# instr_sequencer_flat

==> instr_sequencer_flat/final_congestion.png <==
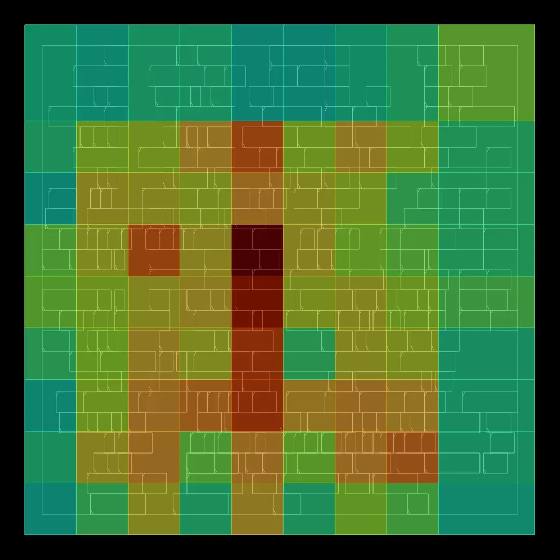

## src/rtl/instr_sequencer_pkg.sv

```systemverilog
// Shared definitions for the instruction sequencer and the ALU it feeds:
// opcode constants, instruction word field positions and FSM encoding.
package instr_sequencer_pkg;

    localparam int IW = 12;

    localparam int OP_HI = 11;
    localparam int OP_LO = 8;
    localparam int A_HI  = 7;
    localparam int A_LO  = 4;
    localparam int B_HI  = 3;
    localparam int B_LO  = 0;

    localparam logic [3:0] OP_NOP  = 4'h0;
    localparam logic [3:0] OP_ADD  = 4'h1;
    localparam logic [3:0] OP_SUB  = 4'h2;
    localparam logic [3:0] OP_MUL  = 4'h3;
    localparam logic [3:0] OP_AND  = 4'h4;
    localparam logic [3:0] OP_OR   = 4'h5;
    localparam logic [3:0] OP_XOR  = 4'h6;
    localparam logic [3:0] OP_DIV  = 4'h7;
    localparam logic [3:0] OP_JMP  = 4'h8;
    localparam logic [3:0] OP_HALT = 4'hF;

    typedef enum logic [2:0] {
        ST_IDLE,
        ST_FETCH,
        ST_DECODE,
        ST_EXEC,
        ST_CAPTURE,
        ST_HALT
    } state_t;

    // Opcodes 1..7 are the ones that go through the ALU.
    function automatic logic is_alu_op(logic [3:0] op);
        return (op != OP_NOP) && !op[3];
    endfunction

endpackage

```

## src/rtl/instr_sequencer_if.sv

```systemverilog
// Program ROM and ALU bus between the sequencer (master) and the
// ROM/ALU side (slave): prog_addr/prog_data, alu_op/a/b, alu_out/sinal.
interface instr_sequencer_if #(
    parameter int PC_W = 4
) ();

    logic [PC_W-1:0] prog_addr;
    logic [11:0]     prog_data;
    logic [3:0]      alu_op;
    logic [3:0]      alu_a;
    logic [3:0]      alu_b;
    logic [8:0]      alu_out;
    logic            alu_sinal;

    modport master (
        output prog_addr,
        output alu_op,
        output alu_a,
        output alu_b,
        input  prog_data,
        input  alu_out,
        input  alu_sinal
    );

    modport slave (
        input  prog_addr,
        input  alu_op,
        input  alu_a,
        input  alu_b,
        output prog_data,
        output alu_out,
        output alu_sinal
    );

endinterface

```

## src/rtl/instr_sequencer.sv

```systemverilog
// Instruction sequencer: fetches/decodes ROM words, drives the ALU and
// captures its registered result. Ports: clk, rst, start, bus (ROM+ALU),
// res/res_sinal/res_valid (captured result), busy, halted (status).
module instr_sequencer
    import instr_sequencer_pkg::*;
#(
    parameter int PC_W = 4
) (
    input  logic                clk,
    input  logic                rst,
    input  logic                start,
    instr_sequencer_if.master   bus,
    output logic [8:0]          res,
    output logic                res_sinal,
    output logic                res_valid,
    output logic                busy,
    output logic                halted
);

    state_t          state_q, state_d;
    logic [PC_W-1:0] pc_q, pc_d;
    logic [IW-1:0]   ir_q, ir_d;
    logic [3:0]      alu_op_q, alu_op_d;
    logic [3:0]      alu_a_q, alu_a_d;
    logic [3:0]      alu_b_q, alu_b_d;
    logic [8:0]      res_q, res_d;
    logic            res_sinal_q, res_sinal_d;
    logic            res_valid_q, res_valid_d;

    logic [3:0] ir_op;
    logic [3:0] ir_a;
    logic [3:0] ir_b;

    assign ir_op = ir_q[OP_HI:OP_LO];
    assign ir_a  = ir_q[A_HI:A_LO];
    assign ir_b  = ir_q[B_HI:B_LO];

    always_comb begin
        state_d     = state_q;
        pc_d        = pc_q;
        ir_d        = ir_q;
        alu_op_d    = alu_op_q;
        alu_a_d     = alu_a_q;
        alu_b_d     = alu_b_q;
        res_d       = res_q;
        res_sinal_d = res_sinal_q;
        res_valid_d = 1'b0;

        unique case (state_q)
            ST_IDLE, ST_HALT: begin
                if (start) begin
                    pc_d    = '0;
                    state_d = ST_FETCH;
                end
            end
            ST_FETCH: begin
                ir_d    = bus.prog_data;
                pc_d    = pc_q + PC_W'(1);
                state_d = ST_DECODE;
            end
            ST_DECODE: begin
                if (is_alu_op(ir_op)) begin
                    alu_op_d = ir_op;
                    alu_a_d  = ir_a;
                    alu_b_d  = ir_b;
                    state_d  = ST_EXEC;
                end else if (ir_op == OP_JMP) begin
                    pc_d    = PC_W'(ir_a);
                    state_d = ST_FETCH;
                end else if (ir_op == OP_HALT) begin
                    state_d = ST_HALT;
                end else begin
                    state_d = ST_FETCH;
                end
            end
            ST_EXEC: begin
                // ALU samples the held inputs at the end of this cycle.
                state_d = ST_CAPTURE;
            end
            ST_CAPTURE: begin
                res_d       = bus.alu_out;
                res_sinal_d = bus.alu_sinal;
                res_valid_d = 1'b1;
                // Park the ALU on NOP so its output returns to 0.
                alu_op_d    = OP_NOP;
                alu_a_d     = '0;
                alu_b_d     = '0;
                state_d     = ST_FETCH;
            end
            default: begin
                state_d = ST_IDLE;
            end
        endcase
    end

    always_ff @(posedge clk) begin
        if (rst) begin
            state_q     <= ST_IDLE;
            pc_q        <= '0;
            ir_q        <= '0;
            alu_op_q    <= '0;
            alu_a_q     <= '0;
            alu_b_q     <= '0;
            res_q       <= '0;
            res_sinal_q <= 1'b0;
            res_valid_q <= 1'b0;
        end else begin
            state_q     <= state_d;
            pc_q        <= pc_d;
            ir_q        <= ir_d;
            alu_op_q    <= alu_op_d;
            alu_a_q     <= alu_a_d;
            alu_b_q     <= alu_b_d;
            res_q       <= res_d;
            res_sinal_q <= res_sinal_d;
            res_valid_q <= res_valid_d;
        end
    end

    assign bus.prog_addr = pc_q;
    assign bus.alu_op    = alu_op_q;
    assign bus.alu_a     = alu_a_q;
    assign bus.alu_b     = alu_b_q;

    assign res       = res_q;
    assign res_sinal = res_sinal_q;
    assign res_valid = res_valid_q;

    assign busy   = (state_q == ST_FETCH)  || (state_q == ST_DECODE) ||
                    (state_q == ST_EXEC)   || (state_q == ST_CAPTURE);
    assign halted = (state_q == ST_HALT);

endmodule

```

## src/flat_wrapper.sv

```systemverilog
// flat-port wrapper written by rule: the top's interface ports become plain ports
module instr_sequencer_flat import instr_sequencer_pkg::*;
#(
    parameter int PC_W = 4
)
  (clk, rst, start, res, res_sinal, res_valid, busy, halted, bus_prog_addr, bus_alu_op, bus_alu_a, bus_alu_b, bus_prog_data, bus_alu_out, bus_alu_sinal);
  instr_sequencer_if #(.PC_W(PC_W)) bus_i ();
  input  logic clk;
  input  logic rst;
  input  logic start;
  output logic [8:0] res;
  output logic res_sinal;
  output logic res_valid;
  output logic busy;
  output logic halted;
  output wire logic [$bits(bus_i.prog_addr)-1:0] bus_prog_addr;
  output wire logic [$bits(bus_i.alu_op)-1:0] bus_alu_op;
  output wire logic [$bits(bus_i.alu_a)-1:0] bus_alu_a;
  output wire logic [$bits(bus_i.alu_b)-1:0] bus_alu_b;
  input wire logic [$bits(bus_i.prog_data)-1:0] bus_prog_data;
  input wire logic [$bits(bus_i.alu_out)-1:0] bus_alu_out;
  input wire logic [$bits(bus_i.alu_sinal)-1:0] bus_alu_sinal;
  assign bus_prog_addr = bus_i.prog_addr;
  assign bus_alu_op = bus_i.alu_op;
  assign bus_alu_a = bus_i.alu_a;
  assign bus_alu_b = bus_i.alu_b;
  assign bus_i.prog_data = bus_prog_data;
  assign bus_i.alu_out = bus_alu_out;
  assign bus_i.alu_sinal = bus_alu_sinal;
  instr_sequencer #(.PC_W(PC_W)) u_core (.clk(clk), .rst(rst), .start(start), .bus(bus_i), .res(res), .res_sinal(res_sinal), .res_valid(res_valid), .busy(busy), .halted(halted));
endmodule
```

## config.mk

```make
export PLATFORM = sky130hd
export DESIGN_NAME = instr_sequencer_flat
export DESIGN_NICKNAME = d
export VERILOG_FILES = /design/src/rtl/instr_sequencer_pkg.sv /design/src/rtl/instr_sequencer_if.sv /design/src/rtl/instr_sequencer.sv /design/src/flat_wrapper.sv
export SDC_FILE = /design/constraint.sdc
export NUM_CORES = 1
export LEC_CHECK = 0
export CORE_MARGIN = 2
export CORE_UTILIZATION = 40
export DETAILED_ROUTE_END_ITERATION = 12
export PLACE_DENSITY_LB_ADDON = 0.05
export SYNTH_ARGS = -nofsm -noshare
export SYNTH_HDL_FRONTEND = slang
export SYNTH_SLANG_ARGS = --single-unit
```

## constraint.sdc

```tcl
create_clock -name clk -period 1.6 [get_ports clk]
set_clock_uncertainty 0.15 [all_clocks]
set_input_delay 0.24 -clock clk [delete_from_list [all_inputs] [get_ports clk]]
set_output_delay 0.24 -clock clk [all_outputs]
set_load 0.02 [all_outputs]
```

# ifetch_unit

**config.mk**
```make
export PLATFORM = sky130hd
export DESIGN_NAME = ifetch_unit
export DESIGN_NICKNAME = d
export VERILOG_FILES = /design/src/rtl/ifetch_pkg.sv /design/src/rtl/ifetch_fifo.sv /design/src/rtl/ifetch_unit.sv
export SDC_FILE = /design/constraint.sdc
export NUM_CORES = 1
export LEC_CHECK = 0
export CAP_MARGIN = 15
export CORE_ASPECT_RATIO = 0.7
export CORE_UTILIZATION = 30
export DETAILED_ROUTE_END_ITERATION = 10
export MAX_ROUTING_LAYER = met4
export PLACE_DENSITY = 0.57
export SLEW_MARGIN = 20
export SYNTH_ARGS = -nofsm -noshare
export SYNTH_HDL_FRONTEND = slang
export SYNTH_SLANG_ARGS = --single-unit
```
**constraint.sdc**
```tcl
create_clock -name clk -period 2.6 [get_ports clk]
set_input_delay 0.52 -clock clk [delete_from_list [all_inputs] [get_ports clk]]
set_output_delay 0.52 -clock clk [all_outputs]
set_load 0.005 [all_outputs]
```
**src/rtl/ifetch_pkg.sv**
```systemverilog
// ifetch_pkg -- shared definitions for the instruction fetch unit.
//   PC_W / INSTR_W   : word-address and instruction widths
//   RESET_PC_DEFAULT : default word address of the first fetch (byte 0x00003034)
//   fetch_state_e    : fetch control FSM states
//   pc_inc()         : sequential next word address, wrapping at 30 bits
package ifetch_pkg;

  localparam int PC_W    = 30;
  localparam int INSTR_W = 32;

  localparam logic [PC_W-1:0] RESET_PC_DEFAULT = 30'h0000_0C0D;

  typedef enum logic [1:0] {
    ST_BOOT = 2'd0,
    ST_RUN  = 2'd1,
    ST_IDLE = 2'd2
  } fetch_state_e;

  function automatic logic [PC_W-1:0] pc_inc(input logic [PC_W-1:0] pc);
    return pc + 30'd1;
  endfunction

endpackage

```
**src/rtl/ifetch_fifo.sv**
```systemverilog
// ifetch_fifo -- small synchronous FIFO with occupancy count.
//   clk, rst_n : clock, asynchronous active-low reset
//   clr        : synchronous flush (drops all entries)
//   push, din  : write request and data (accepted when not full, or when full
//                and a pop happens in the same cycle)
//   pop        : read request (ignored when empty)
//   dout       : head entry (valid when count != 0)
//   count      : number of stored entries
module ifetch_fifo #(
  parameter int DEPTH = 2,
  parameter int WIDTH = 32,
  localparam int PTR_W = (DEPTH > 1) ? $clog2(DEPTH) : 1,
  localparam int CNT_W = $clog2(DEPTH + 1)
) (
  input  logic             clk,
  input  logic             rst_n,
  input  logic             clr,
  input  logic             push,
  input  logic [WIDTH-1:0] din,
  input  logic             pop,
  output logic [WIDTH-1:0] dout,
  output logic [CNT_W-1:0] count
);

  logic [WIDTH-1:0] mem_r [DEPTH];
  logic [PTR_W-1:0] wr_ptr_r;
  logic [PTR_W-1:0] rd_ptr_r;
  logic [CNT_W-1:0] cnt_r;
  logic             push_ok_s;
  logic             pop_ok_s;

  function automatic logic [PTR_W-1:0] ptr_inc(input logic [PTR_W-1:0] p);
    return (p == PTR_W'(DEPTH - 1)) ? '0 : p + PTR_W'(1);
  endfunction

  assign pop_ok_s  = pop && (cnt_r != '0);
  // A full FIFO still accepts a write when the head leaves in the same cycle.
  assign push_ok_s = push && ((cnt_r != CNT_W'(DEPTH)) || pop_ok_s);

  // Storage, pointers and occupancy.
  always_ff @(posedge clk or negedge rst_n) begin
    if (!rst_n) begin
      for (int i = 0; i < DEPTH; i++) begin
        mem_r[i] <= '0;
      end
      wr_ptr_r <= '0;
      rd_ptr_r <= '0;
      cnt_r    <= '0;
    end else if (clr) begin
      wr_ptr_r <= '0;
      rd_ptr_r <= '0;
      cnt_r    <= '0;
    end else begin
      if (push_ok_s) begin
        mem_r[wr_ptr_r] <= din;
        wr_ptr_r        <= ptr_inc(wr_ptr_r);
      end
      if (pop_ok_s) begin
        rd_ptr_r <= ptr_inc(rd_ptr_r);
      end
      cnt_r <= cnt_r + CNT_W'(push_ok_s) - CNT_W'(pop_ok_s);
    end
  end

  assign dout  = mem_r[rd_ptr_r];
  assign count = cnt_r;

endmodule

```
**src/rtl/ifetch_unit.sv**
```systemverilog
// ifetch_unit -- instruction fetch front end.
//   clk, rst_n                       : clock, asynchronous active-low reset
//   redirect_valid/redirect_pc       : flush and restart from a resolved target
//   pred_valid/pred_pc               : flush and restart from a predicted target
//   fetch_en                         : allows new memory requests
//   imem_req/imem_addr/imem_gnt      : request channel to instruction memory
//   imem_rvalid/imem_rdata           : in-order response channel
//   id_valid/id_instr/id_pc/id_ready : instruction handoff to decode
//   fetch_pc                         : next word address to be requested
module ifetch_unit import ifetch_pkg::*; #(
  parameter logic [PC_W-1:0] RESET_PC   = RESET_PC_DEFAULT,
  parameter int              FIFO_DEPTH = 2,
  parameter int              MAX_OUTST  = 2
) (
  input  logic               clk,
  input  logic               rst_n,
  input  logic               redirect_valid,
  input  logic [PC_W-1:0]    redirect_pc,
  input  logic               pred_valid,
  input  logic [PC_W-1:0]    pred_pc,
  input  logic               fetch_en,
  output logic               imem_req,
  output logic [PC_W-1:0]    imem_addr,
  input  logic               imem_gnt,
  input  logic               imem_rvalid,
  input  logic [INSTR_W-1:0] imem_rdata,
  output logic               id_valid,
  output logic [INSTR_W-1:0] id_instr,
  output logic [PC_W-1:0]    id_pc,
  input  logic               id_ready,
  output logic [PC_W-1:0]    fetch_pc
);

  localparam int OUT_W = $clog2(MAX_OUTST + 1);
  localparam int FQ_W  = $clog2(FIFO_DEPTH + 1);
  localparam int CR_W  = $clog2(MAX_OUTST + FIFO_DEPTH + 1);
  localparam int ENT_W = INSTR_W + PC_W;

  fetch_state_e         state_r;
  fetch_state_e         state_s;
  logic [PC_W-1:0]      fetch_pc_r;
  logic [OUT_W-1:0]     outst_r;
  logic [OUT_W-1:0]     discard_r;
  logic                 flush_s;
  logic [PC_W-1:0]      flush_pc_s;
  logic                 req_s;
  logic                 gnt_s;
  logic                 rsp_s;
  logic                 keep_s;
  logic                 pop_s;
  logic [CR_W-1:0]      credit_s;
  logic [FQ_W-1:0]      ifq_cnt_s;
  logic [ENT_W-1:0]     ifq_dout_s;
  logic [OUT_W-1:0]     tag_cnt_s;
  logic [PC_W-1:0]      tag_head_s;

  // Redirects are ignored during the single BOOT cycle; the resolved redirect beats the prediction.
  assign flush_s    = (state_r != ST_BOOT) && (redirect_valid || pred_valid);
  assign flush_pc_s = redirect_valid ? redirect_pc : pred_pc;

  // Requests in flight plus buffered instructions must fit in the instruction queue.
  assign credit_s = CR_W'(outst_r) + CR_W'(ifq_cnt_s);
  assign req_s    = (state_r == ST_RUN) && fetch_en &&
                    (outst_r < OUT_W'(MAX_OUTST)) &&
                    (credit_s < CR_W'(FIFO_DEPTH)) &&
                    !redirect_valid && !pred_valid;
  assign gnt_s    = req_s && imem_gnt;
  assign rsp_s    = imem_rvalid && (outst_r != '0);
  // Only responses belonging to the current stream (tag present, nothing left to discard) are kept.
  assign keep_s   = rsp_s && (discard_r == '0) && !flush_s && (tag_cnt_s != '0);
  assign pop_s    = id_valid && id_ready;

  // FSM next-state logic.
  always_comb begin
    state_s = state_r;
    case (state_r)
      ST_BOOT: state_s = ST_RUN;
      ST_RUN: begin
        if (!fetch_en && (outst_r == '0)) begin
          state_s = ST_IDLE;
        end else begin
          state_s = ST_RUN;
        end
      end
      ST_IDLE: begin
        if (fetch_en) begin
          state_s = ST_RUN;
        end else begin
          state_s = ST_IDLE;
        end
      end
      default: state_s = ST_BOOT;
    endcase
  end

  // FSM state, fetch address, outstanding and discard counters.
  always_ff @(posedge clk or negedge rst_n) begin
    if (!rst_n) begin
      state_r    <= ST_BOOT;
      fetch_pc_r <= RESET_PC;
      outst_r    <= '0;
      discard_r  <= '0;
    end else begin
      state_r <= state_s;
      if (flush_s) begin
        fetch_pc_r <= flush_pc_s;
      end else if (gnt_s) begin
        fetch_pc_r <= pc_inc(fetch_pc_r);
      end
      case ({gnt_s, rsp_s})
        2'b10:   outst_r <= outst_r + OUT_W'(1);
        2'b01:   outst_r <= outst_r - OUT_W'(1);
        default: outst_r <= outst_r;
      endcase
      // Every request still in flight after a flush returns stale data.
      if (flush_s) begin
        discard_r <= outst_r - OUT_W'(rsp_s);
      end else if (rsp_s && (discard_r != '0)) begin
        discard_r <= discard_r - OUT_W'(1);
      end
    end
  end

  ifetch_fifo #(
    .DEPTH(MAX_OUTST),
    .WIDTH(PC_W)
  ) u_tag_q (
    .clk   (clk),
    .rst_n (rst_n),
    .clr   (flush_s),
    .push  (gnt_s),
    .din   (fetch_pc_r),
    .pop   (keep_s),
    .dout  (tag_head_s),
    .count (tag_cnt_s)
  );

  ifetch_fifo #(
    .DEPTH(FIFO_DEPTH),
    .WIDTH(ENT_W)
  ) u_instr_q (
    .clk   (clk),
    .rst_n (rst_n),
    .clr   (flush_s),
    .push  (keep_s),
    .din   ({imem_rdata, tag_head_s}),
    .pop   (pop_s),
    .dout  (ifq_dout_s),
    .count (ifq_cnt_s)
  );

  assign imem_req  = req_s;
  assign imem_addr = fetch_pc_r;
  assign fetch_pc  = fetch_pc_r;
  assign id_valid  = (ifq_cnt_s != '0);
  assign id_instr  = id_valid ? ifq_dout_s[ENT_W-1 -: INSTR_W] : '0;
  assign id_pc     = id_valid ? ifq_dout_s[PC_W-1:0] : '0;

endmodule

```
==> instr_sequencer_flat/cell_classes.png <==
Scale bar: 20 µm.
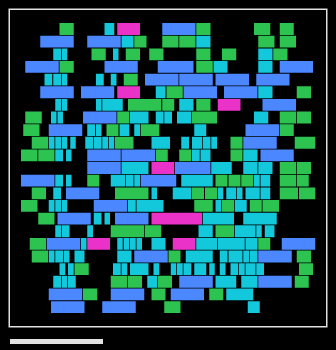
[blue] flops | cells: 42
[cyan] all other logic | cells: 132
[magenta] clock drivers and dummy loads | cells: 7
[green] other buffers and delay cells | cells: 79
post-route standard cell area excluding fillers: 2630 µm²
core region area: 3970 µm²
end-of-flow core utilization: 66.3%
sequential cell area share: 32.1%
Core Rows: 23

Notes on instr_sequencer_flat/final_congestion.png above:
met2 global-route usage: 31.8%
global-route met1 utilization: 25.3%

==> metrics.yaml, instr_sequencer_flat <==
simple_gate_share_of_the_synthesized_area_pct: 22.5
clock_tree.htree_level_count: 2
die-area_um2: 4630
failed_checks: "negative setup slack"
regMostFlops: "u_core.ir_q"
postLayoutSetupSlackWorst_ns: -0.0941
grt_pass1_vias: 1424
cell_count_listed_in_synth_stat_txt: 185
final_period_minus_worst_setup_slack_ns: 1.69
yosys_area_um2: 1640
critPathMaxFanout: 7
final-seq-area_um2: 845
path_delay_family: "simple AND/OR/NAND/NOR gates"
hold_path_class: "flip-flop to flip-flop"
ys_ff: 42
post_synth_fa_ha_maj_area_fraction_pct: 0.763
globalRouteMet3Util_pct: 5.43
logic_depth_of_the_worst_path_buffers_included: 5
number_of_cells_on_the_worst_reg_to_reg_path: 5
critical_path.reg2reg.startpoint: "u_core.state_q[2]"
yosys.cell_count.top_type: "nand2_1"
report.final.setup_viol: 21
average_cell_area_after_synthesis_um2: 8.86
commonest_cells_post_synth: "nand2_1 (45), dfxtp_1 (42), a21oi_1 (25)"
cp_slowest_cell: "or3_4"
outcome: "complete, but fails checks"
first_iter_violations: 68
drt_drc_violations_left: 0
largest_cell_class: "logic gates"
==> ifetch_unit/gate_families.png <==
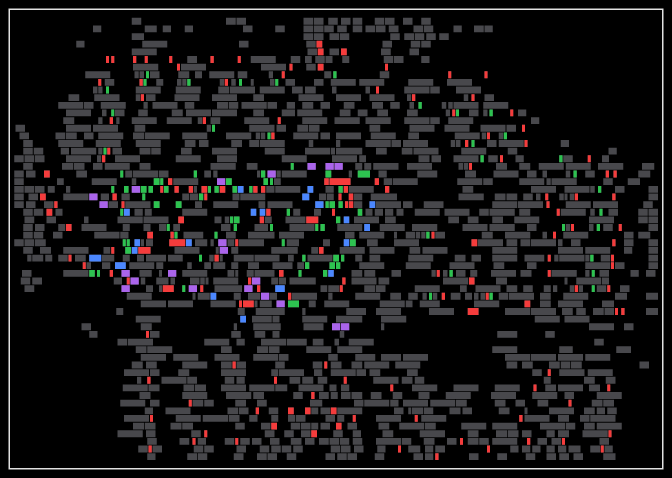
[green] NAND gates | cells: 89
[purple] XOR/XNOR gates | cells: 21
[blue] AND and OR gates | cells: 20
[red] NOR gates | cells: 154 | where: spread over the die
proportion of cell area occupied by multi-input gates: 32.6%
non-filler cells, final: 1714
most frequently placed logic cell in the final layout: dfrtp_1

==> metrics.yaml, ifetch_unit <==
powerDensity_nw_per_um2: 741
postCtsSetupBuffers: 8
grt.total_usage_pct: 16.9
met3_wirelength_um: 1290
cell_count_listed_in_synth_stat_txt: 987
net_switching_share_of_the_total_power_pct: 30.9
max_stage_delay_ns: 0.58
rd_place_congestion: 0.772
filler_cell_count: 3521
largest_cell_class: "flip-flops and latches"
power.net_switching_mw: 3.44
netlist_instances: 987
pg_clk_mw: 3.24
drive_gt1_share_pct: 19.1
placed_cell_area_um2: 14100
number_of_gates_resized_after_cts: 53
outcome: "finished clean"
max-clock-path-buffers: 3
first_iter_violations: 427
flop_cell: "dfrtp_1"

# microwave_cook_timer

==> microwave_cook_timer/clock_map.png <==
Scale bar: 20 µm.
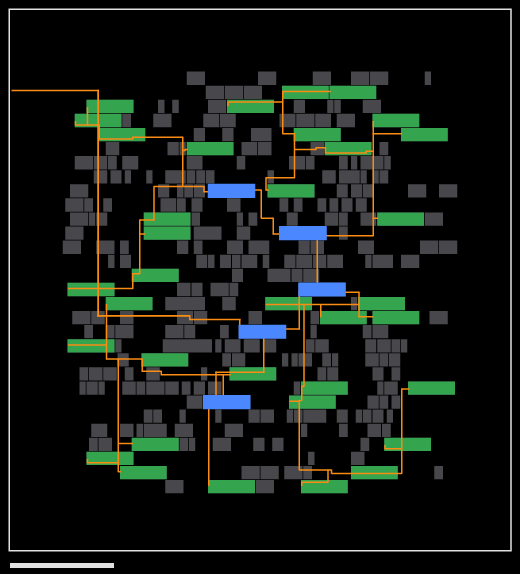

`src/rtl/microwave_pkg.sv`:
```
// Shared types and constants for the microwave cook timer: FSM state encoding,
// BCD digit sizing and a counter-width helper.
package microwave_pkg;

  localparam int BCD_W = 4;

  typedef logic [BCD_W-1:0] bcd_t;

  localparam bcd_t BCD_MAX       = 4'd9;
  localparam bcd_t SEC_TENS_WRAP = 4'd5;

  typedef enum logic [2:0] {
    ST_IDLE   = 3'd0,
    ST_COOK   = 3'd1,
    ST_PAUSED = 3'd2,
    ST_DONE   = 3'd3
  } state_e;

  // Width of a counter holding 0..n-1, never narrower than one bit.
  function automatic int cnt_width(input int n);
    return (n > 1) ? $clog2(n) : 1;
  endfunction

endpackage

```
`src/rtl/bcd_countdown4.sv`:
```
// Four-digit MM:SS BCD register with keypad shift-in, one-second decrement and clear.
// Flags report an all-zero value and a decrement that would land on zero.
module bcd_countdown4
  import microwave_pkg::*;
(
  input  logic clk,
  input  logic rst_n,
  input  logic clear_i,
  input  logic shift_i,
  input  bcd_t digit_i,
  input  logic dec_i,
  output bcd_t min_tens_o,
  output bcd_t min_ones_o,
  output bcd_t sec_tens_o,
  output bcd_t sec_ones_o,
  output logic zero_o,
  output logic dec_to_zero_o
);

  // Index 3 = minute tens ... index 0 = second ones.
  bcd_t [3:0] dig_q, dig_d;

  always_comb begin
    // NOTE: default every output of an always_comb first so no path infers a latch.
    dig_d = dig_q;
    if (clear_i) begin
      dig_d = '0;
    end else if (shift_i) begin
      dig_d = {dig_q[2], dig_q[1], dig_q[0], digit_i};
    end else if (dec_i && !zero_o) begin
      // Seconds-tens borrows to 5, but keyed values above 5 simply count down.
      if (dig_q[0] != 4'd0) begin
        dig_d[0] = dig_q[0] - 4'd1;
      end else begin
        dig_d[0] = BCD_MAX;
        if (dig_q[1] != 4'd0) begin
          dig_d[1] = dig_q[1] - 4'd1;
        end else begin
          dig_d[1] = SEC_TENS_WRAP;
          if (dig_q[2] != 4'd0) begin
            dig_d[2] = dig_q[2] - 4'd1;
          end else begin
            dig_d[2] = BCD_MAX;
            dig_d[3] = dig_q[3] - 4'd1;
          end
        end
      end
    end
  end

  // NOTE: the digit register is small state, not a memory, so it takes the async reset.
  always_ff @(posedge clk or negedge rst_n) begin
    if (!rst_n) begin
      dig_q <= '0;
    end else begin
      // NOTE: non-blocking assignment for all clocked state avoids read/write races.
      dig_q <= dig_d;
    end
  end

  assign zero_o        = (dig_q == 16'h0000);
  assign dec_to_zero_o = (dig_q == 16'h0001);

  assign min_tens_o = dig_q[3];
  assign min_ones_o = dig_q[2];
  assign sec_tens_o = dig_q[1];
  assign sec_ones_o = dig_q[0];

endmodule

```
`src/rtl/microwave_cook_timer.sv`:
```
// Cook-time countdown and magnetron control: tick prescaler, beep timer and the
// IDLE/COOK/PAUSED/DONE sequencer driving the BCD countdown register.
module microwave_cook_timer
  import microwave_pkg::*;
#(
  parameter int TICKS_PER_SEC  = 100,
  parameter int DONE_BEEP_SECS = 3
) (
  input  logic       clk,
  input  logic       rst_n,
  input  logic       tick,
  input  logic       digit_valid,
  input  logic [3:0] digit,
  input  logic       start,
  input  logic       pause,
  input  logic       cancel,
  input  logic       door_open,
  output logic [3:0] min_tens,
  output logic [3:0] min_ones,
  output logic [3:0] sec_tens,
  output logic [3:0] sec_ones,
  output logic       magnetron_on,
  output logic       beep,
  output logic       done,
  output logic [2:0] state
);

  localparam int PRESC_W    = cnt_width(TICKS_PER_SEC);
  localparam int BEEP_TICKS = DONE_BEEP_SECS * TICKS_PER_SEC;
  localparam int BEEP_W     = cnt_width(BEEP_TICKS);

  localparam logic [PRESC_W-1:0] PRESC_LAST = PRESC_W'(TICKS_PER_SEC - 1);
  localparam logic [BEEP_W-1:0]  BEEP_LAST  = BEEP_W'(BEEP_TICKS - 1);

  state_e              state_q;
  logic [PRESC_W-1:0]  presc_q;
  logic [BEEP_W-1:0]   beep_cnt_q;
  logic                done_q;

  logic time_zero, dec_to_zero;
  logic sec_tick, start_ok, cnt_dec, cnt_shift;

  // A second boundary is a tick arriving with the prescaler at its last count.
  assign sec_tick  = tick && (presc_q == PRESC_LAST);
  assign start_ok  = start && !door_open && !pause && !time_zero;
  // Reaching zero outranks door/pause; an ordinary decrement does not.
  assign cnt_dec   = !cancel && (state_q == ST_COOK) && sec_tick &&
                     (dec_to_zero || !(door_open || pause));
  assign cnt_shift = !cancel && (state_q == ST_IDLE) && !start_ok &&
                     digit_valid && (digit <= BCD_MAX);

  bcd_countdown4 u_count (
    .clk          (clk),
    .rst_n        (rst_n),
    .clear_i      (cancel),
    .shift_i      (cnt_shift),
    .digit_i      (digit),
    .dec_i        (cnt_dec),
    .min_tens_o   (min_tens),
    .min_ones_o   (min_ones),
    .sec_tens_o   (sec_tens),
    .sec_ones_o   (sec_ones),
    .zero_o       (time_zero),
    .dec_to_zero_o(dec_to_zero)
  );

  always_ff @(posedge clk or negedge rst_n) begin
    if (!rst_n) begin
      state_q    <= ST_IDLE;
      presc_q    <= '0;
      beep_cnt_q <= '0;
      done_q     <= 1'b0;
    end else begin
      done_q <= 1'b0;
      if (cancel) begin
        state_q    <= ST_IDLE;
        presc_q    <= '0;
        beep_cnt_q <= '0;
      end else begin
        unique case (state_q)
          ST_IDLE: begin
            if (start_ok) begin
              state_q <= ST_COOK;
              presc_q <= '0;
            end
          end
          ST_COOK: begin
            if (sec_tick && dec_to_zero) begin
              state_q    <= ST_DONE;
              presc_q    <= '0;
              beep_cnt_q <= '0;
              done_q     <= 1'b1;
            end else if (door_open || pause) begin
              state_q <= ST_PAUSED;
            end else if (tick) begin
              presc_q <= sec_tick ? '0 : presc_q + 1'b1;
            end
          end
          ST_PAUSED: begin
            if (start && !door_open && !pause) begin
              state_q <= ST_COOK;
            end
          end
          ST_DONE: begin
            if (tick) begin
              if (beep_cnt_q == BEEP_LAST) begin
                state_q    <= ST_IDLE;
                beep_cnt_q <= '0;
              end else begin
                beep_cnt_q <= beep_cnt_q + 1'b1;
              end
            end
          end
          default: state_q <= ST_IDLE;
        endcase
      end
    end
  end

  assign magnetron_on = (state_q == ST_COOK);
  assign beep         = (state_q == ST_DONE);
  assign done         = done_q;
  assign state        = state_q;

endmodule

```
`config.mk`:
```
export PLATFORM = sky130hd
export DESIGN_NAME = microwave_cook_timer
export DESIGN_NICKNAME = d
export VERILOG_FILES = /design/src/rtl/microwave_pkg.sv /design/src/rtl/bcd_countdown4.sv /design/src/rtl/microwave_cook_timer.sv
export SDC_FILE = /design/constraint.sdc
export NUM_CORES = 1
export LEC_CHECK = 0
export ABC_CLOCK_PERIOD_IN_PS = 8100
export CAP_MARGIN = 5
export CELL_PAD_IN_SITES_DETAIL_PLACEMENT = 0
export CELL_PAD_IN_SITES_GLOBAL_PLACEMENT = 2
export CORE_ASPECT_RATIO = 1.1
export CORE_MARGIN = 10
export CORE_UTILIZATION = 36
export CTS_BUF_LIST = sky130_fd_sc_hd__clkbuf_16
export CTS_CLUSTER_SIZE = 8
export DETAILED_ROUTE_END_ITERATION = 8
export PLACE_DENSITY_LB_ADDON = 0.15
export SYNTH_ARGS = -nofsm -noshare
export SYNTH_HDL_FRONTEND = slang
export SYNTH_SLANG_ARGS = --single-unit
export TNS_END_PERCENT = 1
```
`constraint.sdc`:
```
create_clock -name clk -period 8.1 [get_ports clk]
set_input_delay 1.62 -clock clk [delete_from_list [all_inputs] [get_ports clk]]
set_output_delay 1.62 -clock clk [all_outputs]
set_load 0.02 [all_outputs]
```
# dft_uart_stream_flat

===== src/rtl/dft_uart_stream_pkg.sv =====
// Shared types and helpers for the DFT capture-and-stream block.
package dft_uart_pkg;

  typedef enum logic [2:0] {
    IDLE      = 3'd0,
    LOAD      = 3'd1,
    EMIT      = 3'd2,
    WAIT_ACK  = 3'd3,
    WAIT_DONE = 3'd4
  } state_t;

  localparam logic [7:0] DEFAULT_SYNC_BYTE = 8'hA5;

  // Number of bytes in a captured word.
  function automatic int unsigned nbytes(input int unsigned bit_width);
    return bit_width / 8;
  endfunction

endpackage


===== src/rtl/dft_uart_stream_if.sv =====
// Capture-side and UART-side signals of the DFT stream block.
interface dft_uart_stream_if #(
  parameter int unsigned BIT_WIDTH  = 32,
  parameter int unsigned FIFO_DEPTH = 4
);
  localparam int unsigned LW = $clog2(FIFO_DEPTH) + 1;

  logic [BIT_WIDTH-1:0] Data;
  logic [BIT_WIDTH-1:0] Address;
  logic [BIT_WIDTH-1:0] PC;
  logic                 RegWrite;
  logic                 enable;
  logic                 uart_busy;
  logic [7:0]           uart_dat_i;
  logic                 uart_wr_i;
  logic [LW-1:0]        fifo_level;
  logic                 overflow;

  modport master (
    output Data, Address, PC, RegWrite, enable, uart_busy,
    input  uart_dat_i, uart_wr_i, fifo_level, overflow
  );

  modport slave (
    input  Data, Address, PC, RegWrite, enable, uart_busy,
    output uart_dat_i, uart_wr_i, fifo_level, overflow
  );
endinterface


===== src/rtl/dft_sync_fifo.sv =====
// Generic synchronous FIFO with occupancy count; pushes when full and pops when empty are ignored.
module dft_sync_fifo #(
  parameter int unsigned WIDTH = 32,
  parameter int unsigned DEPTH = 4
) (
  input  logic                       clk,
  input  logic                       rst,
  input  logic                       push,
  input  logic                       pop,
  input  logic [WIDTH-1:0]           din,
  output logic [WIDTH-1:0]           dout,
  output logic                       full,
  output logic                       empty,
  output logic [$clog2(DEPTH):0]     level
);
  localparam int unsigned AW = $clog2(DEPTH);
  localparam int unsigned LW = AW + 1;

  logic [WIDTH-1:0] mem [DEPTH];
  logic [AW-1:0]    wr_ptr;
  logic [AW-1:0]    rd_ptr;
  logic [LW-1:0]    count;
  logic             do_push;
  logic             do_pop;

  assign full    = (count == LW'(DEPTH));
  assign empty   = (count == LW'(0));
  assign do_push = push & ~full;
  assign do_pop  = pop & ~empty;
  assign dout    = mem[rd_ptr];
  assign level   = count;

  // Storage array; contents are don't-care until written.
  always_ff @(posedge clk) begin
    if (do_push) mem[wr_ptr] <= din;
  end

  // Pointers wrap naturally since DEPTH is a power of two.
  always_ff @(posedge clk) begin
    if (rst) begin
      wr_ptr <= '0;
      rd_ptr <= '0;
      count  <= '0;
    end else begin
      if (do_push) wr_ptr <= wr_ptr + AW'(1);
      if (do_pop)  rd_ptr <= rd_ptr + AW'(1);
      case ({do_push, do_pop})
        2'b10:   count <= count + LW'(1);
        2'b01:   count <= count - LW'(1);
        default: count <= count;
      endcase
    end
  end
endmodule


===== src/rtl/dft_uart_stream.sv =====
// Captures matching register writes into a FIFO and streams each word to a UART byte by byte.
module dft_uart_stream
  import dft_uart_pkg::*;
#(
  parameter int unsigned          BIT_WIDTH   = 32,
  parameter int unsigned          FIFO_DEPTH  = 4,
  parameter logic [BIT_WIDTH-1:0] MATCH_ADDR  = BIT_WIDTH'(32'h0000_0002),
  parameter logic [BIT_WIDTH-1:0] MATCH_PC    = BIT_WIDTH'(32'h0040_0040),
  parameter int unsigned          MSB_FIRST   = 1,
  parameter int unsigned          SYNC_EN     = 1,
  parameter logic [7:0]           SYNC_BYTE   = DEFAULT_SYNC_BYTE,
  parameter int unsigned          ACK_TIMEOUT = 16
) (
  input logic             clk,
  input logic             rst,
  dft_uart_stream_if.slave bus
);
  localparam int unsigned NB = nbytes(BIT_WIDTH);
  localparam int unsigned CW = $clog2(NB + 1);
  localparam int unsigned TW = $clog2(ACK_TIMEOUT) + 1;

  state_t               state;
  logic [BIT_WIDTH-1:0] shift_q;
  logic [CW-1:0]        bytes_left;
  logic [TW-1:0]        tmo_cnt;
  logic [7:0]           dat_q;
  logic                 wr_q;
  logic                 ovf_q;

  logic                 trig;
  logic                 fifo_full;
  logic                 fifo_empty;
  logic [BIT_WIDTH-1:0] fifo_head;

  // Byte that goes out next from a word in the shift register.
  function automatic logic [7:0] head_byte(input logic [BIT_WIDTH-1:0] w);
    if (MSB_FIRST != 0) return w[BIT_WIDTH-1 -: 8];
    else                return w[7:0];
  endfunction

  // Drop the byte just sent so the following one moves into place.
  function automatic logic [BIT_WIDTH-1:0] advance(input logic [BIT_WIDTH-1:0] w);
    if (MSB_FIRST != 0) return w << 8;
    else                return w >> 8;
  endfunction

  assign trig = bus.enable & bus.RegWrite &
                (bus.Address == MATCH_ADDR) & (bus.PC == MATCH_PC);

  dft_sync_fifo #(
    .WIDTH (BIT_WIDTH),
    .DEPTH (FIFO_DEPTH)
  ) u_fifo (
    .clk   (clk),
    .rst   (rst),
    .push  (trig),
    .pop   (state == LOAD),
    .din   (bus.Data),
    .dout  (fifo_head),
    .full  (fifo_full),
    .empty (fifo_empty),
    .level (bus.fifo_level)
  );

  // Frame sequencer; the write strobe is registered on entry to EMIT so it is high exactly while in EMIT.
  always_ff @(posedge clk) begin
    if (rst) begin
      state      <= IDLE;
      shift_q    <= '0;
      bytes_left <= '0;
      tmo_cnt    <= '0;
      dat_q      <= 8'h00;
      wr_q       <= 1'b0;
      ovf_q      <= 1'b0;
    end else begin
      wr_q <= 1'b0;
      if (trig && fifo_full) ovf_q <= 1'b1;
      case (state)
        IDLE: begin
          if (!fifo_empty && !bus.uart_busy) state <= LOAD;
        end
        LOAD: begin
          if (SYNC_EN != 0) begin
            dat_q      <= SYNC_BYTE;
            shift_q    <= fifo_head;
            bytes_left <= CW'(NB);
          end else begin
            dat_q      <= head_byte(fifo_head);
            shift_q    <= advance(fifo_head);
            bytes_left <= CW'(NB - 1);
          end
          wr_q  <= 1'b1;
          state <= EMIT;
        end
        EMIT: begin
          tmo_cnt <= '0;
          state   <= WAIT_ACK;
        end
        WAIT_ACK: begin
          if (bus.uart_busy || tmo_cnt == TW'(ACK_TIMEOUT - 1)) state <= WAIT_DONE;
          else tmo_cnt <= tmo_cnt + TW'(1);
        end
        WAIT_DONE: begin
          if (!bus.uart_busy) begin
            if (bytes_left != '0) begin
              dat_q      <= head_byte(shift_q);
              shift_q    <= advance(shift_q);
              bytes_left <= bytes_left - CW'(1);
              wr_q       <= 1'b1;
              state      <= EMIT;
            end else begin
              state <= IDLE;
            end
          end
        end
        default: state <= IDLE;
      endcase
    end
  end

  assign bus.uart_dat_i = dat_q;
  assign bus.uart_wr_i  = wr_q;
  assign bus.overflow   = ovf_q;
endmodule


===== src/flat_wrapper.sv =====
// flat-port wrapper written by rule: the top's interface ports become plain ports
module dft_uart_stream_flat import dft_uart_pkg::*;
#(
  parameter int unsigned          BIT_WIDTH   = 32,
  parameter int unsigned          FIFO_DEPTH  = 4,
  parameter logic [BIT_WIDTH-1:0] MATCH_ADDR  = BIT_WIDTH'(32'h0000_0002),
  parameter logic [BIT_WIDTH-1:0] MATCH_PC    = BIT_WIDTH'(32'h0040_0040),
  parameter int unsigned          MSB_FIRST   = 1,
  parameter int unsigned          SYNC_EN     = 1,
  parameter logic [7:0]           SYNC_BYTE   = DEFAULT_SYNC_BYTE,
  parameter int unsigned          ACK_TIMEOUT = 16
)
  (clk, rst, bus_Data, bus_Address, bus_PC, bus_RegWrite, bus_enable, bus_uart_busy, bus_uart_dat_i, bus_uart_wr_i, bus_fifo_level, bus_overflow);
  dft_uart_stream_if #(.BIT_WIDTH(BIT_WIDTH), .FIFO_DEPTH(FIFO_DEPTH)) bus_i ();
  input logic clk;
  input logic rst;
  input wire logic [$bits(bus_i.Data)-1:0] bus_Data;
  input wire logic [$bits(bus_i.Address)-1:0] bus_Address;
  input wire logic [$bits(bus_i.PC)-1:0] bus_PC;
  input wire logic [$bits(bus_i.RegWrite)-1:0] bus_RegWrite;
  input wire logic [$bits(bus_i.enable)-1:0] bus_enable;
  input wire logic [$bits(bus_i.uart_busy)-1:0] bus_uart_busy;
  output wire logic [$bits(bus_i.uart_dat_i)-1:0] bus_uart_dat_i;
  output wire logic [$bits(bus_i.uart_wr_i)-1:0] bus_uart_wr_i;
  output wire logic [$bits(bus_i.fifo_level)-1:0] bus_fifo_level;
  output wire logic [$bits(bus_i.overflow)-1:0] bus_overflow;
  assign bus_i.Data = bus_Data;
  assign bus_i.Address = bus_Address;
  assign bus_i.PC = bus_PC;
  assign bus_i.RegWrite = bus_RegWrite;
  assign bus_i.enable = bus_enable;
  assign bus_i.uart_busy = bus_uart_busy;
  assign bus_uart_dat_i = bus_i.uart_dat_i;
  assign bus_uart_wr_i = bus_i.uart_wr_i;
  assign bus_fifo_level = bus_i.fifo_level;
  assign bus_overflow = bus_i.overflow;
  dft_uart_stream #(.BIT_WIDTH(BIT_WIDTH), .FIFO_DEPTH(FIFO_DEPTH), .MATCH_ADDR(MATCH_ADDR), .MATCH_PC(MATCH_PC), .MSB_FIRST(MSB_FIRST), .SYNC_EN(SYNC_EN), .SYNC_BYTE(SYNC_BYTE), .ACK_TIMEOUT(ACK_TIMEOUT)) u_core (.clk(clk), .rst(rst), .bus(bus_i));
endmodule

===== config.mk =====
export PLATFORM = sky130hd
export DESIGN_NAME = dft_uart_stream_flat
export DESIGN_NICKNAME = d
export VERILOG_FILES = /design/src/rtl/dft_uart_stream_pkg.sv /design/src/rtl/dft_uart_stream_if.sv /design/src/rtl/dft_sync_fifo.sv /design/src/rtl/dft_uart_stream.sv /design/src/flat_wrapper.sv
export SDC_FILE = /design/constraint.sdc
export NUM_CORES = 1
export LEC_CHECK = 0
export ABC_AREA = 1
export CORE_ASPECT_RATIO = 1.5
export CORE_MARGIN = 3
export CORE_UTILIZATION = 45
export DETAILED_ROUTE_END_ITERATION = 10
export HOLD_SLACK_MARGIN = 0.1
export PLACE_DENSITY_LB_ADDON = 0.25
export SYNTH_ARGS = -nofsm -noshare
export SYNTH_HDL_FRONTEND = slang
export SYNTH_HIERARCHICAL = 1
export SYNTH_SLANG_ARGS = --single-unit
export TNS_END_PERCENT = 10

===== constraint.sdc =====
create_clock -name clk -period 4.42 [get_ports clk]
set_input_delay 1.105 -clock clk [delete_from_list [all_inputs] [get_ports clk]]
set_output_delay 1.105 -clock clk [all_outputs]
set_load 0.02 [all_outputs]

# mpx_retire_trace

$ cat src/rtl/mpx_retire_trace_pkg.sv
// Shared types and constants for the MPX retire trace capture stage.
// Holds FSM state encodings and the packed trace entry layout.
package mpx_retire_trace_pkg;

  typedef enum logic [1:0] {
    MPX_TRACE_STATE_DISABLED = 2'd0,
    MPX_TRACE_STATE_ACTIVE   = 2'd1,
    MPX_TRACE_STATE_DRAIN    = 2'd2
  } trace_state_e;

  localparam int unsigned MPX_TRACE_ENTRY_W = 64;

  typedef struct packed {
    logic [31:0] pc;
    logic [31:0] opcode;
  } trace_entry_t;

endpackage

$ cat src/rtl/mpx_trace_fifo.sv
// Generic synchronous FIFO with a registered head output.
// Ports: clk_i/rst_i (sync, active-high), push_i/din_i write,
//   pop_i advance head, dout_o/valid_o registered head,
//   level_o occupancy 0..DEPTH, full_o/empty_o from level.
module mpx_trace_fifo #(
  parameter int unsigned WIDTH = 64,
  parameter int unsigned DEPTH = 8
) (
  input  logic                     clk_i,
  input  logic                     rst_i,
  input  logic                     push_i,
  input  logic [WIDTH-1:0]         din_i,
  input  logic                     pop_i,
  output logic [WIDTH-1:0]         dout_o,
  output logic                     valid_o,
  output logic [$clog2(DEPTH):0]   level_o,
  output logic                     full_o,
  output logic                     empty_o
);

  localparam int unsigned AW = $clog2(DEPTH);
  localparam int unsigned LW = AW + 1;

  logic [WIDTH-1:0] mem_q [DEPTH];
  logic [AW-1:0]    wr_ptr_q, wr_ptr_d;
  logic [AW-1:0]    rd_ptr_q, rd_ptr_d;
  logic [LW-1:0]    count_q, count_d;
  logic [LW-1:0]    remain;
  logic [WIDTH-1:0] dout_q, dout_d;
  logic             valid_q, valid_d;
  logic             push_ok, pop_ok;

  assign full_o  = (count_q == LW'(DEPTH));
  assign empty_o = (count_q == '0);

  always_comb begin
    push_ok  = push_i && (!full_o || pop_i);
    pop_ok   = pop_i && !empty_o;
    wr_ptr_d = wr_ptr_q + AW'(push_ok);
    rd_ptr_d = rd_ptr_q + AW'(pop_ok);
    count_d  = count_q + LW'(push_ok) - LW'(pop_ok);
    remain   = count_q - LW'(pop_ok);
    valid_d  = (count_d != '0);
    dout_d   = dout_q;
    // An entry that lands in an otherwise empty
    // FIFO bypasses the array so it shows next cycle.
    if (remain != '0) begin
      dout_d = mem_q[rd_ptr_d];
    end else if (push_ok) begin
      dout_d = din_i;
    end
  end

  always_ff @(posedge clk_i) begin
    if (push_ok) begin
      mem_q[wr_ptr_q] <= din_i;
    end
  end

  always_ff @(posedge clk_i) begin
    if (rst_i) begin
      wr_ptr_q <= '0;
      rd_ptr_q <= '0;
      count_q  <= '0;
      dout_q   <= '0;
      valid_q  <= 1'b0;
    end else begin
      wr_ptr_q <= wr_ptr_d;
      rd_ptr_q <= rd_ptr_d;
      count_q  <= count_d;
      dout_q   <= dout_d;
      valid_q  <= valid_d;
    end
  end

  assign dout_o  = dout_q;
  assign valid_o = valid_q;
  assign level_o = count_q;

endmodule

$ cat src/rtl/mpx_retire_trace.sv
// Retire trace capture: FIFO between retire point and trace decoder.
// Ports: clk_i/rst_i, enable_i, retire_* in, trace_* out with
//   trace_ready_i, stall_o, dropped_o, level_o, busy_o.
// Option: MPX_RETIRE_TRACE_STALL_EN drives stall_o when full.
module mpx_retire_trace
  import mpx_retire_trace_pkg::*;
#(
  parameter int unsigned DEPTH  = 8,
  parameter int unsigned DROP_W = 16
) (
  input  logic                   clk_i,
  input  logic                   rst_i,
  input  logic                   enable_i,
  input  logic                   retire_valid_i,
  input  logic [31:0]            retire_pc_i,
  input  logic [31:0]            retire_opcode_i,
  output logic                   trace_valid_o,
  output logic [31:0]            trace_pc_o,
  output logic [31:0]            trace_opcode_o,
  input  logic                   trace_ready_i,
  output logic                   stall_o,
  output logic [DROP_W-1:0]      dropped_o,
  output logic [$clog2(DEPTH):0] level_o,
  output logic                   busy_o
);

  trace_state_e      state_q, state_d;
  logic [DROP_W-1:0] dropped_q, dropped_d;
  trace_entry_t      din, dout;
  logic              push, pop, drop;
  logic              full, empty;

  assign din.pc     = retire_pc_i;
  assign din.opcode = retire_opcode_i;

  mpx_trace_fifo #(
    .WIDTH (MPX_TRACE_ENTRY_W),
    .DEPTH (DEPTH)
  ) u_fifo (
    .clk_i   (clk_i),
    .rst_i   (rst_i),
    .push_i  (push),
    .din_i   (din),
    .pop_i   (pop),
    .dout_o  (dout),
    .valid_o (trace_valid_o),
    .level_o (level_o),
    .full_o  (full),
    .empty_o (empty)
  );

  always_comb begin
    push = (state_q == MPX_TRACE_STATE_ACTIVE)
           && retire_valid_i;
    pop  = trace_valid_o && trace_ready_i;
    // A pop in the same cycle frees the slot.
    drop = push && full && !pop;
  end

  always_comb begin
    state_d   = state_q;
    dropped_d = dropped_q;
    unique case (state_q)
      MPX_TRACE_STATE_DISABLED: begin
        if (enable_i) begin
          state_d   = MPX_TRACE_STATE_ACTIVE;
          dropped_d = '0;
        end
      end
      MPX_TRACE_STATE_ACTIVE: begin
        if (!enable_i) begin
          state_d = MPX_TRACE_STATE_DRAIN;
        end
        if (drop && (dropped_q != '1)) begin
          dropped_d = dropped_q + 1'b1;
        end
      end
      MPX_TRACE_STATE_DRAIN: begin
        if (enable_i) begin
          state_d = MPX_TRACE_STATE_ACTIVE;
        end else if (empty) begin
          state_d = MPX_TRACE_STATE_DISABLED;
        end
      end
      default: begin
        state_d = MPX_TRACE_STATE_DISABLED;
      end
    endcase
  end

  always_ff @(posedge clk_i) begin
    if (rst_i) begin
      state_q   <= MPX_TRACE_STATE_DISABLED;
      dropped_q <= '0;
    end else begin
      state_q   <= state_d;
      dropped_q <= dropped_d;
    end
  end

`ifdef MPX_RETIRE_TRACE_STALL_EN
  assign stall_o = (state_q == MPX_TRACE_STATE_ACTIVE)
                   && full && !pop;

  // Retiring while stalled breaks the lossless contract.
  a_no_retire_on_stall : assert property (
    @(posedge clk_i) disable iff (rst_i)
    !(retire_valid_i && stall_o)
  );
`else
  assign stall_o = 1'b0;
`endif

  assign trace_pc_o     = dout.pc;
  assign trace_opcode_o = dout.opcode;
  assign dropped_o      = dropped_q;
  assign busy_o = (state_q != MPX_TRACE_STATE_DISABLED);

endmodule

$ cat config.mk
export PLATFORM = sky130hd
export DESIGN_NAME = mpx_retire_trace
export DESIGN_NICKNAME = d
export VERILOG_FILES = /design/src/rtl/mpx_retire_trace_pkg.sv /design/src/rtl/mpx_trace_fifo.sv /design/src/rtl/mpx_retire_trace.sv
export SDC_FILE = /design/constraint.sdc
export NUM_CORES = 1
export LEC_CHECK = 0
export ABC_AREA = 0
export CORE_AREA = 8 8 280 255
export DETAILED_ROUTE_END_ITERATION = 8
export DIE_AREA = 0 0 288 263
export PLACE_DENSITY_LB_ADDON = 0.1
export SYNTH_ARGS = -nofsm -noshare
export SYNTH_HDL_FRONTEND = slang
export SYNTH_SLANG_ARGS = --single-unit
$ cat constraint.sdc
create_clock -name clk_i -period 29.9 [get_ports clk_i]
set_input_delay 4.485 -clock clk_i [delete_from_list [all_inputs] [get_ports clk_i]]
set_output_delay 4.485 -clock clk_i [all_outputs]
set_load 0.05 [all_outputs]
# ringosc_sweep_ctrl

File: src/rtl/ringosc_sweep_ctrl.sv
// Ring-oscillator sweep controller.
// For each clksel value it lets the oscillator settle, counts synchronized
// osc_div rising edges over a fixed gate window, then reports the count.
module ringosc_sweep_ctrl #(
  parameter int SETTLE_CYCLES = 64,
  parameter int GATE_CYCLES   = 4096,
  parameter int CNT_W         = 16,
  parameter int NUM_SEL       = 16
) (
  input  logic             clk,
  input  logic             reset_n,
  input  logic             start,
  input  logic             continuous,
  input  logic             abort,
  input  logic             osc_div,
  output logic [3:0]       clksel,
  output logic [CNT_W-1:0] meas_count,
  output logic [3:0]       meas_sel,
  output logic             meas_valid,
  output logic             busy,
  output logic             sweep_done
);

  // One phase counter serves both SETTLE and GATE, so size it for the longer.
  localparam int PH_MAX = (SETTLE_CYCLES > GATE_CYCLES) ? SETTLE_CYCLES : GATE_CYCLES;
  localparam int PH_W   = $clog2(PH_MAX + 1);
  localparam logic [PH_W-1:0]  SETTLE_LAST = PH_W'(SETTLE_CYCLES - 1);
  localparam logic [PH_W-1:0]  GATE_LAST   = PH_W'(GATE_CYCLES - 1);
  localparam logic [3:0]       LAST_SEL    = 4'(NUM_SEL - 1);
  localparam logic [CNT_W-1:0] CNT_MAX     = '1;

  typedef enum logic [1:0] {IDLE, SETTLE, GATE, REPORT} state_t;

  state_t           state, state_nxt;
  logic [PH_W-1:0]  ph_cnt, ph_nxt;
  logic [CNT_W-1:0] edge_cnt, edge_nxt, edge_inc;
  logic [3:0]       clksel_nxt;
  logic             meas_load;
  logic             sync1, sync2, hist;
  logic             pulse;

  // osc_div is asynchronous: two-flop synchronizer plus a history flop.
  always_ff @(posedge clk or negedge reset_n) begin
    if (!reset_n) begin
      sync1 <= 1'b0;
      sync2 <= 1'b0;
      hist  <= 1'b0;
    end else begin
      sync1 <= osc_div;
      sync2 <= sync1;
      hist  <= sync2;
    end
  end

  assign pulse    = sync2 & ~hist;
  // Saturating increment; also used to capture an edge in the last gate cycle.
  assign edge_inc = (pulse && (edge_cnt != CNT_MAX)) ? edge_cnt + 1'b1 : edge_cnt;

  // Next-state logic: abort wins over everything, including start.
  always_comb begin
    state_nxt  = state;
    ph_nxt     = ph_cnt;
    edge_nxt   = edge_cnt;
    clksel_nxt = clksel;
    meas_load  = 1'b0;
    case (state)
      IDLE: begin
        if (start && !abort) begin
          state_nxt  = SETTLE;
          clksel_nxt = 4'd0;
          ph_nxt     = '0;
        end
      end
      SETTLE: begin
        if (abort) begin
          state_nxt = IDLE;
        end else if (ph_cnt == SETTLE_LAST) begin
          state_nxt = GATE;
          ph_nxt    = '0;
          edge_nxt  = '0;
        end else begin
          ph_nxt = ph_cnt + 1'b1;
        end
      end
      GATE: begin
        edge_nxt = edge_inc;
        if (abort) begin
          state_nxt = IDLE;
        end else if (ph_cnt == GATE_LAST) begin
          state_nxt = REPORT;
          meas_load = 1'b1;
        end else begin
          ph_nxt = ph_cnt + 1'b1;
        end
      end
      REPORT: begin
        if (abort) begin
          state_nxt = IDLE;
        end else if (clksel == LAST_SEL) begin
          if (continuous) begin
            state_nxt  = SETTLE;
            clksel_nxt = 4'd0;
            ph_nxt     = '0;
          end else begin
            state_nxt = IDLE;
          end
        end else begin
          state_nxt  = SETTLE;
          clksel_nxt = clksel + 4'd1;
          ph_nxt     = '0;
        end
      end
      default: state_nxt = IDLE;
    endcase
  end

  // State, counters and the measurement result registers.
  always_ff @(posedge clk or negedge reset_n) begin
    if (!reset_n) begin
      state      <= IDLE;
      ph_cnt     <= '0;
      edge_cnt   <= '0;
      clksel     <= 4'd0;
      meas_count <= '0;
      meas_sel   <= 4'd0;
    end else begin
      state    <= state_nxt;
      ph_cnt   <= ph_nxt;
      edge_cnt <= edge_nxt;
      clksel   <= clksel_nxt;
      if (meas_load) begin
        meas_count <= edge_inc;
        meas_sel   <= clksel;
      end
    end
  end

  // Status strobes decode straight from the registered state.
  always_comb begin
    busy       = (state != IDLE);
    meas_valid = (state == REPORT);
    sweep_done = (state == REPORT) && (clksel == LAST_SEL);
  end

endmodule

File: config.mk
export PLATFORM = sky130hd
export DESIGN_NAME = ringosc_sweep_ctrl
export DESIGN_NICKNAME = d
export VERILOG_FILES = /design/src/rtl/ringosc_sweep_ctrl.sv
export SDC_FILE = /design/constraint.sdc
export NUM_CORES = 1
export LEC_CHECK = 0
export CORE_MARGIN = 2
export CORE_UTILIZATION = 40
export CTS_CLUSTER_SIZE = 12
export DETAILED_ROUTE_END_ITERATION = 8
export SYNTH_ARGS = -nofsm -noshare
export SYNTH_HDL_FRONTEND = slang
export SYNTH_SLANG_ARGS = --single-unit
File: constraint.sdc
create_clock -name clk -period 2.6 [get_ports clk]
set_clock_uncertainty 0.1 [all_clocks]
set_input_delay 0.39 -clock clk [delete_from_list [all_inputs] [get_ports clk]]
set_output_delay 0.39 -clock clk [all_outputs]
set_load 0.05 [all_outputs]
==> mpx_retire_trace/cell_classes.png <==
Scale bar: 100 µm.
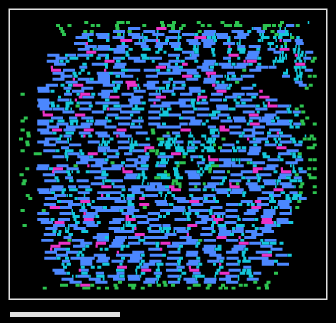
[blue] flops | cells: 605
[cyan] all other logic | cells: 790
[magenta] clock drivers and dummy loads | cells: 124
[green] other buffers and delay cells | cells: 184

==> metrics.yaml, mpx_retire_trace <==
drt_drc_violations_left: 0
number_of_sequential_cells_in_the_layout: 605
drt_pass1_iterations: 4
floorplan.initialDensity_pct: 35.7
comb.multi_input.count: 779
seq-cell-share_pct: 60.8
number_of_cells_on_the_worst_reg_to_reg_path: 11
outcome: "finished clean"
drive_gt1_share_pct: 12.0
area_share_nonclk_buffers_pct: 6.28
die_boundary_height_um: 263
timing.critical_path.to_type: "flip-flop"
layout.cells.most_common_list: "edfxtp_1 (512), mux2i_1 (190), clkdlybuf4s50_1 (154), nand2_1 (139), dfxtp_1 (93)"
total_congestion_overflow_after_global_routing: 0
met2_length_um: 27700
simple_gate_share_of_the_synthesized_area_pct: 5.61
cell_count_listed_in_synth_stat_txt: 1483
flow.area_growth_from_synthesis_pct: 19.5
cp_slowest_cell: "and2_2"
mappedNetlistNets: 1564
antenna_cells: 1
yosys.area_share.aoi_pct: 7.24
wire_length_of_the_first_global_routing_pass_um: 90500
rd_place_congestion: 0.724
postCtsSetupBuffers: 0
grt_pass1_vias: 13400
final_period_minus_worst_setup_slack_ns: 7.72
largest_cell_class: "flip-flops and latches"
globalRouteMet3Util_pct: 3.53
net_switching_share_of_the_total_power_pct: 32.8
postLayoutSetupSlackWorst_ns: 22.18
synth_sequential_area_ratio_pct: 72.7
cts_hold_repair.buffers: 0
floorplan.rows: 90
maxUsedRoutingLayer: "met5"
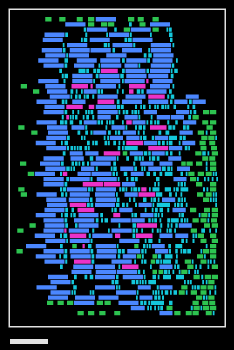
(dft_uart_stream_flat/cell_classes.png)
Scale bar: 20 µm.
[cyan] all other logic | cells: 514
[magenta] clock drivers and dummy loads | cells: 32
[green] other buffers and delay cells | cells: 122
[blue] flops | cells: 190

==> metrics.yaml, dft_uart_stream_flat <==
number_of_sequential_cells_in_the_layout: 190
synthesis.area_um2: 7750
critPathRequiredTime_ns: 4.47
vias: 5579
enable_flop_cells: 128
regMostFlops: "u_core/u_fifo/mem"
placed_cell_area_um2: 9000
place.detailed.instances: 1036
post_synth_fa_ha_maj_area_fraction_pct: 1.71
area.combinational_um2: 2200
synth.yosys.warnings: 6
dp_worst_setup_slack_ns: 1.06
drt_drc_violations_left: 0
maxUsedRoutingLayer: "met4"
finClkSkew_ns: 0.0127
cts_inserted_buffers: 17
outcome: "finished clean"
initial_antenna_violation_count: 0
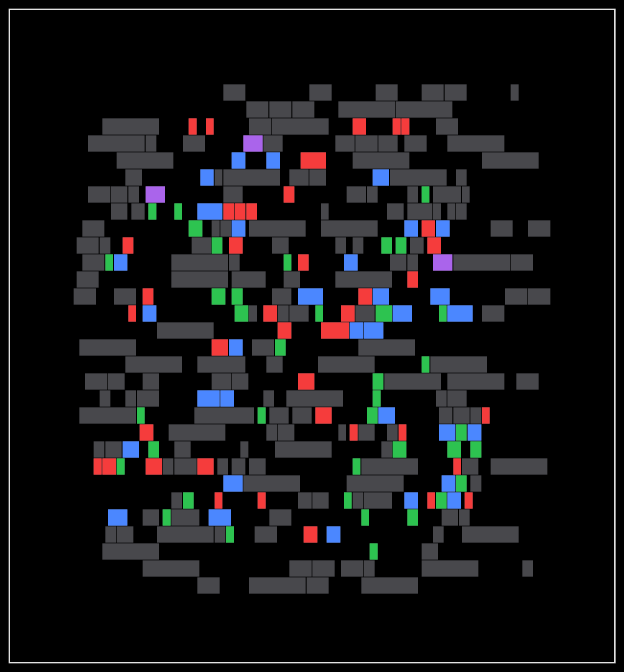
(microwave_cook_timer/gate_families.png)
[purple] XOR/XNOR gates | cells: 3
[red] NOR gates | cells: 40
[blue] AND and OR gates | cells: 32
[green] NAND gates | cells: 38
non-filler cells, final: 364
most frequently placed logic cell in the final layout: dfrtp_1
proportion of cell area occupied by multi-input gates: 48.1%

## Picture notes: microwave_cook_timer/clock_map.png
[orange] clock wires | length: 587 µm
[blue] cells driving clock nets | count: 5
[green] flip-flops | count: 35
routed clock nets: 6
latest clock arrival within the worst-skew pair: 0.28 ns
clock group power: 0.181 mW
setup clock skew after layout: 0.00430 ns
clock network fraction of total power: 26.3%

==> metrics.yaml, microwave_cook_timer <==
drt_drc_violations_left: 0
filler_cell_count: 649
grt.total_usage_pct: 12.7
yosys_area_um2: 2330
n_tap_cell: 80
finalNetCount: 298
power_sequential_mw: 0.225
worst_slew_margin_rel_pct: 44.4
worstHoldPathCells: 1
floorplan.initialDensity_pct: 37.3
layout.cell_area.non_filler_um2: 2800
number_of_sequential_cells_in_the_layout: 35
yosys.cell_count.top_type: "dfrtp_1"
fmaxAchievable_ghz: 0.254
cp_slowest_cell: "clkdlybuf4s50_1"
power.net_switching_mw: 0.274
outcome: "finished clean"
cts_hold_repair.buffers: 0
rd_place_congestion: 0.801
stage_log_warnings: 26
p_int_mw: 0.413
netlist_instances: 259
die_boundary_height_um: 104
ys_ff: 35
synth.yosys.warnings: 0
final_period_minus_worst_setup_slack_ns: 3.94
clock_distribution_area_overhead_in_the_final_layout_pct: 4.88
wirelength_met1_um: 3090
antenna_cells: 0
regMostFlops: "beep_cnt_q"
drive_gt1_share_pct: 8.45
met2_length_um: 2920
reg_top3: "beep_cnt_q x9, presc_q x7"
io_pins: 34
port_buffers: 32
postCtsSetupBuffers: 0
critPathMaxFanout: 13
cell_count_listed_in_synth_stat_txt: 259
path_clk_slew_ns: 0.06
tritoncts: "built"
powerDensity_nw_per_um2: 246
setup.worst_path.class: "primary input to flip-flop"
==> ringosc_sweep_ctrl/gate_families.png <==
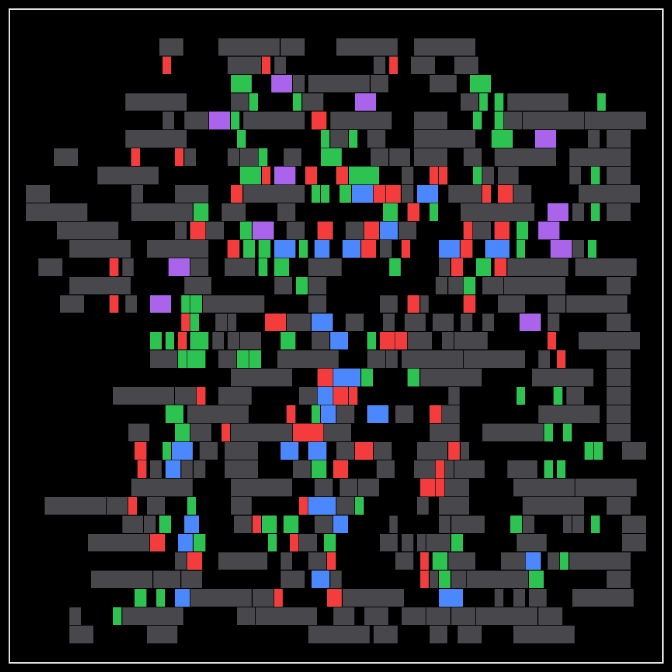
[blue] AND and OR gates | cells: 26
[purple] XOR/XNOR gates | cells: 12
[green] NAND gates | cells: 85
[red] NOR gates | cells: 66
most frequently placed logic cell in the final layout: dfrtp_1
proportion of cell area occupied by multi-input gates: 43.3%
non-filler cells, final: 544

==> metrics.yaml, ringosc_sweep_ctrl <==
outcome: "finished clean"
worst-endpoint-arrival_ns: 2.01
use_met1_pct: 27.2
met2_length_um: 3460
met3_wirelength_um: 261
path_delay_family: "buffers and inverters"
cts_hold_repair.buffers: 1
cts_inserted_buffers: 9
clock_distribution_area_overhead_in_the_final_layout_pct: 4.84
grt.total_usage_pct: 19.1
worst_ir_drop_vdd_mv: 0.290
placeableCoreArea_um2: 8260
stage_log_warnings: 30
yosys.area_share.aoi_pct: 16.5
area_leaders: "dfrtp_1 (42%), nand2_1 (4.8%), nor2_1 (3.5%), nand3_1 (3.1%), ha_1 (2.9%)"
setup.worst_path.start: "state[0]"
report.final.setup_viol: 0
cell_count_listed_in_synth_stat_txt: 385
number_of_gates_resized_after_cts: 0
cap_viol_max_count: 0
fmaxAchievable_ghz: 0.400
synth_largest_type_area_fraction_pct: 42.3
flop_cell: "dfrtp_1"
total_congestion_overflow_after_global_routing: 0
post_synth_fa_ha_maj_area_fraction_pct: 2.92
floorplan.initialDensity_pct: 41.5
timing.rr.end: "edge_cnt[13]"
n_tap_cell: 105
initial_antenna_violation_count: 0
clock-sinks: 58
power_combinational_mw: 1.22
powerDensity_nw_per_um2: 732
die_boundary_height_um: 96.6
top_power_group: "combinational cells"
mux_area_share_pct: 3.14
crit_path_end: "meas_valid"
hold_viol: 0
clkPwrFrac_pct: 27.9
pwr-share-comb_pct: 39.6
p_int_mw: 1.90
yosys.cell_types.count: 63
max_slew.worst_pin.slew_ns: 0.675
simple_gate_share_of_the_synthesized_area_pct: 27.6
filler_cell_count: 825
drive_gt1_share_pct: 14.8


==> screenshots <==
Selected gate families.
panel A
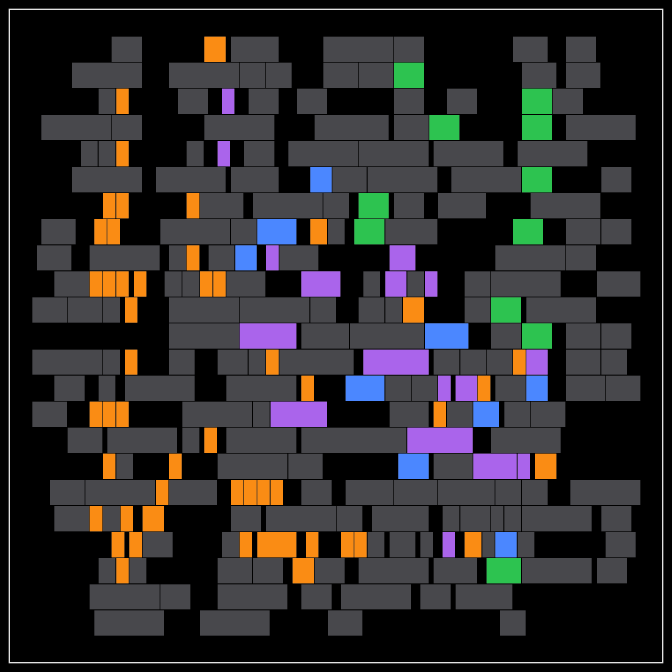
panel B
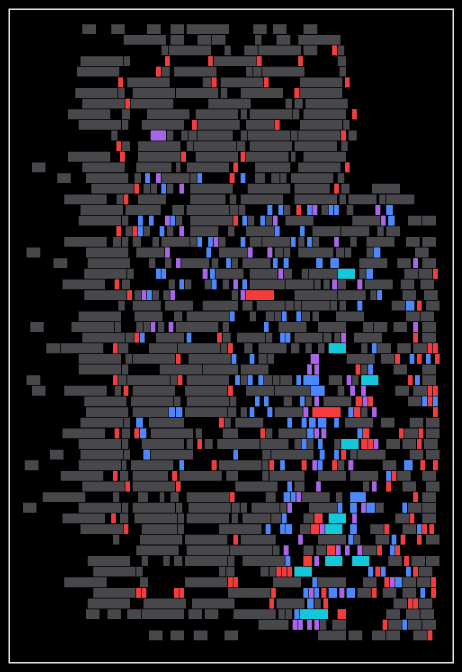
panel C
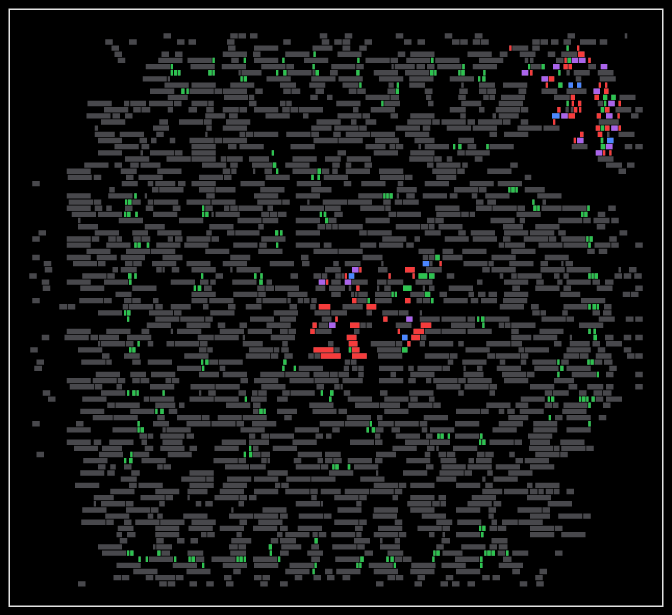
Of these, most cells: panel C
panel C -> mpx_retire_trace
panel A -> instr_sequencer_flat
panel B -> dft_uart_stream_flat


==> notes/layouts.md <==
Pictures saved along the way, in no particular order.

Routing congestion map.
Plate I
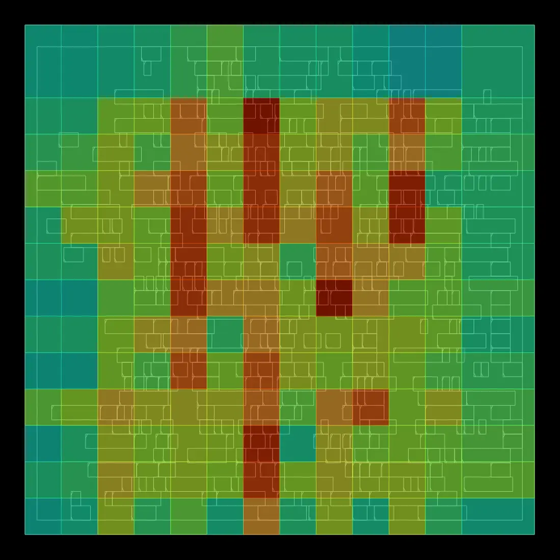
Plate II
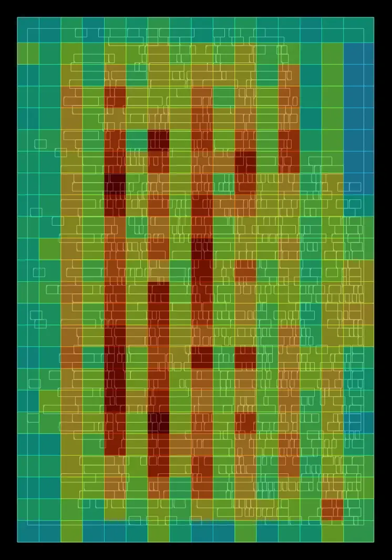
Plate III
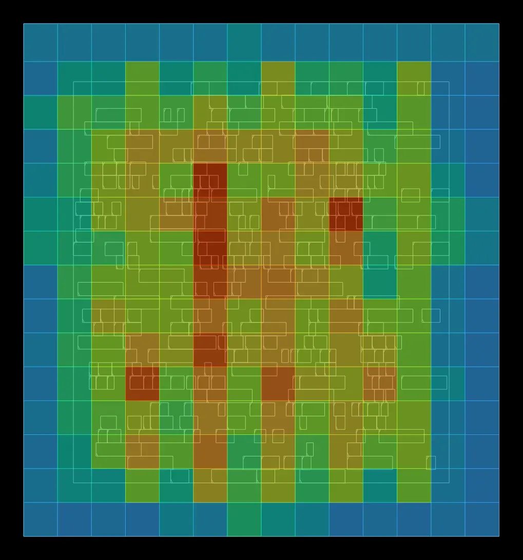
Plate IV
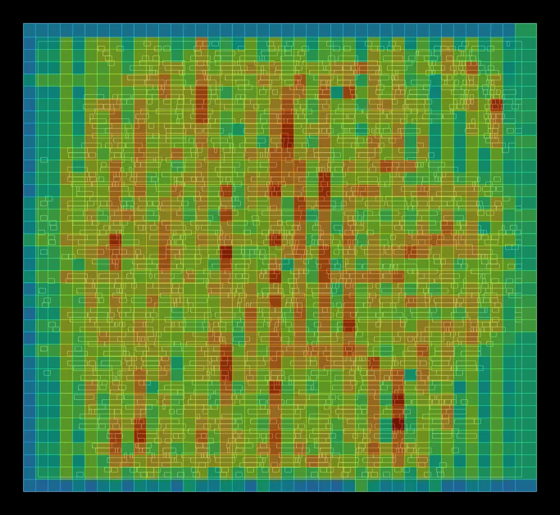
Plate V
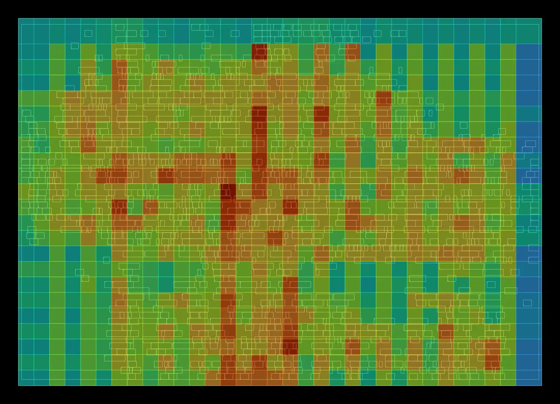
The one with the most wire per cell is Plate IV.
Plate III comes from microwave_cook_timer.
Plate IV comes from mpx_retire_trace.
Plate V comes from ifetch_unit.
Plate II comes from dft_uart_stream_flat.
Plate I comes from ringosc_sweep_ctrl.

Power and IR drop assume default switching activity.
